######## uart_rx_ext ########
File: config.mk
export PLATFORM = sky130hd
export DESIGN_NAME = uart_rx_ext
export DESIGN_NICKNAME = d
export VERILOG_FILES = /design/src/rtl/uart_rx_ext.sv
export SDC_FILE = /design/constraint.sdc
export NUM_CORES = 1
export LEC_CHECK = 0
export ABC_AREA = 1
export CORE_AREA = 2 2 78 65
export CTS_CLUSTER_DIAMETER = 40
export CTS_CLUSTER_SIZE = 24
export DETAILED_ROUTE_END_ITERATION = 7
export DIE_AREA = 0 0 80 67
export PLACE_DENSITY = 0.72
export RECOVER_POWER = 50
export SETUP_SLACK_MARGIN = 0.4
export SLEW_MARGIN = 20
export SYNTH_ARGS = -nofsm -noshare
export SYNTH_HDL_FRONTEND = slang
export SYNTH_SLANG_ARGS = --single-unit
File: constraint.sdc
create_clock -name clk_i -period 1.6 [get_ports clk_i]
set_input_delay 0.24 -clock clk_i [delete_from_list [all_inputs] [get_ports clk_i]]
set_output_delay 0.24 -clock clk_i [all_outputs]
set_load 0.03 [all_outputs]
File: src/rtl/uart_rx_ext.sv
// Parametrised UART receiver with synchroniser, false-start rejection, parity/framing
// error flags and a valid/ready output stage that reports dropped frames as overrun.
module uart_rx_ext #(
   parameter int CLK_FREQ  = 50000000,
   parameter int BAUD_RATE = 9600,
   parameter int DATA_BITS = 8,
   parameter int PARITY    = 0,
   parameter int STOP_BITS = 1
) (
   input  logic                 clk_i,
   input  logic                 rst_i,
   input  logic                 rx_i,
   output logic [DATA_BITS-1:0] rx_data_o,
   output logic                 rx_valid_o,
   input  logic                 rx_ready_i,
   output logic                 parity_err_o,
   output logic                 frame_err_o,
   output logic                 overrun_o,
   output logic                 busy_o
);

   localparam int CLKS_PER_BIT = CLK_FREQ / BAUD_RATE;
   localparam int CNT_W        = (CLKS_PER_BIT > 1) ? $clog2(CLKS_PER_BIT) : 1;
   localparam int IDX_W        = 4;

   localparam logic [CNT_W-1:0] CNT_MID  = CNT_W'(CLKS_PER_BIT / 2 - 1);
   localparam logic [CNT_W-1:0] CNT_LAST = CNT_W'(CLKS_PER_BIT - 1);
   localparam logic [IDX_W-1:0] IDX_DATA_LAST = IDX_W'(DATA_BITS - 1);
   localparam logic [IDX_W-1:0] IDX_STOP_LAST = IDX_W'(STOP_BITS - 1);

   localparam logic [2:0] ST_IDLE   = 3'd0;
   localparam logic [2:0] ST_START  = 3'd1;
   localparam logic [2:0] ST_DATA   = 3'd2;
   localparam logic [2:0] ST_PARITY = 3'd3;
   localparam logic [2:0] ST_STOP   = 3'd4;

   logic                 sync1_q, rxs_q, prev_q;
   logic [2:0]           state_q, state_d;
   logic [CNT_W-1:0]     cnt_q, cnt_d;
   logic [IDX_W-1:0]     idx_q, idx_d;
   logic [DATA_BITS-1:0] shift_q, shift_d;
   logic                 perr_q, perr_d;
   logic                 ferr_q, ferr_d;
   logic                 done_q, done_d;
   logic [DATA_BITS-1:0] data_q, data_d;
   logic                 valid_q, valid_d;
   logic                 perr_out_q, perr_out_d;
   logic                 ferr_out_q, ferr_out_d;
   logic                 overrun_q, overrun_d;

   logic rx_fall;
   logic accept;
   logic par_calc;

   assign rx_fall  = prev_q & ~rxs_q;
   assign accept   = valid_q & rx_ready_i;
   assign par_calc = (^shift_q) ^ rxs_q;

   always_comb begin
      state_d    = state_q;
      cnt_d      = cnt_q + CNT_W'(1);
      idx_d      = idx_q;
      shift_d    = shift_q;
      perr_d     = perr_q;
      ferr_d     = ferr_q;
      done_d     = 1'b0;
      data_d     = data_q;
      valid_d    = valid_q;
      perr_out_d = perr_out_q;
      ferr_out_d = ferr_out_q;
      overrun_d  = 1'b0;

      case (state_q)
         ST_IDLE: begin
            cnt_d = '0;
            if (rx_fall) state_d = ST_START;
         end
         ST_START: begin
            // Restarting cnt at the mid-start sample puts every later sample at mid-bit.
            if (cnt_q == CNT_MID) begin
               cnt_d  = '0;
               idx_d  = '0;
               perr_d = 1'b0;
               ferr_d = 1'b0;
               state_d = rxs_q ? ST_IDLE : ST_DATA;
            end
         end
         ST_DATA: begin
            if (cnt_q == CNT_LAST) begin
               cnt_d   = '0;
               shift_d = {rxs_q, shift_q[DATA_BITS-1:1]};
               if (idx_q == IDX_DATA_LAST) begin
                  idx_d   = '0;
                  state_d = (PARITY != 0) ? ST_PARITY : ST_STOP;
               end else begin
                  idx_d = idx_q + IDX_W'(1);
               end
            end
         end
         ST_PARITY: begin
            if (cnt_q == CNT_LAST) begin
               cnt_d   = '0;
               perr_d  = (PARITY == 1) ? ~par_calc : par_calc;
               state_d = ST_STOP;
            end
         end
         ST_STOP: begin
            if (cnt_q == CNT_LAST) begin
               cnt_d = '0;
               if (!rxs_q) ferr_d = 1'b1;
               if (idx_q == IDX_STOP_LAST) begin
                  idx_d   = '0;
                  done_d  = 1'b1;
                  state_d = ST_IDLE;
               end else begin
                  idx_d = idx_q + IDX_W'(1);
               end
            end
         end
         default: begin
            cnt_d   = '0;
            state_d = ST_IDLE;
         end
      endcase

      // A completed frame only lands if the output slot is free or being emptied now.
      if (done_q) begin
         if (!valid_q || accept) begin
            data_d     = shift_q;
            perr_out_d = perr_q;
            ferr_out_d = ferr_q;
            valid_d    = 1'b1;
         end else begin
            overrun_d = 1'b1;
         end
      end else if (accept) begin
         valid_d = 1'b0;
      end
   end

   always_ff @(posedge clk_i) begin
      if (rst_i) begin
         sync1_q    <= 1'b1;
         rxs_q      <= 1'b1;
         prev_q     <= 1'b1;
         state_q    <= ST_IDLE;
         cnt_q      <= '0;
         idx_q      <= '0;
         shift_q    <= '0;
         perr_q     <= 1'b0;
         ferr_q     <= 1'b0;
         done_q     <= 1'b0;
         data_q     <= '0;
         valid_q    <= 1'b0;
         perr_out_q <= 1'b0;
         ferr_out_q <= 1'b0;
         overrun_q  <= 1'b0;
      end else begin
         sync1_q    <= rx_i;
         rxs_q      <= sync1_q;
         prev_q     <= rxs_q;
         state_q    <= state_d;
         cnt_q      <= cnt_d;
         idx_q      <= idx_d;
         shift_q    <= shift_d;
         perr_q     <= perr_d;
         ferr_q     <= ferr_d;
         done_q     <= done_d;
         data_q     <= data_d;
         valid_q    <= valid_d;
         perr_out_q <= perr_out_d;
         ferr_out_q <= ferr_out_d;
         overrun_q  <= overrun_d;
      end
   end

   assign rx_data_o    = data_q;
   assign rx_valid_o   = valid_q;
   assign parity_err_o = perr_out_q;
   assign frame_err_o  = ferr_out_q;
   assign overrun_o    = overrun_q;
   assign busy_o       = (state_q != ST_IDLE);

endmodule

######## a2d_scan_sched_flat ########
==> src/rtl/a2d_scan_sched_if.sv <==
// A2D conversion handshake bundle between the scan scheduler and the SPI A2D interface.
// Latency: none, wires only.
// Backpressure: none; the scheduler issues one start and then waits for the sticky completion.
// Ports: strt_cnv (start pulse), chnnl (channel), cnv_cmplt (sticky done), res (12-bit result).
interface a2d_scan_sched_if;
    logic        strt_cnv;
    logic [2:0]  chnnl;
    logic        cnv_cmplt;
    logic [11:0] res;

    // master: scheduler side, slave: A2D interface side
    modport master (output strt_cnv, output chnnl, input cnv_cmplt, input res);
    modport slave  (input strt_cnv, input chnnl, output cnv_cmplt, output res);
endinterface

==> src/rtl/a2d_scan_sched.sv <==
// Periodic masked scan of 8 A2D channels into a result file, plus one prioritised demand requester.
// Latency: strt_cnv 2 clks after req is sampled in IDLE; ack 2 clks after the completion rising edge.
// Backpressure: one conversion in flight; req is held until ack; timer wraps during a busy scan raise overrun.
// Ports: clk/rst_n; en, ch_mask (scan control); req/req_ch/ack/dmd_res (demand);
//        rd_ch/rd_res/valid (result file); scan_done, overrun, err (status); a2d (conversion handshake).
module a2d_scan_sched #(
    parameter int PERIOD  = 50000,
    parameter int TIMEOUT = 4096
) (
    input  logic        clk,
    input  logic        rst_n,
    input  logic        en,
    input  logic [7:0]  ch_mask,
    input  logic        req,
    input  logic [2:0]  req_ch,
    output logic        ack,
    output logic [11:0] dmd_res,
    input  logic [2:0]  rd_ch,
    output logic [11:0] rd_res,
    output logic [7:0]  valid,
    output logic        scan_done,
    output logic        overrun,
    output logic        err,
    a2d_scan_sched_if.master a2d
);

    localparam int TW = (PERIOD > 1) ? $clog2(PERIOD) : 1;
    localparam int WW = $clog2(TIMEOUT + 1);
    localparam logic [TW-1:0] T_LAST = TW'(PERIOD - 1);
    localparam logic [WW-1:0] W_LAST = WW'(TIMEOUT - 1);

    typedef enum logic [1:0] {IDLE, START, WAIT, STORE} state_t;

    state_t      state;
    logic [TW-1:0] timer;
    logic [WW-1:0] wdog;
    logic        scan_pend;
    logic        scan_act;     // a scan is in progress (survives demand interruptions)
    logic [7:0]  scan_mask;    // channels still to convert in the current scan
    logic        dmd;          // conversion in flight belongs to the demand requester
    logic        cnv_cmplt_q;
    logic        strt_cnv_r;
    logic [2:0]  chnnl_r;
    logic [11:0] res_mem [8];

    logic        cmplt;
    logic        req_ok;
    logic [7:0]  store_mask;
    logic        scan_busy;
    logic        timer_wrap;

    function automatic logic [2:0] low_bit(input logic [7:0] m);
        low_bit = 3'd0;
        for (int i = 7; i >= 0; i--) begin
            if (m[i]) low_bit = 3'(i);
        end
    endfunction

    always_comb begin
        cmplt      = a2d.cnv_cmplt & ~cnv_cmplt_q;
        // The request being stored or acknowledged right now is still held high;
        // it must not be served a second time.
        req_ok     = req & ~ack & ~((state == STORE) & dmd);
        store_mask = dmd ? scan_mask : (scan_mask & ~(8'd1 << chnnl_r));
        // A scan finishing this cycle no longer counts as busy, so a coincident wrap queues the next one.
        scan_busy  = scan_act & ~((state == STORE) & ~req_ok & (store_mask == 8'd0));
        timer_wrap = en & (timer == T_LAST);
    end

    assign a2d.strt_cnv = strt_cnv_r;
    assign a2d.chnnl    = chnnl_r;
    assign rd_res       = res_mem[rd_ch];

    always_ff @(posedge clk or negedge rst_n) begin
        if (!rst_n) begin
            state       <= IDLE;
            timer       <= '0;
            wdog        <= '0;
            scan_pend   <= 1'b0;
            scan_act    <= 1'b0;
            scan_mask   <= 8'd0;
            dmd         <= 1'b0;
            cnv_cmplt_q <= 1'b0;
            strt_cnv_r  <= 1'b0;
            chnnl_r     <= 3'd0;
            ack         <= 1'b0;
            dmd_res     <= 12'd0;
            valid       <= 8'd0;
            scan_done   <= 1'b0;
            overrun     <= 1'b0;
            err         <= 1'b0;
            for (int i = 0; i < 8; i++) res_mem[i] <= 12'd0;
        end else begin
            ack         <= 1'b0;
            strt_cnv_r  <= 1'b0;
            scan_done   <= 1'b0;
            overrun     <= 1'b0;
            cnv_cmplt_q <= a2d.cnv_cmplt;

            if (!en) begin
                timer     <= '0;
                scan_pend <= 1'b0;
            end else if (timer_wrap) begin
                timer <= '0;
                if (scan_pend || scan_busy) overrun   <= 1'b1;
                else                        scan_pend <= 1'b1;
            end else begin
                timer <= timer + TW'(1);
            end

            case (state)
                IDLE: begin
                    if (req_ok) begin
                        chnnl_r <= req_ch;
                        dmd     <= 1'b1;
                        state   <= START;
                    end else if (scan_pend && en) begin
                        scan_pend <= 1'b0;
                        scan_mask <= ch_mask;
                        // An empty mask consumes the trigger without starting anything.
                        if (ch_mask != 8'd0) begin
                            chnnl_r  <= low_bit(ch_mask);
                            dmd      <= 1'b0;
                            scan_act <= 1'b1;
                            state    <= START;
                        end
                    end
                end
                START: begin
                    strt_cnv_r <= 1'b1;
                    wdog       <= '0;
                    state      <= WAIT;
                end
                WAIT: begin
                    if (cmplt) begin
                        state <= STORE;
                    end else if (wdog == W_LAST) begin
                        // Abandon the conversion and the whole scan; a held demand is retried from IDLE.
                        err       <= 1'b1;
                        scan_act  <= 1'b0;
                        scan_mask <= 8'd0;
                        state     <= IDLE;
                    end else begin
                        wdog <= wdog + WW'(1);
                    end
                end
                STORE: begin
                    if (dmd) begin
                        dmd_res <= a2d.res;
                        ack     <= 1'b1;
                    end else begin
                        res_mem[chnnl_r] <= a2d.res;
                        valid[chnnl_r]   <= 1'b1;
                    end
                    scan_mask <= store_mask;
                    if (req_ok) begin
                        chnnl_r <= req_ch;
                        dmd     <= 1'b1;
                        state   <= START;
                    end else if (store_mask != 8'd0) begin
                        chnnl_r <= low_bit(store_mask);
                        dmd     <= 1'b0;
                        state   <= START;
                    end else begin
                        if (scan_act) scan_done <= 1'b1;
                        scan_act <= 1'b0;
                        state    <= IDLE;
                    end
                end
                default: state <= IDLE;
            endcase
        end
    end

endmodule

==> src/flat_wrapper.sv <==
// flat-port wrapper written by rule: the top's interface ports become plain ports
module a2d_scan_sched_flat 
#(
    parameter int PERIOD  = 50000,
    parameter int TIMEOUT = 4096
)
  (clk, rst_n, en, ch_mask, req, req_ch, ack, dmd_res, rd_ch, rd_res, valid, scan_done, overrun, err, a2d_strt_cnv, a2d_chnnl, a2d_cnv_cmplt, a2d_res);
  a2d_scan_sched_if a2d_i ();
  input  logic clk;
  input  logic rst_n;
  input  logic en;
  input  logic [7:0] ch_mask;
  input  logic req;
  input  logic [2:0] req_ch;
  output logic ack;
  output logic [11:0] dmd_res;
  input  logic [2:0] rd_ch;
  output logic [11:0] rd_res;
  output logic [7:0] valid;
  output logic scan_done;
  output logic overrun;
  output logic err;
  output wire logic [$bits(a2d_i.strt_cnv)-1:0] a2d_strt_cnv;
  output wire logic [$bits(a2d_i.chnnl)-1:0] a2d_chnnl;
  input wire logic [$bits(a2d_i.cnv_cmplt)-1:0] a2d_cnv_cmplt;
  input wire logic [$bits(a2d_i.res)-1:0] a2d_res;
  assign a2d_strt_cnv = a2d_i.strt_cnv;
  assign a2d_chnnl = a2d_i.chnnl;
  assign a2d_i.cnv_cmplt = a2d_cnv_cmplt;
  assign a2d_i.res = a2d_res;
  a2d_scan_sched #(.PERIOD(PERIOD), .TIMEOUT(TIMEOUT)) u_core (.clk(clk), .rst_n(rst_n), .en(en), .ch_mask(ch_mask), .req(req), .req_ch(req_ch), .ack(ack), .dmd_res(dmd_res), .rd_ch(rd_ch), .rd_res(rd_res), .valid(valid), .scan_done(scan_done), .overrun(overrun), .err(err), .a2d(a2d_i));
endmodule
==> config.mk <==
export PLATFORM = sky130hd
export DESIGN_NAME = a2d_scan_sched_flat
export DESIGN_NICKNAME = d
export VERILOG_FILES = /design/src/rtl/a2d_scan_sched_if.sv /design/src/rtl/a2d_scan_sched.sv /design/src/flat_wrapper.sv
export SDC_FILE = /design/constraint.sdc
export NUM_CORES = 1
export LEC_CHECK = 0
export ABC_AREA = 1
export CAP_MARGIN = 10
export CORE_MARGIN = 5
export CORE_UTILIZATION = 45
export CTS_CLUSTER_SIZE = 28
export DETAILED_ROUTE_END_ITERATION = 16
export GPL_ROUTABILITY_DRIVEN = 0
export GPL_TIMING_DRIVEN = 0
export HOLD_SLACK_MARGIN = 0.08
export MAX_ROUTING_LAYER = met4
export PLACE_DENSITY = 0.63
export SLEW_MARGIN = 25
export SYNTH_ARGS = -nofsm -noshare
export SYNTH_HDL_FRONTEND = slang
export SYNTH_SLANG_ARGS = --single-unit
export TNS_END_PERCENT = 1
==> constraint.sdc <==
create_clock -name clk -period 3.7 [get_ports clk]
set_clock_uncertainty 0.05 [all_clocks]
set_input_delay 0.37 -clock clk [delete_from_list [all_inputs] [get_ports clk]]
set_output_delay 0.37 -clock clk [all_outputs]
set_load 0.02 [all_outputs]
a2d_scan_sched_flat/final_congestion.png
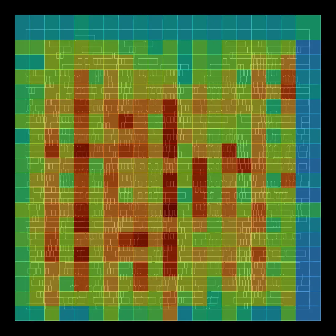
final core occ: 55.0%
overall routing resource usage: 21.6%
met1 demand-to-capacity share in global routing: 27.3%

==> impl_metrics.env, a2d_scan_sched_flat <==
# source this file to load flow results
export IMPL_syn_area_per_cell_sq_um=8.09
export IMPL_critical_path_startpoint_type="input pin"
export IMPL_initial_utilization_pct=45.8
export IMPL_filler_cell_count=1638
export IMPL_synth_cell_type_count=34
export IMPL_synth_ff_latch_count=167
export IMPL_fin_tns_setup_ns=0
export IMPL_nClkBuffers=19
export IMPL_outcome="finished clean"
export IMPL_rows=48
export IMPL_power_density_nw_per_um2=726
export IMPL_fin_crit_period_ns=3.39
export IMPL_numSequentialCells=167
export IMPL_cellLeakagePower_nw=4.51
export IMPL_top_regs="u_core.res_mem: 96 flops, u_core.timer: 16 flops, u_core.wdog: 13 flops"
export IMPL_met3_usage_pct=5.16
## a2d_scan_sched_flat: logic make-up (layout without fill, tap and decap cells)
kind of cell,after synthesis,in the layout,share of synthesized area [%]
flops,167,167,52.7
xor+xnor,5,5,0.552
compound gates,240,240,16.2
fa+ha+maj,6,6,0.947
buf+inv,135,236,6.64
simple gates,427,427,22.9
## a2d_scan_sched_flat: per-stage QoR
step / instance area, sq um / setup slack [ns]
after floorplan: 7930 / 1.70
after global placement: 8900 / -4.83
after CTS: 9510 / 0.316
after detailed placement: 8960 / 0.342
after global routing: 9510 / 0.197
final: 9510 / 0.307
uart_rx_ext/met4.png
(4 px per micron) Supply wires on this layer in grey. Cells faint in the background.
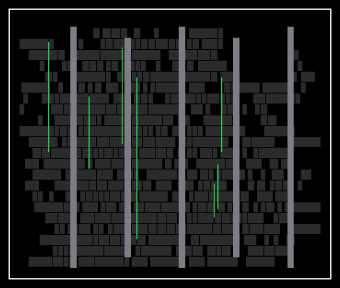
longest straight run = 40.1 microns
wire length on this layer = 146 microns
nets with wire on the layer = 6
main direction = vertical
share of all routed wire = 2.4%

uart_rx_ext/met2.png
(6 px per micron)
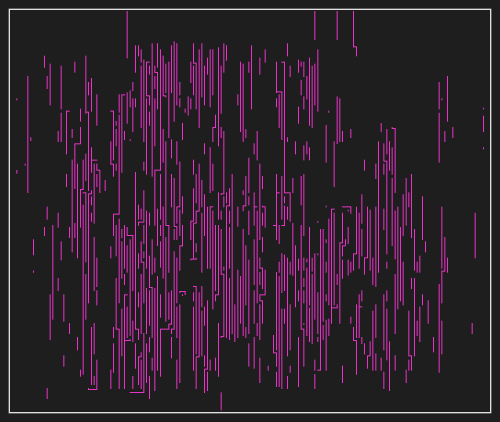
wire length on this layer = 2860 microns
main direction = vertical
share of all routed wire = 47%
longest straight run = 28.2 microns
nets with wire on the layer = 307

==> impl_metrics.env, uart_rx_ext <==
# source this file to load flow results
export IMPL_reg2reg_to="idx_q[1]$_SDFFE_PP0P_"
export IMPL_postLayoutCellArea_sq_um=3190
export IMPL_chip_area_sq_um=5360
export IMPL_outcome="finished clean"
export IMPL_remaining_drc_errors=0
export IMPL_cts_buffers_inserted=5
export IMPL_crit_arrival_ns=1.73
export IMPL_via_per_inst=5.10
export IMPL_synth_cellmix_compoundShare_pct=9.45
export IMPL_worst_path_buf_inv=1
export IMPL_nets=375
export IMPL_filler_cell_count=344
export IMPL_fin_crit_period_ns=1.49
export IMPL_first_iter_violations=110
export IMPL_grt_start_max_net_pins=23
export IMPL_largest_area_cell="sky130_fd_sc_hd__dfxtp_1"
export IMPL_holdCritPathClass="reg -> reg"
export IMPL_fin_tns_setup_ns=0
export IMPL_cts_tree="done"
export IMPL_crit_path_max_fanout=8
export IMPL_peakVddDrop_uv=1000
export IMPL_drt_first_pass_iters=4
export IMPL_place_ws_ns=0.0118
export IMPL_timing_critical_path_max_delay_family="simple AND/OR/NAND/NOR gates"
export IMPL_post_route_worst_setup_slack_ns=0.112
export IMPL_cp_startpoint="cnt_q[1]$_SDFF_PP0_"
export IMPL_ys_seq_share_pct=39.8
export IMPL_synth_cell_type_count=30
-- uart_rx_ext: metal layers --
layer,global-route usage [%],wire [microns]
met2,34.6,2860
met5,0,0
met3,4.20,210
met1,29.7,2820
met4,6.78,146
-- uart_rx_ext: where the power goes --
| part | switching [mW] | internal (mW) |
|---|---|---|
| logic | 1.23 | 0.889 |
| clock network | 0.411 | 0.467 |
| registers | 0.108 | 1.25 |
-- uart_rx_ext: final cells by class --
class                   count  share of cell area, %
clock inverters             2                   1.18
flip-flops and latches     46                   29.7
clock buffers               6                   2.28
inverters                  39                   4.75
well taps                  60                   2.35
multi-input cells         228                   46.8
repair buffers             48                   12.9

######## tlc_intersection_ctrl ########
$ cat config.mk
export PLATFORM = sky130hd
export DESIGN_NAME = tlc_intersection_ctrl
export DESIGN_NICKNAME = d
export VERILOG_FILES = /design/src/rtl/traffic_light_pkg.sv /design/src/rtl/tlc_phase_timer.sv /design/src/rtl/tlc_intersection_ctrl.sv
export SDC_FILE = /design/constraint.sdc
export NUM_CORES = 1
export LEC_CHECK = 0
export CORE_MARGIN = 5
export CORE_UTILIZATION = 39
export CTS_BUF_LIST = sky130_fd_sc_hd__clkbuf_4 sky130_fd_sc_hd__clkbuf_8
export CTS_CLUSTER_SIZE = 16
export DETAILED_ROUTE_END_ITERATION = 8
export GPL_ROUTABILITY_DRIVEN = 1
export MAX_ROUTING_LAYER = met4
export PLACE_DENSITY = 0.62
export SETUP_SLACK_MARGIN = 0.5
export SYNTH_ARGS = -nofsm -noshare
export SYNTH_HDL_FRONTEND = slang
export SYNTH_SLANG_ARGS = --single-unit
$ cat constraint.sdc
create_clock -name clk -period 5.6 [get_ports clk]
set_clock_uncertainty 0.15 [all_clocks]
set_input_delay 0.56 -clock clk [delete_from_list [all_inputs] [get_ports clk]]
set_output_delay 0.56 -clock clk [all_outputs]
set_load 0.03 [all_outputs]
$ cat src/rtl/traffic_light_pkg.sv
// Shared types for the two-road intersection controller.
// State encoding and the one-hot {red, yel, green} lamp codes.
package traffic_light_pkg;

    typedef enum logic [2:0] {
        ALLRED_A = 3'd0,
        NS_GREEN = 3'd1,
        NS_YEL   = 3'd2,
        ALLRED_B = 3'd3,
        EW_GREEN = 3'd4,
        EW_YEL   = 3'd5,
        WALK     = 3'd6
    } tlc_state_e;

    localparam logic [2:0] LAMP_RED = 3'b100;
    localparam logic [2:0] LAMP_YEL = 3'b010;
    localparam logic [2:0] LAMP_GRN = 3'b001;

endpackage

$ cat src/rtl/tlc_phase_timer.sv
// Loadable down-counter for phase timing.
// Decrements once per tick, holds at zero; load wins over tick.
module tlc_phase_timer #(
    parameter int CNT_W = 6
) (
    input  logic             clk,
    input  logic             load,
    input  logic [CNT_W-1:0] load_val,
    input  logic             tick,
    output logic [CNT_W-1:0] count,
    output logic             zero
);

    assign zero = (count == '0);

    always_ff @(posedge clk) begin
        if (load) begin
            count <= load_val;
        end else if (tick && !zero) begin
            count <= count - CNT_W'(1);
        end
    end

endmodule

$ cat src/rtl/tlc_intersection_ctrl.sv
// Two-road traffic-light controller with all-red clearance.
// Optional pedestrian walk phase built when TLC_PED_WALK_EN is defined.
module tlc_intersection_ctrl
    import traffic_light_pkg::*;
#(
    parameter int T_GREEN  = 30,
    parameter int T_YEL    = 5,
    parameter int T_ALLRED = 2,
    parameter int T_WALK   = 10,
    parameter int CNT_W    = 6
) (
    input  logic             clk,
    input  logic             reset,
    input  logic             tick,
    input  logic             ped_req,
    output logic [2:0]       ns_lights,
    output logic [2:0]       ew_lights,
    output logic             walk,
    output logic             ped_pending,
    output logic [CNT_W-1:0] phase_remaining
);

`ifdef TLC_PED_WALK_EN
    localparam bit WALK_EN = 1'b1;
`else
    localparam bit WALK_EN = 1'b0;
`endif

    tlc_state_e       state;
    tlc_state_e       nxt;
    logic             adv;
    logic             zero;
    logic             load;
    logic [CNT_W-1:0] load_val;
    logic             ped_q;
    logic             dir_q;
    logic             walk_q;
    logic             walk_go;

    function automatic logic [CNT_W-1:0] dur(input tlc_state_e s);
        case (s)
            NS_GREEN, EW_GREEN: dur = CNT_W'(T_GREEN - 1);
            NS_YEL, EW_YEL:     dur = CNT_W'(T_YEL - 1);
            WALK:               dur = CNT_W'(T_WALK - 1);
            default:            dur = CNT_W'(T_ALLRED - 1);
        endcase
    endfunction

    function automatic logic [2:0] ns_dec(input tlc_state_e s);
        case (s)
            NS_GREEN: ns_dec = LAMP_GRN;
            NS_YEL:   ns_dec = LAMP_YEL;
            default:  ns_dec = LAMP_RED;
        endcase
    endfunction

    function automatic logic [2:0] ew_dec(input tlc_state_e s);
        case (s)
            EW_GREEN: ew_dec = LAMP_GRN;
            EW_YEL:   ew_dec = LAMP_YEL;
            default:  ew_dec = LAMP_RED;
        endcase
    endfunction

    assign adv     = tick & zero;
    assign walk_go = WALK_EN & ped_q;

    always_comb begin
        nxt = state;
        case (state)
            ALLRED_A: if (adv) nxt = walk_go ? WALK : NS_GREEN;
            NS_GREEN: if (adv) nxt = NS_YEL;
            NS_YEL:   if (adv) nxt = ALLRED_B;
            ALLRED_B: if (adv) nxt = walk_go ? WALK : EW_GREEN;
            EW_GREEN: if (adv) nxt = EW_YEL;
            EW_YEL:   if (adv) nxt = ALLRED_A;
            WALK: begin
                if (!WALK_EN) begin
                    nxt = ALLRED_A;
                end else if (adv) begin
                    if (dir_q) nxt = EW_GREEN;
                    else       nxt = NS_GREEN;
                end
            end
            default:  nxt = ALLRED_A;
        endcase
    end

    // Every state change reloads; reset reloads even when already in ALLRED_A.
    assign load     = reset | (nxt != state);
    assign load_val = reset ? CNT_W'(T_ALLRED - 1) : dur(nxt);

    tlc_phase_timer #(
        .CNT_W (CNT_W)
    ) u_timer (
        .clk      (clk),
        .load     (load),
        .load_val (load_val),
        .tick     (tick),
        .count    (phase_remaining),
        .zero     (zero)
    );

    always_ff @(posedge clk) begin
        if (reset) begin
            state     <= ALLRED_A;
            ns_lights <= LAMP_RED;
            ew_lights <= LAMP_RED;
            walk_q    <= 1'b0;
        end else begin
            state     <= nxt;
            ns_lights <= ns_dec(nxt);
            ew_lights <= ew_dec(nxt);
            walk_q    <= (nxt == WALK);
        end
    end

`ifdef TLC_PED_WALK_EN
    // dir_q remembers which green the interrupted ALLRED was heading to.
    always_ff @(posedge clk) begin
        if (reset) begin
            ped_q <= 1'b0;
            dir_q <= 1'b0;
        end else if (nxt == WALK && state != WALK) begin
            ped_q <= 1'b0;
            dir_q <= (state == ALLRED_B);
        end else if (state != WALK && ped_req) begin
            ped_q <= 1'b1;
        end
    end
`else
    logic unused_ped;
    assign ped_q      = 1'b0;
    assign dir_q      = 1'b0;
    assign unused_ped = ped_req;
`endif

    assign walk        = walk_q;
    assign ped_pending = ped_q;

endmodule

######## exe_unit_w2 ########
File: src/rtl/exe_pkg.sv
// Shared opcode/state types and status-flag layout for the exe_unit_w2 execution unit.
package exe_pkg;

    typedef enum logic [2:0] {
        OP_ADD = 3'b000,
        OP_SUB = 3'b001,
        OP_AND = 3'b010,
        OP_OR  = 3'b011,
        OP_XOR = 3'b100,
        OP_SHL = 3'b101,
        OP_SLT = 3'b110,
        OP_MUL = 3'b111
    } op_e;

    typedef enum logic [1:0] {
        IDLE = 2'b00,
        BUSY = 2'b01,
        DONE = 2'b10
    } state_e;

    localparam int ST_Z = 0;
    localparam int ST_N = 1;
    localparam int ST_V = 2;
    localparam int ST_E = 3;

    function automatic logic [3:0] pack_status(input logic z, input logic neg,
                                               input logic v, input logic e);
        logic [3:0] s;
        s       = '0;
        s[ST_Z] = z;
        s[ST_N] = neg;
        s[ST_V] = v;
        s[ST_E] = e;
        return s;
    endfunction

endpackage

File: src/rtl/exe_mul_seq.sv
// Iterative shift-add multiplier: one partial product per cycle, m cycles per operation.
// done is high during the last step; product then already includes that final step.
module exe_mul_seq
    import exe_pkg::*;
#(
    parameter int m = 8
) (
    input  logic           i_clk,
    input  logic           i_rsn,
    input  logic           start,
    input  logic [m-1:0]   arg_a,
    input  logic [m-1:0]   arg_b,
    output logic           done,
    output logic [2*m-1:0] product
);

    localparam int CW = (m > 1) ? $clog2(m) : 1;

    logic           busy;
    logic [CW-1:0]  step;
    logic [2*m-1:0] acc;
    logic [2*m-1:0] acc_next;
    logic [2*m-1:0] mcand;
    logic [m-1:0]   mplier;

    // NOTE: every variable in always_comb gets a default first so no latch is inferred.
    always_comb begin
        acc_next = acc;
        if (mplier[0]) begin
            acc_next = acc + mcand;
        end
    end

    assign done    = busy && (step == CW'(m - 1));
    assign product = acc_next;

    // NOTE: sequential state uses non-blocking assignments only.
    always_ff @(posedge i_clk or negedge i_rsn) begin
        if (!i_rsn) begin
            busy   <= 1'b0;
            step   <= '0;
            acc    <= '0;
            mcand  <= '0;
            mplier <= '0;
        end else if (start) begin
            busy   <= 1'b1;
            step   <= '0;
            acc    <= '0;
            mcand  <= {{m{1'b0}}, arg_a};
            mplier <= arg_b;
        end else if (busy) begin
            acc    <= acc_next;
            mcand  <= mcand << 1;
            mplier <= mplier >> 1;
            step   <= step + 1'b1;
            if (done) begin
                busy <= 1'b0;
            end
        end
    end

endmodule

File: src/rtl/exe_unit_w2.sv
// Valid/ready execution unit: single-cycle ALU ops plus an optional multi-cycle multiplier.
// Define EXE_UNIT_W2_MUL_EN to build the multiplier; otherwise MUL reports E=1 with a zero result.
module exe_unit_w2
    import exe_pkg::*;
#(
    parameter int m = 8,
    parameter int n = 3
) (
    input  logic         i_clk,
    input  logic         i_rsn,
    input  logic         i_valid,
    output logic         o_ready,
    input  logic [n-1:0] i_oper,
    input  logic [m-1:0] i_argA,
    input  logic [m-1:0] i_argB,
    output logic         o_valid,
    input  logic         i_ready,
    output logic [m-1:0] o_result,
    output logic [3:0]   o_status
);

    localparam logic [m-1:0] M_W = m[m-1:0];

    state_e         state;
    state_e         state_nxt;
    op_e            op;
    logic           accept;
    logic           start_mul;
    logic           mul_done;
    logic [2*m-1:0] mul_prod;
    logic [m-1:0]   alu_res;
    logic [m-1:0]   shamt;
    logic           alu_v;
    logic           alu_e;
    logic [3:0]     alu_status;

`ifdef EXE_UNIT_W2_MUL_EN
    localparam bit MUL_EN = 1'b1;

    exe_mul_seq #(.m(m)) u_mul (
        .i_clk   (i_clk),
        .i_rsn   (i_rsn),
        .start   (start_mul),
        .arg_a   (i_argA),
        .arg_b   (i_argB),
        .done    (mul_done),
        .product (mul_prod)
    );
`else
    localparam bit MUL_EN = 1'b0;

    assign mul_done = 1'b0;
    assign mul_prod = '0;
`endif

    assign op        = op_e'(i_oper);
    assign o_ready   = (state == IDLE) || ((state == DONE) && i_ready);
    assign o_valid   = (state == DONE);
    assign accept    = i_valid && o_ready;
    assign start_mul = accept && (op == OP_MUL) && MUL_EN;

    always_comb begin
        alu_res = '0;
        alu_v   = 1'b0;
        alu_e   = 1'b0;
        shamt   = i_argB % M_W;
        case (op)
            OP_ADD: begin
                alu_res = i_argA + i_argB;
                alu_v   = (i_argA[m-1] == i_argB[m-1]) && (alu_res[m-1] != i_argA[m-1]);
            end
            OP_SUB: begin
                alu_res = i_argA - i_argB;
                alu_v   = (i_argA[m-1] != i_argB[m-1]) && (alu_res[m-1] != i_argA[m-1]);
            end
            OP_AND:  alu_res = i_argA & i_argB;
            OP_OR:   alu_res = i_argA | i_argB;
            OP_XOR:  alu_res = i_argA ^ i_argB;
            OP_SHL:  alu_res = i_argA << shamt;
            OP_SLT:  alu_res = {{(m-1){1'b0}}, ($signed(i_argA) < $signed(i_argB))};
            // Without the multiplier, MUL completes immediately and flags the error.
            OP_MUL:  alu_e   = ~MUL_EN;
            default: alu_res = '0;
        endcase
        alu_status = pack_status(alu_res == '0, alu_res[m-1], alu_v, alu_e);
    end

    always_comb begin
        state_nxt = state;
        case (state)
            IDLE: begin
                if (accept) begin
                    state_nxt = start_mul ? BUSY : DONE;
                end
            end
            BUSY: begin
                if (mul_done) begin
                    state_nxt = DONE;
                end
            end
            DONE: begin
                if (accept) begin
                    state_nxt = start_mul ? BUSY : DONE;
                end else if (i_ready) begin
                    state_nxt = IDLE;
                end
            end
            default: state_nxt = IDLE;
        endcase
    end

    always_ff @(posedge i_clk or negedge i_rsn) begin
        if (!i_rsn) begin
            state    <= IDLE;
            o_result <= '0;
            o_status <= '0;
        end else begin
            state <= state_nxt;
            if (accept && !start_mul) begin
                o_result <= alu_res;
                o_status <= alu_status;
            end else if (mul_done) begin
                o_result <= mul_prod[m-1:0];
                o_status <= pack_status(mul_prod[m-1:0] == '0, mul_prod[m-1],
                                        |mul_prod[2*m-1:m], 1'b0);
            end
        end
    end

endmodule

File: config.mk
export PLATFORM = sky130hd
export DESIGN_NAME = exe_unit_w2
export DESIGN_NICKNAME = d
export VERILOG_FILES = /design/src/rtl/exe_pkg.sv /design/src/rtl/exe_mul_seq.sv /design/src/rtl/exe_unit_w2.sv
export SDC_FILE = /design/constraint.sdc
export NUM_CORES = 1
export LEC_CHECK = 0
export ABC_CLOCK_PERIOD_IN_PS = 3600
export CAP_MARGIN = 20
export CORE_ASPECT_RATIO = 0.6
export CORE_UTILIZATION = 50
export DETAILED_ROUTE_END_ITERATION = 8
export PLACE_DENSITY_LB_ADDON = 0.12
export SYNTH_ARGS = -nofsm -noshare
export SYNTH_HDL_FRONTEND = slang
export SYNTH_SLANG_ARGS = --single-unit
File: constraint.sdc
create_clock -name i_clk -period 3.6 [get_ports i_clk]
set_input_delay 0.36 -clock i_clk [delete_from_list [all_inputs] [get_ports i_clk]]
set_output_delay 0.36 -clock i_clk [all_outputs]
set_load 0.01 [all_outputs]
######## ibniz_scene_mixer ########
--- src/rtl/ibniz_pkg.sv ---
// Shared definitions for the Ibniz video blocks.
//   - Y'UV -> RGB coefficients (20-bit signed so products stay in range)
//   - fade FSM state encoding
//   - bit positions of the bright / hue1 / hue2 fields in a generator word
package ibniz_pkg;

  localparam logic signed [19:0] YUV_K_C  = 20'sd298;
  localparam logic signed [19:0] YUV_K_RD = 20'sd516;
  localparam logic signed [19:0] YUV_K_GD = 20'sd100;
  localparam logic signed [19:0] YUV_K_GE = 20'sd208;
  localparam logic signed [19:0] YUV_K_BE = 20'sd409;
  localparam logic signed [19:0] YUV_RND  = 20'sd128;

  localparam int HUE1_LSB   = 24;
  localparam int HUE2_LSB   = 16;
  localparam int BRIGHT_LSB = 8;

  typedef enum logic {IDLE, FADE} fade_state_t;

endpackage

--- src/rtl/ibniz_yuv2rgb.sv ---
// One registered Y'UV -> RGB conversion stage.
// Ports:
//   clk      system clock
//   rst      synchronous active-low reset, clears the RGB registers
//   c        brightness, unsigned 8 bit
//   d, e     hue1 / hue2, signed 8 bit
//   r, g, b  clamped 8-bit colour channels, registered
module ibniz_yuv2rgb (
  input  logic              clk,
  input  logic              rst,
  input  logic [7:0]        c,
  input  logic signed [7:0] d,
  input  logic signed [7:0] e,
  output logic [7:0]        r,
  output logic [7:0]        g,
  output logic [7:0]        b
);
  import ibniz_pkg::*;

  logic signed [19:0] c20, d20, e20;
  logic signed [19:0] r_acc, g_acc, b_acc;

  // Worst case magnitude is ~142k, well inside 20-bit signed range.
  assign c20 = {12'd0, c};
  assign d20 = {{12{d[7]}}, d};
  assign e20 = {{12{e[7]}}, e};

  assign r_acc = YUV_K_C * c20 + YUV_K_RD * d20 + YUV_RND;
  assign g_acc = YUV_K_C * c20 - YUV_K_GD * d20 - YUV_K_GE * e20 + YUV_RND;
  assign b_acc = YUV_K_C * c20 + YUV_K_BE * e20 + YUV_RND;

  function automatic logic [7:0] clamp8(input logic signed [19:0] v);
    logic signed [19:0] s;
    s = v >>> 8;
    if (s < 20'sd0)        return 8'd0;
    else if (s > 20'sd255) return 8'hFF;
    else                   return s[7:0];
  endfunction

  // ---- stage 3: clamp and register ----
  always_ff @(posedge clk) begin
    if (!rst) begin
      r <= 8'd0;
      g <= 8'd0;
      b <= 8'd0;
    end else begin
      r <= clamp8(r_acc);
      g <= clamp8(g_acc);
      b <= clamp8(b_acc);
    end
  end

endmodule

--- src/rtl/ibniz_scene_mixer.sv ---
// Ibniz scene mixer: coordinate/time front-end for N_SCENES generators,
// run-time scene selection with a frame-driven cross-fade, and a 3-stage
// Y'UV -> RGB pipeline toward the VGA output.
// Ports:
//   clk, rst             clock, synchronous active-low reset
//   iX_video, iY_video   signed pixel position from the timing generator
//   endFrame             one-cycle end-of-frame strobe
//   scene_req            requested scene index
//   pause, speed         freeze / per-frame increment of the T counter
//   T_out, X_out, Y_out  generator inputs (T = {frame_cnt,16'h0})
//   v_in                 flattened generator words, scene i at [32i+31:32i]
//   oR/oG/oB_video       clamped RGB, 3 clocks after v_in
//   scene_cur, busy      active scene, fade in progress
//   frame_cnt            frame counter
module ibniz_scene_mixer #(
  parameter int N_SCENES   = 8,
  parameter int SEL_W      = 3,
  parameter int RES_X      = 1240,
  parameter int RES_Y      = 1024,
  parameter int XY_STEP    = 7,
  parameter int FADE_SHIFT = 4,
  parameter int INIT_SCENE = 0
) (
  input  logic                    clk,
  input  logic                    rst,
  input  logic signed [11:0]      iX_video,
  input  logic signed [11:0]      iY_video,
  input  logic                    endFrame,
  input  logic [SEL_W-1:0]        scene_req,
  input  logic                    pause,
  input  logic [3:0]              speed,
  output logic [31:0]             T_out,
  output logic [31:0]             X_out,
  output logic [31:0]             Y_out,
  input  logic [32*N_SCENES-1:0]  v_in,
  output logic [7:0]              oR_video,
  output logic [7:0]              oG_video,
  output logic [7:0]              oB_video,
  output logic [SEL_W-1:0]        scene_cur,
  output logic                    busy,
  output logic [15:0]             frame_cnt
);
  import ibniz_pkg::*;

  localparam int FADE_FRAMES = 1 << FADE_SHIFT;
  localparam int BW          = 11 + FADE_SHIFT;
  localparam logic signed [11:0] CX = 12'(RES_X / 2);
  localparam logic signed [11:0] CY = 12'(RES_Y / 2);

  // Coordinates: the 12-bit difference wraps before sign extension.
  logic signed [11:0] dx, dy;
  logic signed [31:0] dx_ext, dy_ext;

  assign dx     = iX_video - CX;
  assign dy     = iY_video - CY;
  assign dx_ext = {{20{dx[11]}}, dx};
  assign dy_ext = {{20{dy[11]}}, dy};
  assign X_out  = dx_ext <<< XY_STEP;
  assign Y_out  = dy_ext <<< XY_STEP;
  assign T_out  = {frame_cnt, 16'h0};

  // Fade FSM and frame counter
  fade_state_t             state, state_d;
  logic [FADE_SHIFT-1:0]   k, k_d;
  logic [SEL_W-1:0]        scene_nxt, scene_nxt_d, scene_cur_d;
  logic                    req_ok;

  assign req_ok = ({1'b0, scene_req} < (SEL_W+1)'(N_SCENES));

  always_comb begin
    state_d     = state;
    k_d         = k;
    scene_nxt_d = scene_nxt;
    scene_cur_d = scene_cur;
    if (endFrame) begin
      case (state)
        IDLE: begin
          if (scene_req != scene_cur && req_ok) begin
            scene_nxt_d = scene_req;
            k_d         = FADE_SHIFT'(1);
            state_d     = FADE;
          end
        end
        FADE: begin
          if (k == '1) begin
            scene_cur_d = scene_nxt;
            k_d         = '0;
            state_d     = IDLE;
          end else begin
            k_d = k + 1'b1;
          end
        end
        default: state_d = IDLE;
      endcase
    end
  end

  always_ff @(posedge clk) begin
    if (!rst) begin
      state     <= IDLE;
      k         <= '0;
      scene_cur <= SEL_W'(INIT_SCENE);
      scene_nxt <= SEL_W'(INIT_SCENE);
      busy      <= 1'b0;
      frame_cnt <= '0;
    end else begin
      state     <= state_d;
      k         <= k_d;
      scene_cur <= scene_cur_d;
      scene_nxt <= scene_nxt_d;
      busy      <= (state_d == FADE);
      if (endFrame && !pause)
        frame_cnt <= frame_cnt + 16'(speed);
    end
  end

  // Scene word selection
  logic [31:0] word_a, word_b;

  always_comb begin
    word_a = '0;
    word_b = '0;
    for (int i = 0; i < N_SCENES; i++) begin
      if (scene_cur == SEL_W'(i)) word_a = v_in[32*i +: 32];
      if (scene_nxt == SEL_W'(i)) word_b = v_in[32*i +: 32];
    end
  end

  // Weighted mix (a*(F-k) + b*k) >>> FADE_SHIFT; with k == 0 this is a exactly.
  function automatic logic [7:0] blend(input logic signed [9:0] a,
                                       input logic signed [9:0] b,
                                       input logic [FADE_SHIFT-1:0] kw);
    logic signed [BW-1:0] wa, wb, acc;
    wb  = BW'(kw);
    wa  = BW'(FADE_FRAMES) - wb;
    acc = BW'(a) * wa + BW'(b) * wb;
    return 8'(acc >>> FADE_SHIFT);
  endfunction

  // ---- stage 1: capture both scene words and the fade weight ----
  logic [31:0]           a_p1, b_p1;
  logic [FADE_SHIFT-1:0] k_p1;

  always_ff @(posedge clk) begin
    if (!rst) begin
      a_p1 <= '0;
      b_p1 <= '0;
      k_p1 <= '0;
    end else begin
      a_p1 <= word_a;
      b_p1 <= word_b;
      k_p1 <= k;
    end
  end

  // Low byte of the generator word carries nothing for the mixer.
  logic unused_lsbs;
  assign unused_lsbs = ^{a_p1[7:0], b_p1[7:0]};

  // ---- stage 2: blend bright (unsigned) and hues (signed) ----
  logic [7:0]        c_p2;
  logic signed [7:0] d_p2, e_p2;

  always_ff @(posedge clk) begin
    if (!rst) begin
      c_p2 <= '0;
      d_p2 <= '0;
      e_p2 <= '0;
    end else begin
      c_p2 <= blend({2'b00, a_p1[BRIGHT_LSB +: 8]},
                    {2'b00, b_p1[BRIGHT_LSB +: 8]}, k_p1);
      d_p2 <= blend({{2{a_p1[HUE1_LSB+7]}}, a_p1[HUE1_LSB +: 8]},
                    {{2{b_p1[HUE1_LSB+7]}}, b_p1[HUE1_LSB +: 8]}, k_p1);
      e_p2 <= blend({{2{a_p1[HUE2_LSB+7]}}, a_p1[HUE2_LSB +: 8]},
                    {{2{b_p1[HUE2_LSB+7]}}, b_p1[HUE2_LSB +: 8]}, k_p1);
    end
  end

  // ---- stage 3: colour conversion ----
  ibniz_yuv2rgb u_yuv2rgb (
    .clk (clk),
    .rst (rst),
    .c   (c_p2),
    .d   (d_p2),
    .e   (e_p2),
    .r   (oR_video),
    .g   (oG_video),
    .b   (oB_video)
  );

endmodule

--- config.mk ---
export PLATFORM = sky130hd
export DESIGN_NAME = ibniz_scene_mixer
export DESIGN_NICKNAME = d
export VERILOG_FILES = /design/src/rtl/ibniz_pkg.sv /design/src/rtl/ibniz_yuv2rgb.sv /design/src/rtl/ibniz_scene_mixer.sv
export SDC_FILE = /design/constraint.sdc
export NUM_CORES = 1
export LEC_CHECK = 0
export ABC_CLOCK_PERIOD_IN_PS = 11900
export CAP_MARGIN = 10
export CORE_ASPECT_RATIO = 0.9
export CORE_MARGIN = 5
export CORE_UTILIZATION = 58
export DETAILED_ROUTE_END_ITERATION = 6
export HOLD_SLACK_MARGIN = 0.08
export PLACE_DENSITY = 0.95
export SETUP_SLACK_MARGIN = 0.4
export SYNTH_ARGS = -nofsm -noshare
export SYNTH_HDL_FRONTEND = slang
export SYNTH_HIERARCHICAL = 1
export SYNTH_SLANG_ARGS = --single-unit
--- constraint.sdc ---
create_clock -name clk -period 11.9 [get_ports clk]
set_input_delay 1.19 -clock clk [delete_from_list [all_inputs] [get_ports clk]]
set_output_delay 1.19 -clock clk [all_outputs]
set_load 0.1 [all_outputs]
######## fft64_reorder ########
### src/rtl/fft64_reorder.sv
// Output reorder buffer for the 64-point radix-8 FFT.
// Ping-pong banks turn digit-reversed input frames into natural order.
module fft64_reorder #(
    parameter int NBW_IN = 9,
    parameter int NS     = 64
) (
    input  logic                   clk,
    input  logic                   rst_async_n,
    input  logic                   i_valid,
    output logic                   o_ready,
    input  logic                   i_sof,
    input  logic [1:0][NBW_IN-1:0] i_data,
    output logic                   o_valid,
    input  logic                   i_ready,
    output logic                   o_sof,
    output logic [1:0][NBW_IN-1:0] o_data,
    output logic                   o_frm_drop
);

    localparam int AW = $clog2(NS);

    if (NS != 64) begin : g_ns_check
        $error("fft64_reorder: NS must be 64");
    end

    typedef logic [1:0][NBW_IN-1:0] sample_t;

    sample_t       mem [2][NS];

    logic [AW-1:0] wcnt;
    logic [AW-1:0] wcnt_n;
    logic [AW-1:0] rcnt;
    logic [AW-1:0] n_eff;
    logic [AW-1:0] waddr;
    logic          wbank;
    logic          rbank;
    logic [1:0]    bank_full;
    logic [1:0]    full_n;

    logic          acc;
    logic          resync;
    logic          wlast;
    logic          load;
    logic          rlast;

    assign o_ready = !bank_full[wbank];
    assign acc     = i_valid && o_ready;
    assign resync  = acc && i_sof && (wcnt != '0);
    assign wlast   = acc && !resync && (wcnt == AW'(NS - 1));
    assign load    = bank_full[rbank] && (!o_valid || i_ready);
    assign rlast   = load && (rcnt == AW'(NS - 1));

    // A resync sample always lands as position 0 of the new frame
    assign n_eff = resync ? '0 : wcnt;
    assign waddr = {n_eff[2:0], n_eff[5:3]};

    always_comb begin
        wcnt_n = wcnt;
        if (resync) begin
            wcnt_n = AW'(1);
        end else if (wlast) begin
            wcnt_n = '0;
        end else if (acc) begin
            wcnt_n = wcnt + AW'(1);
        end
    end

    // Set and clear never hit the same bank: write side only owns non-full banks
    always_comb begin
        full_n = bank_full;
        if (wlast) begin
            full_n[wbank] = 1'b1;
        end
        if (rlast) begin
            full_n[rbank] = 1'b0;
        end
    end

    always_ff @(posedge clk) begin
        if (acc) begin
            mem[wbank][waddr] <= i_data;
        end
    end

    always_ff @(posedge clk or negedge rst_async_n) begin
        if (!rst_async_n) begin
            wcnt       <= '0;
            rcnt       <= '0;
            wbank      <= 1'b0;
            rbank      <= 1'b0;
            bank_full  <= '0;
            o_frm_drop <= 1'b0;
        end else begin
            wcnt       <= wcnt_n;
            wbank      <= wbank ^ wlast;
            rbank      <= rbank ^ rlast;
            bank_full  <= full_n;
            o_frm_drop <= resync;
            if (load) begin
                rcnt <= rcnt + AW'(1);
            end
        end
    end

    always_ff @(posedge clk or negedge rst_async_n) begin
        if (!rst_async_n) begin
            o_valid <= 1'b0;
            o_sof   <= 1'b0;
            o_data  <= '0;
        end else if (load) begin
            o_valid <= 1'b1;
            o_sof   <= (rcnt == '0);
            o_data  <= mem[rbank][rcnt];
        end else if (i_ready) begin
            o_valid <= 1'b0;
        end
    end

endmodule

### config.mk
export PLATFORM = sky130hd
export DESIGN_NAME = fft64_reorder
export DESIGN_NICKNAME = d
export VERILOG_FILES = /design/src/rtl/fft64_reorder.sv
export SDC_FILE = /design/constraint.sdc
export NUM_CORES = 2
export LEC_CHECK = 0
export CORE_MARGIN = 2
export CORE_UTILIZATION = 35
export DETAILED_ROUTE_END_ITERATION = 6
export PLACE_DENSITY = 0.5
export SYNTH_ARGS = -nofsm -noshare
export SYNTH_HDL_FRONTEND = slang
export SYNTH_SLANG_ARGS = --single-unit
### constraint.sdc
create_clock -name clk -period 3.6 [get_ports clk]
set_input_delay 0.9 -clock clk [delete_from_list [all_inputs] [get_ports clk]]
set_output_delay 0.9 -clock clk [all_outputs]
set_load 0.01 [all_outputs]
exe_unit_w2/clock_map.png
(4 px per micron)
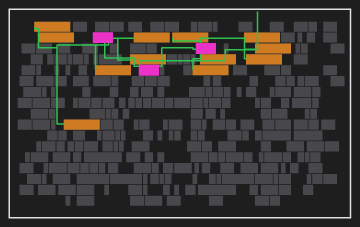
magenta -> cells driving clock nets  # count 3
green -> clock wires  # length 193 microns
orange -> flip-flops  # count 12
routed clock nets = 4

exe_unit_w2/met1.png
(8 px per micron) Supply wires on this layer in grey. Cells faint in the background.
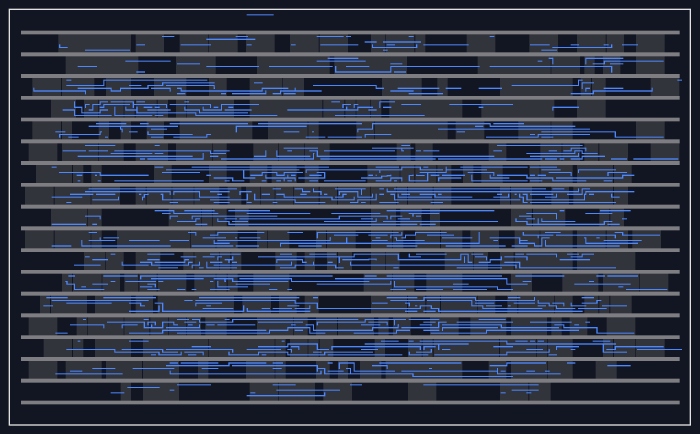
main direction = horizontal
wire length on this layer = 2810 microns
share of all routed wire = 50%

==> impl_metrics.env, exe_unit_w2 <==
# source this file to load flow results
export IMPL_cp_endpoint="o_status[0]$_DFFE_PN0P_"
export IMPL_synthCells=240
export IMPL_sum_of_met2_wire_segment_lengths_after_detailed_routing_mm=2.34
export IMPL_yosys_cell_count_top_type="sky130_fd_sc_hd__ha_1"
export IMPL_critical_path_startpoint_type="input pin"
export IMPL_yosysChipArea_sq_um=2060
export IMPL_synth_cell_type_count=67
export IMPL_chip_area_sq_um=4400
export IMPL_slew_violations=0
export IMPL_grt_start_max_net_pins=18
export IMPL_outcome="complete, but fails checks"
export IMPL_top_cells_by_count="sky130_fd_sc_hd__ha_1 (28), sky130_fd_sc_hd__inv_1 (21), sky130_fd_sc_hd__nand2_1 (17)"
export IMPL_first_iter_violations=193
export IMPL_grt_overflow_total=0
export IMPL_remaining_drc_errors=3
export IMPL_use_met2_pct=41.1
export IMPL_dpl_cell_count=318
export IMPL_flow_area_growth_from_synthesis_pct=20.3
export IMPL_violations="DRC"
export IMPL_total_power_mw=0.627
export IMPL_grt_busiest_layer="met2"
export IMPL_grt_total_usage_pct=26.8
export IMPL_synthDominantCellAreaShare_pct=17.0
export IMPL_largest_area_cell="sky130_fd_sc_hd__ha_1"
export IMPL_synth_ff_latch_count=12
export IMPL_fin_crit_period_ns=2.93
export IMPL_p_seq_mw=0.168
export IMPL_mappedNetlistArea_sq_um=2060
-- exe_unit_w2: area by class of cell --
| type | count | area [sq um] | share of cell area (%) |
|---|---|---|---|
| multi-input cells | 193 | 1580 | 63.6 |
| well taps | 47 | 58.8 | 2.37 |
| repair buffers | 44 | 420 | 16.9 |
| clock buffers | 3 | 41.3 | 1.66 |
| flip-flops and latches | 12 | 300 | 12.1 |
| inverters | 22 | 82.6 | 3.32 |
-- exe_unit_w2: sequential cells by signal (all words and copies together) (netlist names) --
| name | flops |
|---|---|
| state | 1 |
| o_result | 7 |
| o_status | 4 |
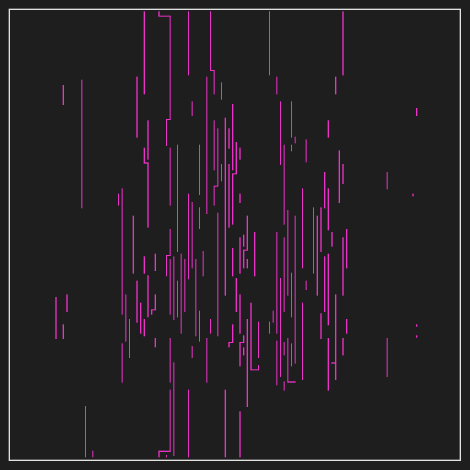
tlc_intersection_ctrl/met2.png
(8 px per micron)
wire length on this layer = 763 microns
share of all routed wire = 47%
main direction = vertical

tlc_intersection_ctrl/met1.png
(8 px per micron) Supply wires on this layer in grey. Cells faint in the background.
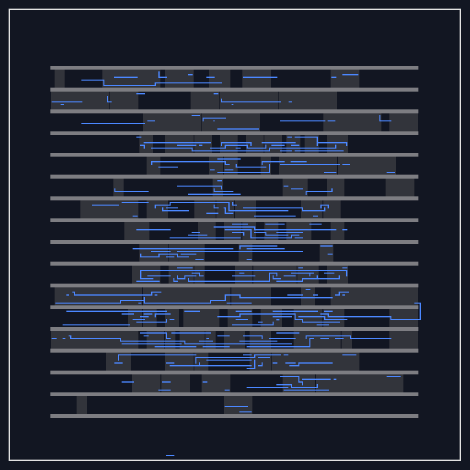
share of all routed wire = 48%
wire length on this layer = 781 microns

==> impl_metrics.env, tlc_intersection_ctrl <==
# source this file to load flow results
export IMPL_outcome="finished clean"
export IMPL_dpl_cell_count=119
export IMPL_timing_worst_setup_path_type="reg -> out"
export IMPL_synth_cell_type_count=37
export IMPL_worstSetupPathDepth=1
export IMPL_cts_hold_buffers=0
export IMPL_detailroute_via_count=623
export IMPL_power_density_nw_per_um2=286
export IMPL_largest_cell_class="combinational gates"
export IMPL_tool_warnings=28
export IMPL_cts_root_buf="sky130_fd_sc_hd__clkbuf_4"
export IMPL_max_cap_viol_count=0
export IMPL_cts_repair_resize_count=0
export IMPL_via_per_inst=5.07
export IMPL_setup_viol=0
export IMPL_yosysWarningCount=0
export IMPL_grt_overflow_total=0
export IMPL_cellInternalPower_mw=0.202
export IMPL_mappedNetlistArea_sq_um=832
[tlc_intersection_ctrl: worst paths after layout]
kind | slack [ns] | to | start
setup / recovery | 3.34 | phase_remaining[2] | u_timer.count[2]$_DFFE_PP_
hold / removal | 0.50 | state[1]$_SDFF_PP0_ | state[1]$_SDFF_PP0_
setup reg to reg | 3.51 | u_timer.count[0]$_DFFE_PP_ | u_timer.count[0]$_DFFE_PP_
hold reg to reg | 0.50 | state[1]$_SDFF_PP0_ | state[1]$_SDFF_PP0_
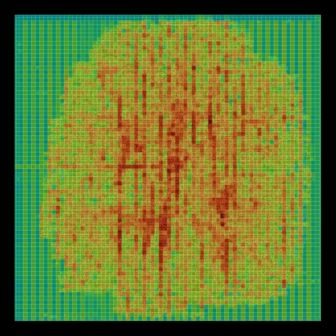
fft64_reorder/final_congestion.png
met1 demand-to-capacity share in global routing: 29.4%
met3 Resource Use GR: 2.94%
global-route met2 utilization: 33.1%
final core occ: 41.8%

==> impl_metrics.env, fft64_reorder <==
# source this file to load flow results
export IMPL_postLayoutCellArea_sq_um=108000
export IMPL_pwr_group_combinational_mw=1.86
export IMPL_post_route_worst_setup_slack_ns=-0.0130
export IMPL_max_power_group="registers"
export IMPL_setup_viol=1
export IMPL_critical_path_startpoint_type="register"
export IMPL_timing_worst_setup_path_type="reg -> reg"
export IMPL_netlist_logic_family_top="multiplexers"
export IMPL_cts_buffers_inserted=235
export IMPL_p_seq_mw=30.2
export IMPL_rows=186
export IMPL_die_size_y_microns=513
export IMPL_power_density_nw_per_um2=524
export IMPL_grt_overflow_total=0
export IMPL_sum_of_met2_wire_segment_lengths_after_detailed_routing_mm=131
export IMPL_outcome="complete, but fails checks"
export IMPL_synth_cell_type_count=69
export IMPL_cts_setup_buffers=0
export IMPL_place_ws_ns=0.0124
export IMPL_crit_path_cell_trace="buf_12 -> mux4_2 -> a311oi_1 -> o311ai_0 -> o22ai_1 -> a21oi_1 -> o22a_1"
export IMPL_violations="setup timing"
export IMPL_numPortBuffers=44
export IMPL_largest_area_cell="sky130_fd_sc_hd__edfxtp_1"
export IMPL_initial_utilization_pct=35.3
export IMPL_top_cells_by_count="sky130_fd_sc_hd__edfxtp_1 (2304), sky130_fd_sc_hd__mux4_2 (527), sky130_fd_sc_hd__mux2i_1 (189)"
export IMPL_clockNetworkPower_mw=24.3
export IMPL_mappedNetlistArea_sq_um=90700
export IMPL_first_iter_violations=5401
export IMPL_final_instance_count_excl_fill=8238
-- fft64_reorder: cell type report --
class | count | area (sq um)
fill | 22400 | 150000
clock inverter | 134 | 1420
sequential | 2341 | 70100
antenna | 8 | 20.0
tap | 3384 | 4230
timing repair buffer | 494 | 6220
clock buffer | 299 | 6190
multi-input combinational | 1563 | 19300
inverter | 15 | 63.8
-- fft64_reorder: state kept, by name, indices dropped and copies added, names as in the netlist --
signal,cells
rbank,1
o_sof,1
o_frm_drop,1
wbank,1
rcnt,6
bank_full,2
wcnt,6
o_valid,1
o_data,18
mem,2304
ibniz_scene_mixer/met4.png
(2 px per micron) Supply wires on this layer in grey. Cells faint in the background.
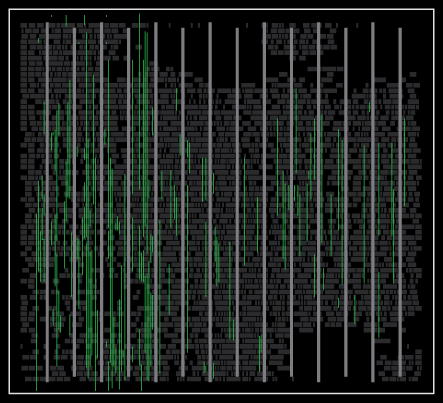
main direction = vertical
nets with wire on the layer = 115

==> impl_metrics.env, ibniz_scene_mixer <==
# source this file to load flow results
export IMPL_layout_top_cells_excl_fill_tap="sky130_fd_sc_hd__inv_1 (354), sky130_fd_sc_hd__ha_1 (335), sky130_fd_sc_hd__clkdlybuf4s50_1 (313), sky130_fd_sc_hd__fa_1 (213), sky130_fd_sc_hd__nand2_1 (185)"
export IMPL_cellLeakagePower_nw=11.8
export IMPL_netlist_logic_family_top="adder cells"
export IMPL_peak_freq_ghz=0.134
export IMPL_nClkBuffers=17
export IMPL_outcome="finished clean"
export IMPL_grt_first_pass_wirelength_mm=103
export IMPL_first_iter_violations=1614
export IMPL_flow_area_growth_from_synthesis_pct=17.2
export IMPL_area_share_nonclk_buffers_pct=13.2
export IMPL_yosys_area_share_xor_xnor_pct=5.23
export IMPL_yosysChipArea_sq_um=21200
export IMPL_yosysWarningCount=6
export IMPL_setup_repair_after_global_routing_missed_its_margin="no"
export IMPL_postPlaceCellArea_sq_um=24200
export IMPL_crit_slowest_cell="sky130_fd_sc_hd__a311oi_2"
export IMPL_peakVddDrop_uv=129
export IMPL_cp_startpoint="c_p2[2]$_SDFF_PN0_"
export IMPL_drtAntennaViolNets=0
export IMPL_ys_seq_share_pct=12.0
export IMPL_layout_worst_path_cycle_share_pct=62.6
export IMPL_design_core_area_sq_um=36100
export IMPL_power_density_nw_per_um2=117
export IMPL_worst_pin_slew_ns=1.17
export IMPL_crit_arrival_ns=7.75
==> ibniz_scene_mixer: stage by stage <==
stage	total power, mW	hold slack [ns]	worst slack (ns)	utilization, %
after global routing	3.09	0.536	4.08	68.8
final	2.91	0.492	4.45	68.8
after detailed placement	2.33	0.481	4.59	67.0
after CTS	2.89	0.493	4.52	68.7
after floorplan	1.91	0.461	5.23	-
after global placement	2.25	0.475	4.68	67.0
==> ibniz_scene_mixer: routing by layer <==
layer	wire length (microns)	track usage, %
met1	23600	35.5
met5	85	0
met4	4370	19.5
met2	32400	55.9
met3	5850	7.76

==> layout pictures side by side <==
Met3 routing.
picture 1
(3 px per micron) Cells faint in the background.
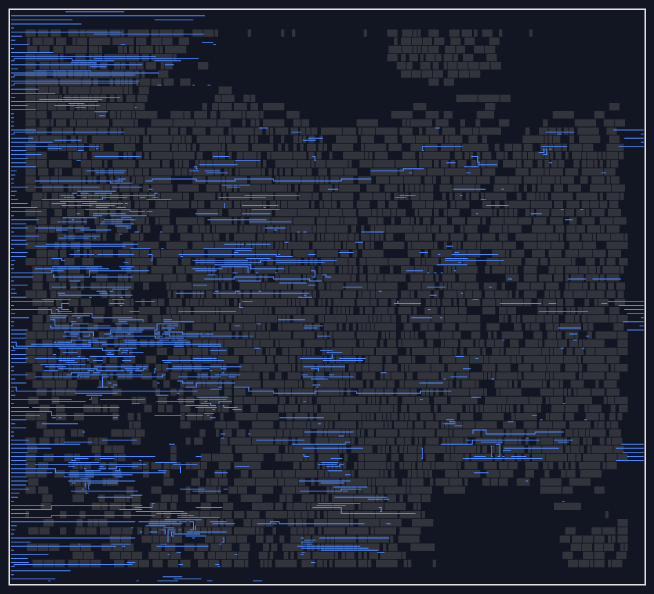
picture 2
(1 px per micron) Cells faint in the background.
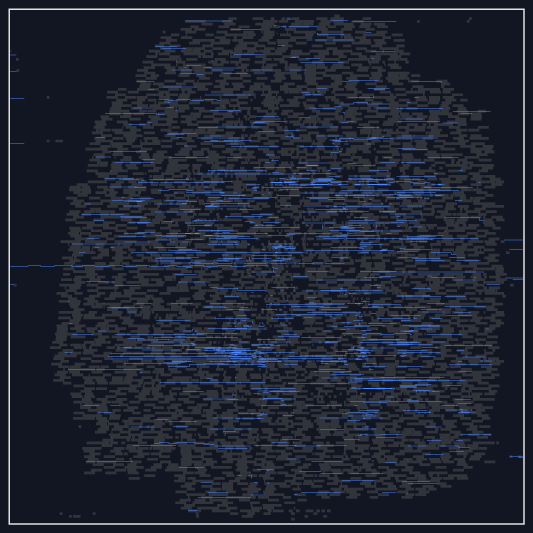
picture 3
(10 px per micron) Cells faint in the background.
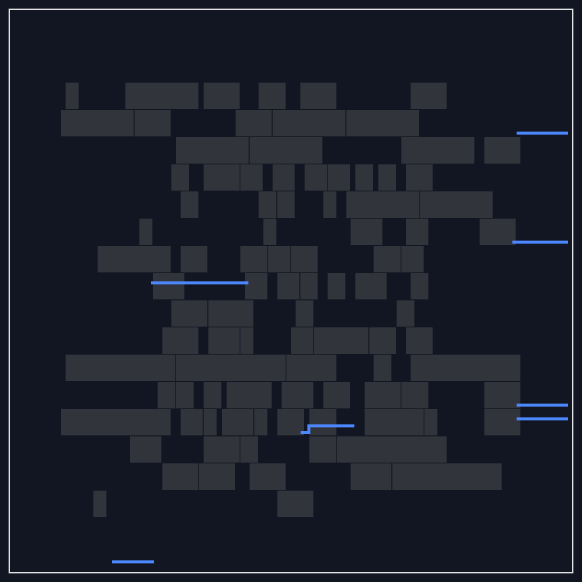
picture 4
(10 px per micron) Cells faint in the background.
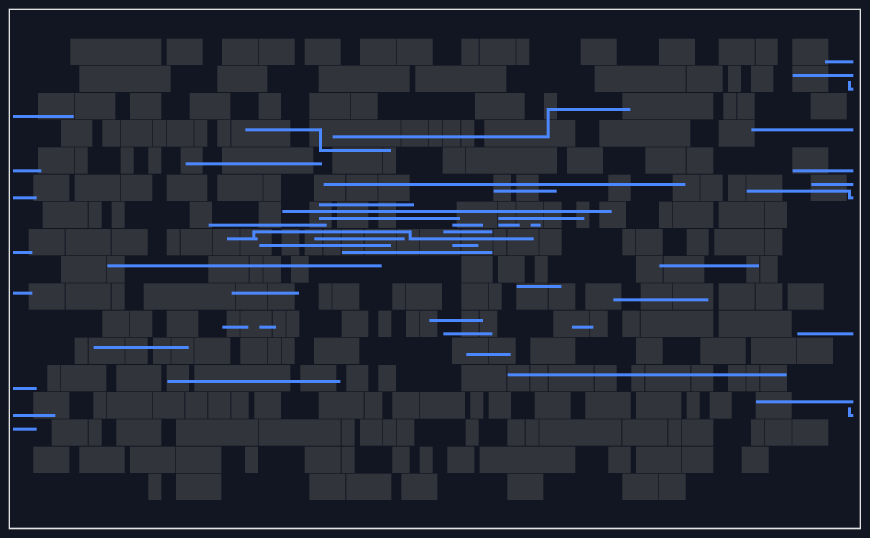
Of these, largest die: picture 2
fft64_reorder is picture 2.
tlc_intersection_ctrl is picture 3.
exe_unit_w2 is picture 4.
ibniz_scene_mixer is picture 1.



==> screenshots <==
Routing congestion.
image #1
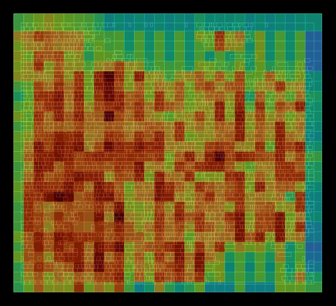
image #2
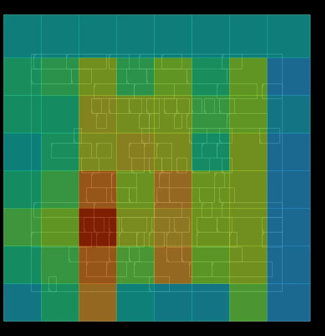
image #3
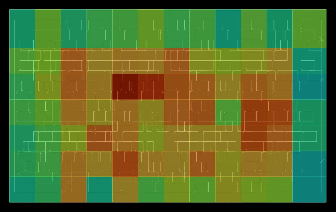
image #4
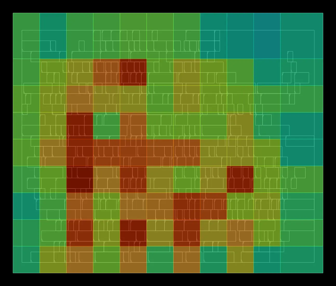
- most wire per cell: image #1
- image #4 = uart_rx_ext
- image #2 = tlc_intersection_ctrl
- image #3 = exe_unit_w2
- image #1 = ibniz_scene_mixer


## Gallery

Met1 routing.
panel A
(1 px per micron) Supply wires on this layer in grey. Cells faint in the background.
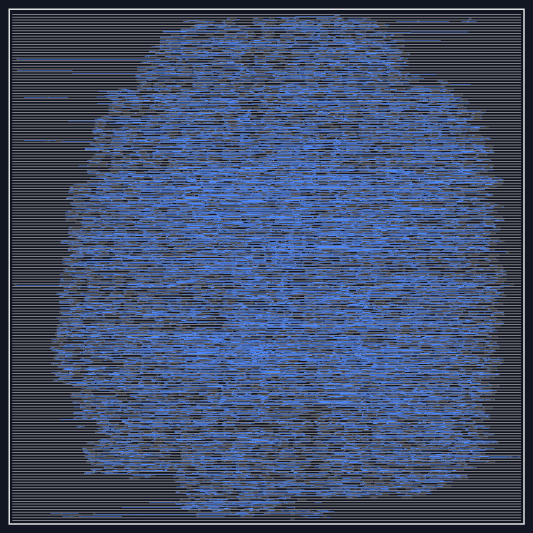
panel B
(2 px per micron) Supply wires on this layer in grey. Cells faint in the background.
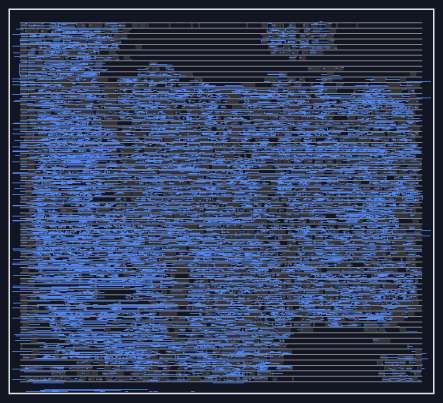
panel C
(6 px per micron) Supply wires on this layer in grey. Cells faint in the background.
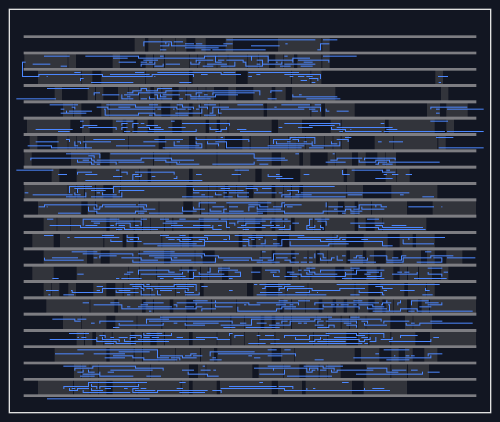
panel D
(3 px per micron) Supply wires on this layer in grey. Cells faint in the background.
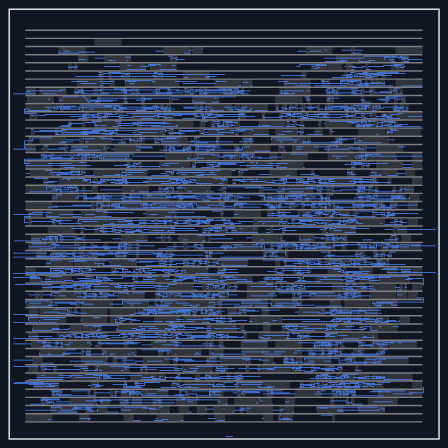
panel B -> ibniz_scene_mixer
panel D -> a2d_scan_sched_flat
panel A -> fft64_reorder
panel C -> uart_rx_ext

Key to panel D:
main direction = horizontal
nets with wire on the layer = 1028
share of all routed wire = 45%
wire length on this layer = 9180 microns

Power is estimated from default activity; no workload was simulated.
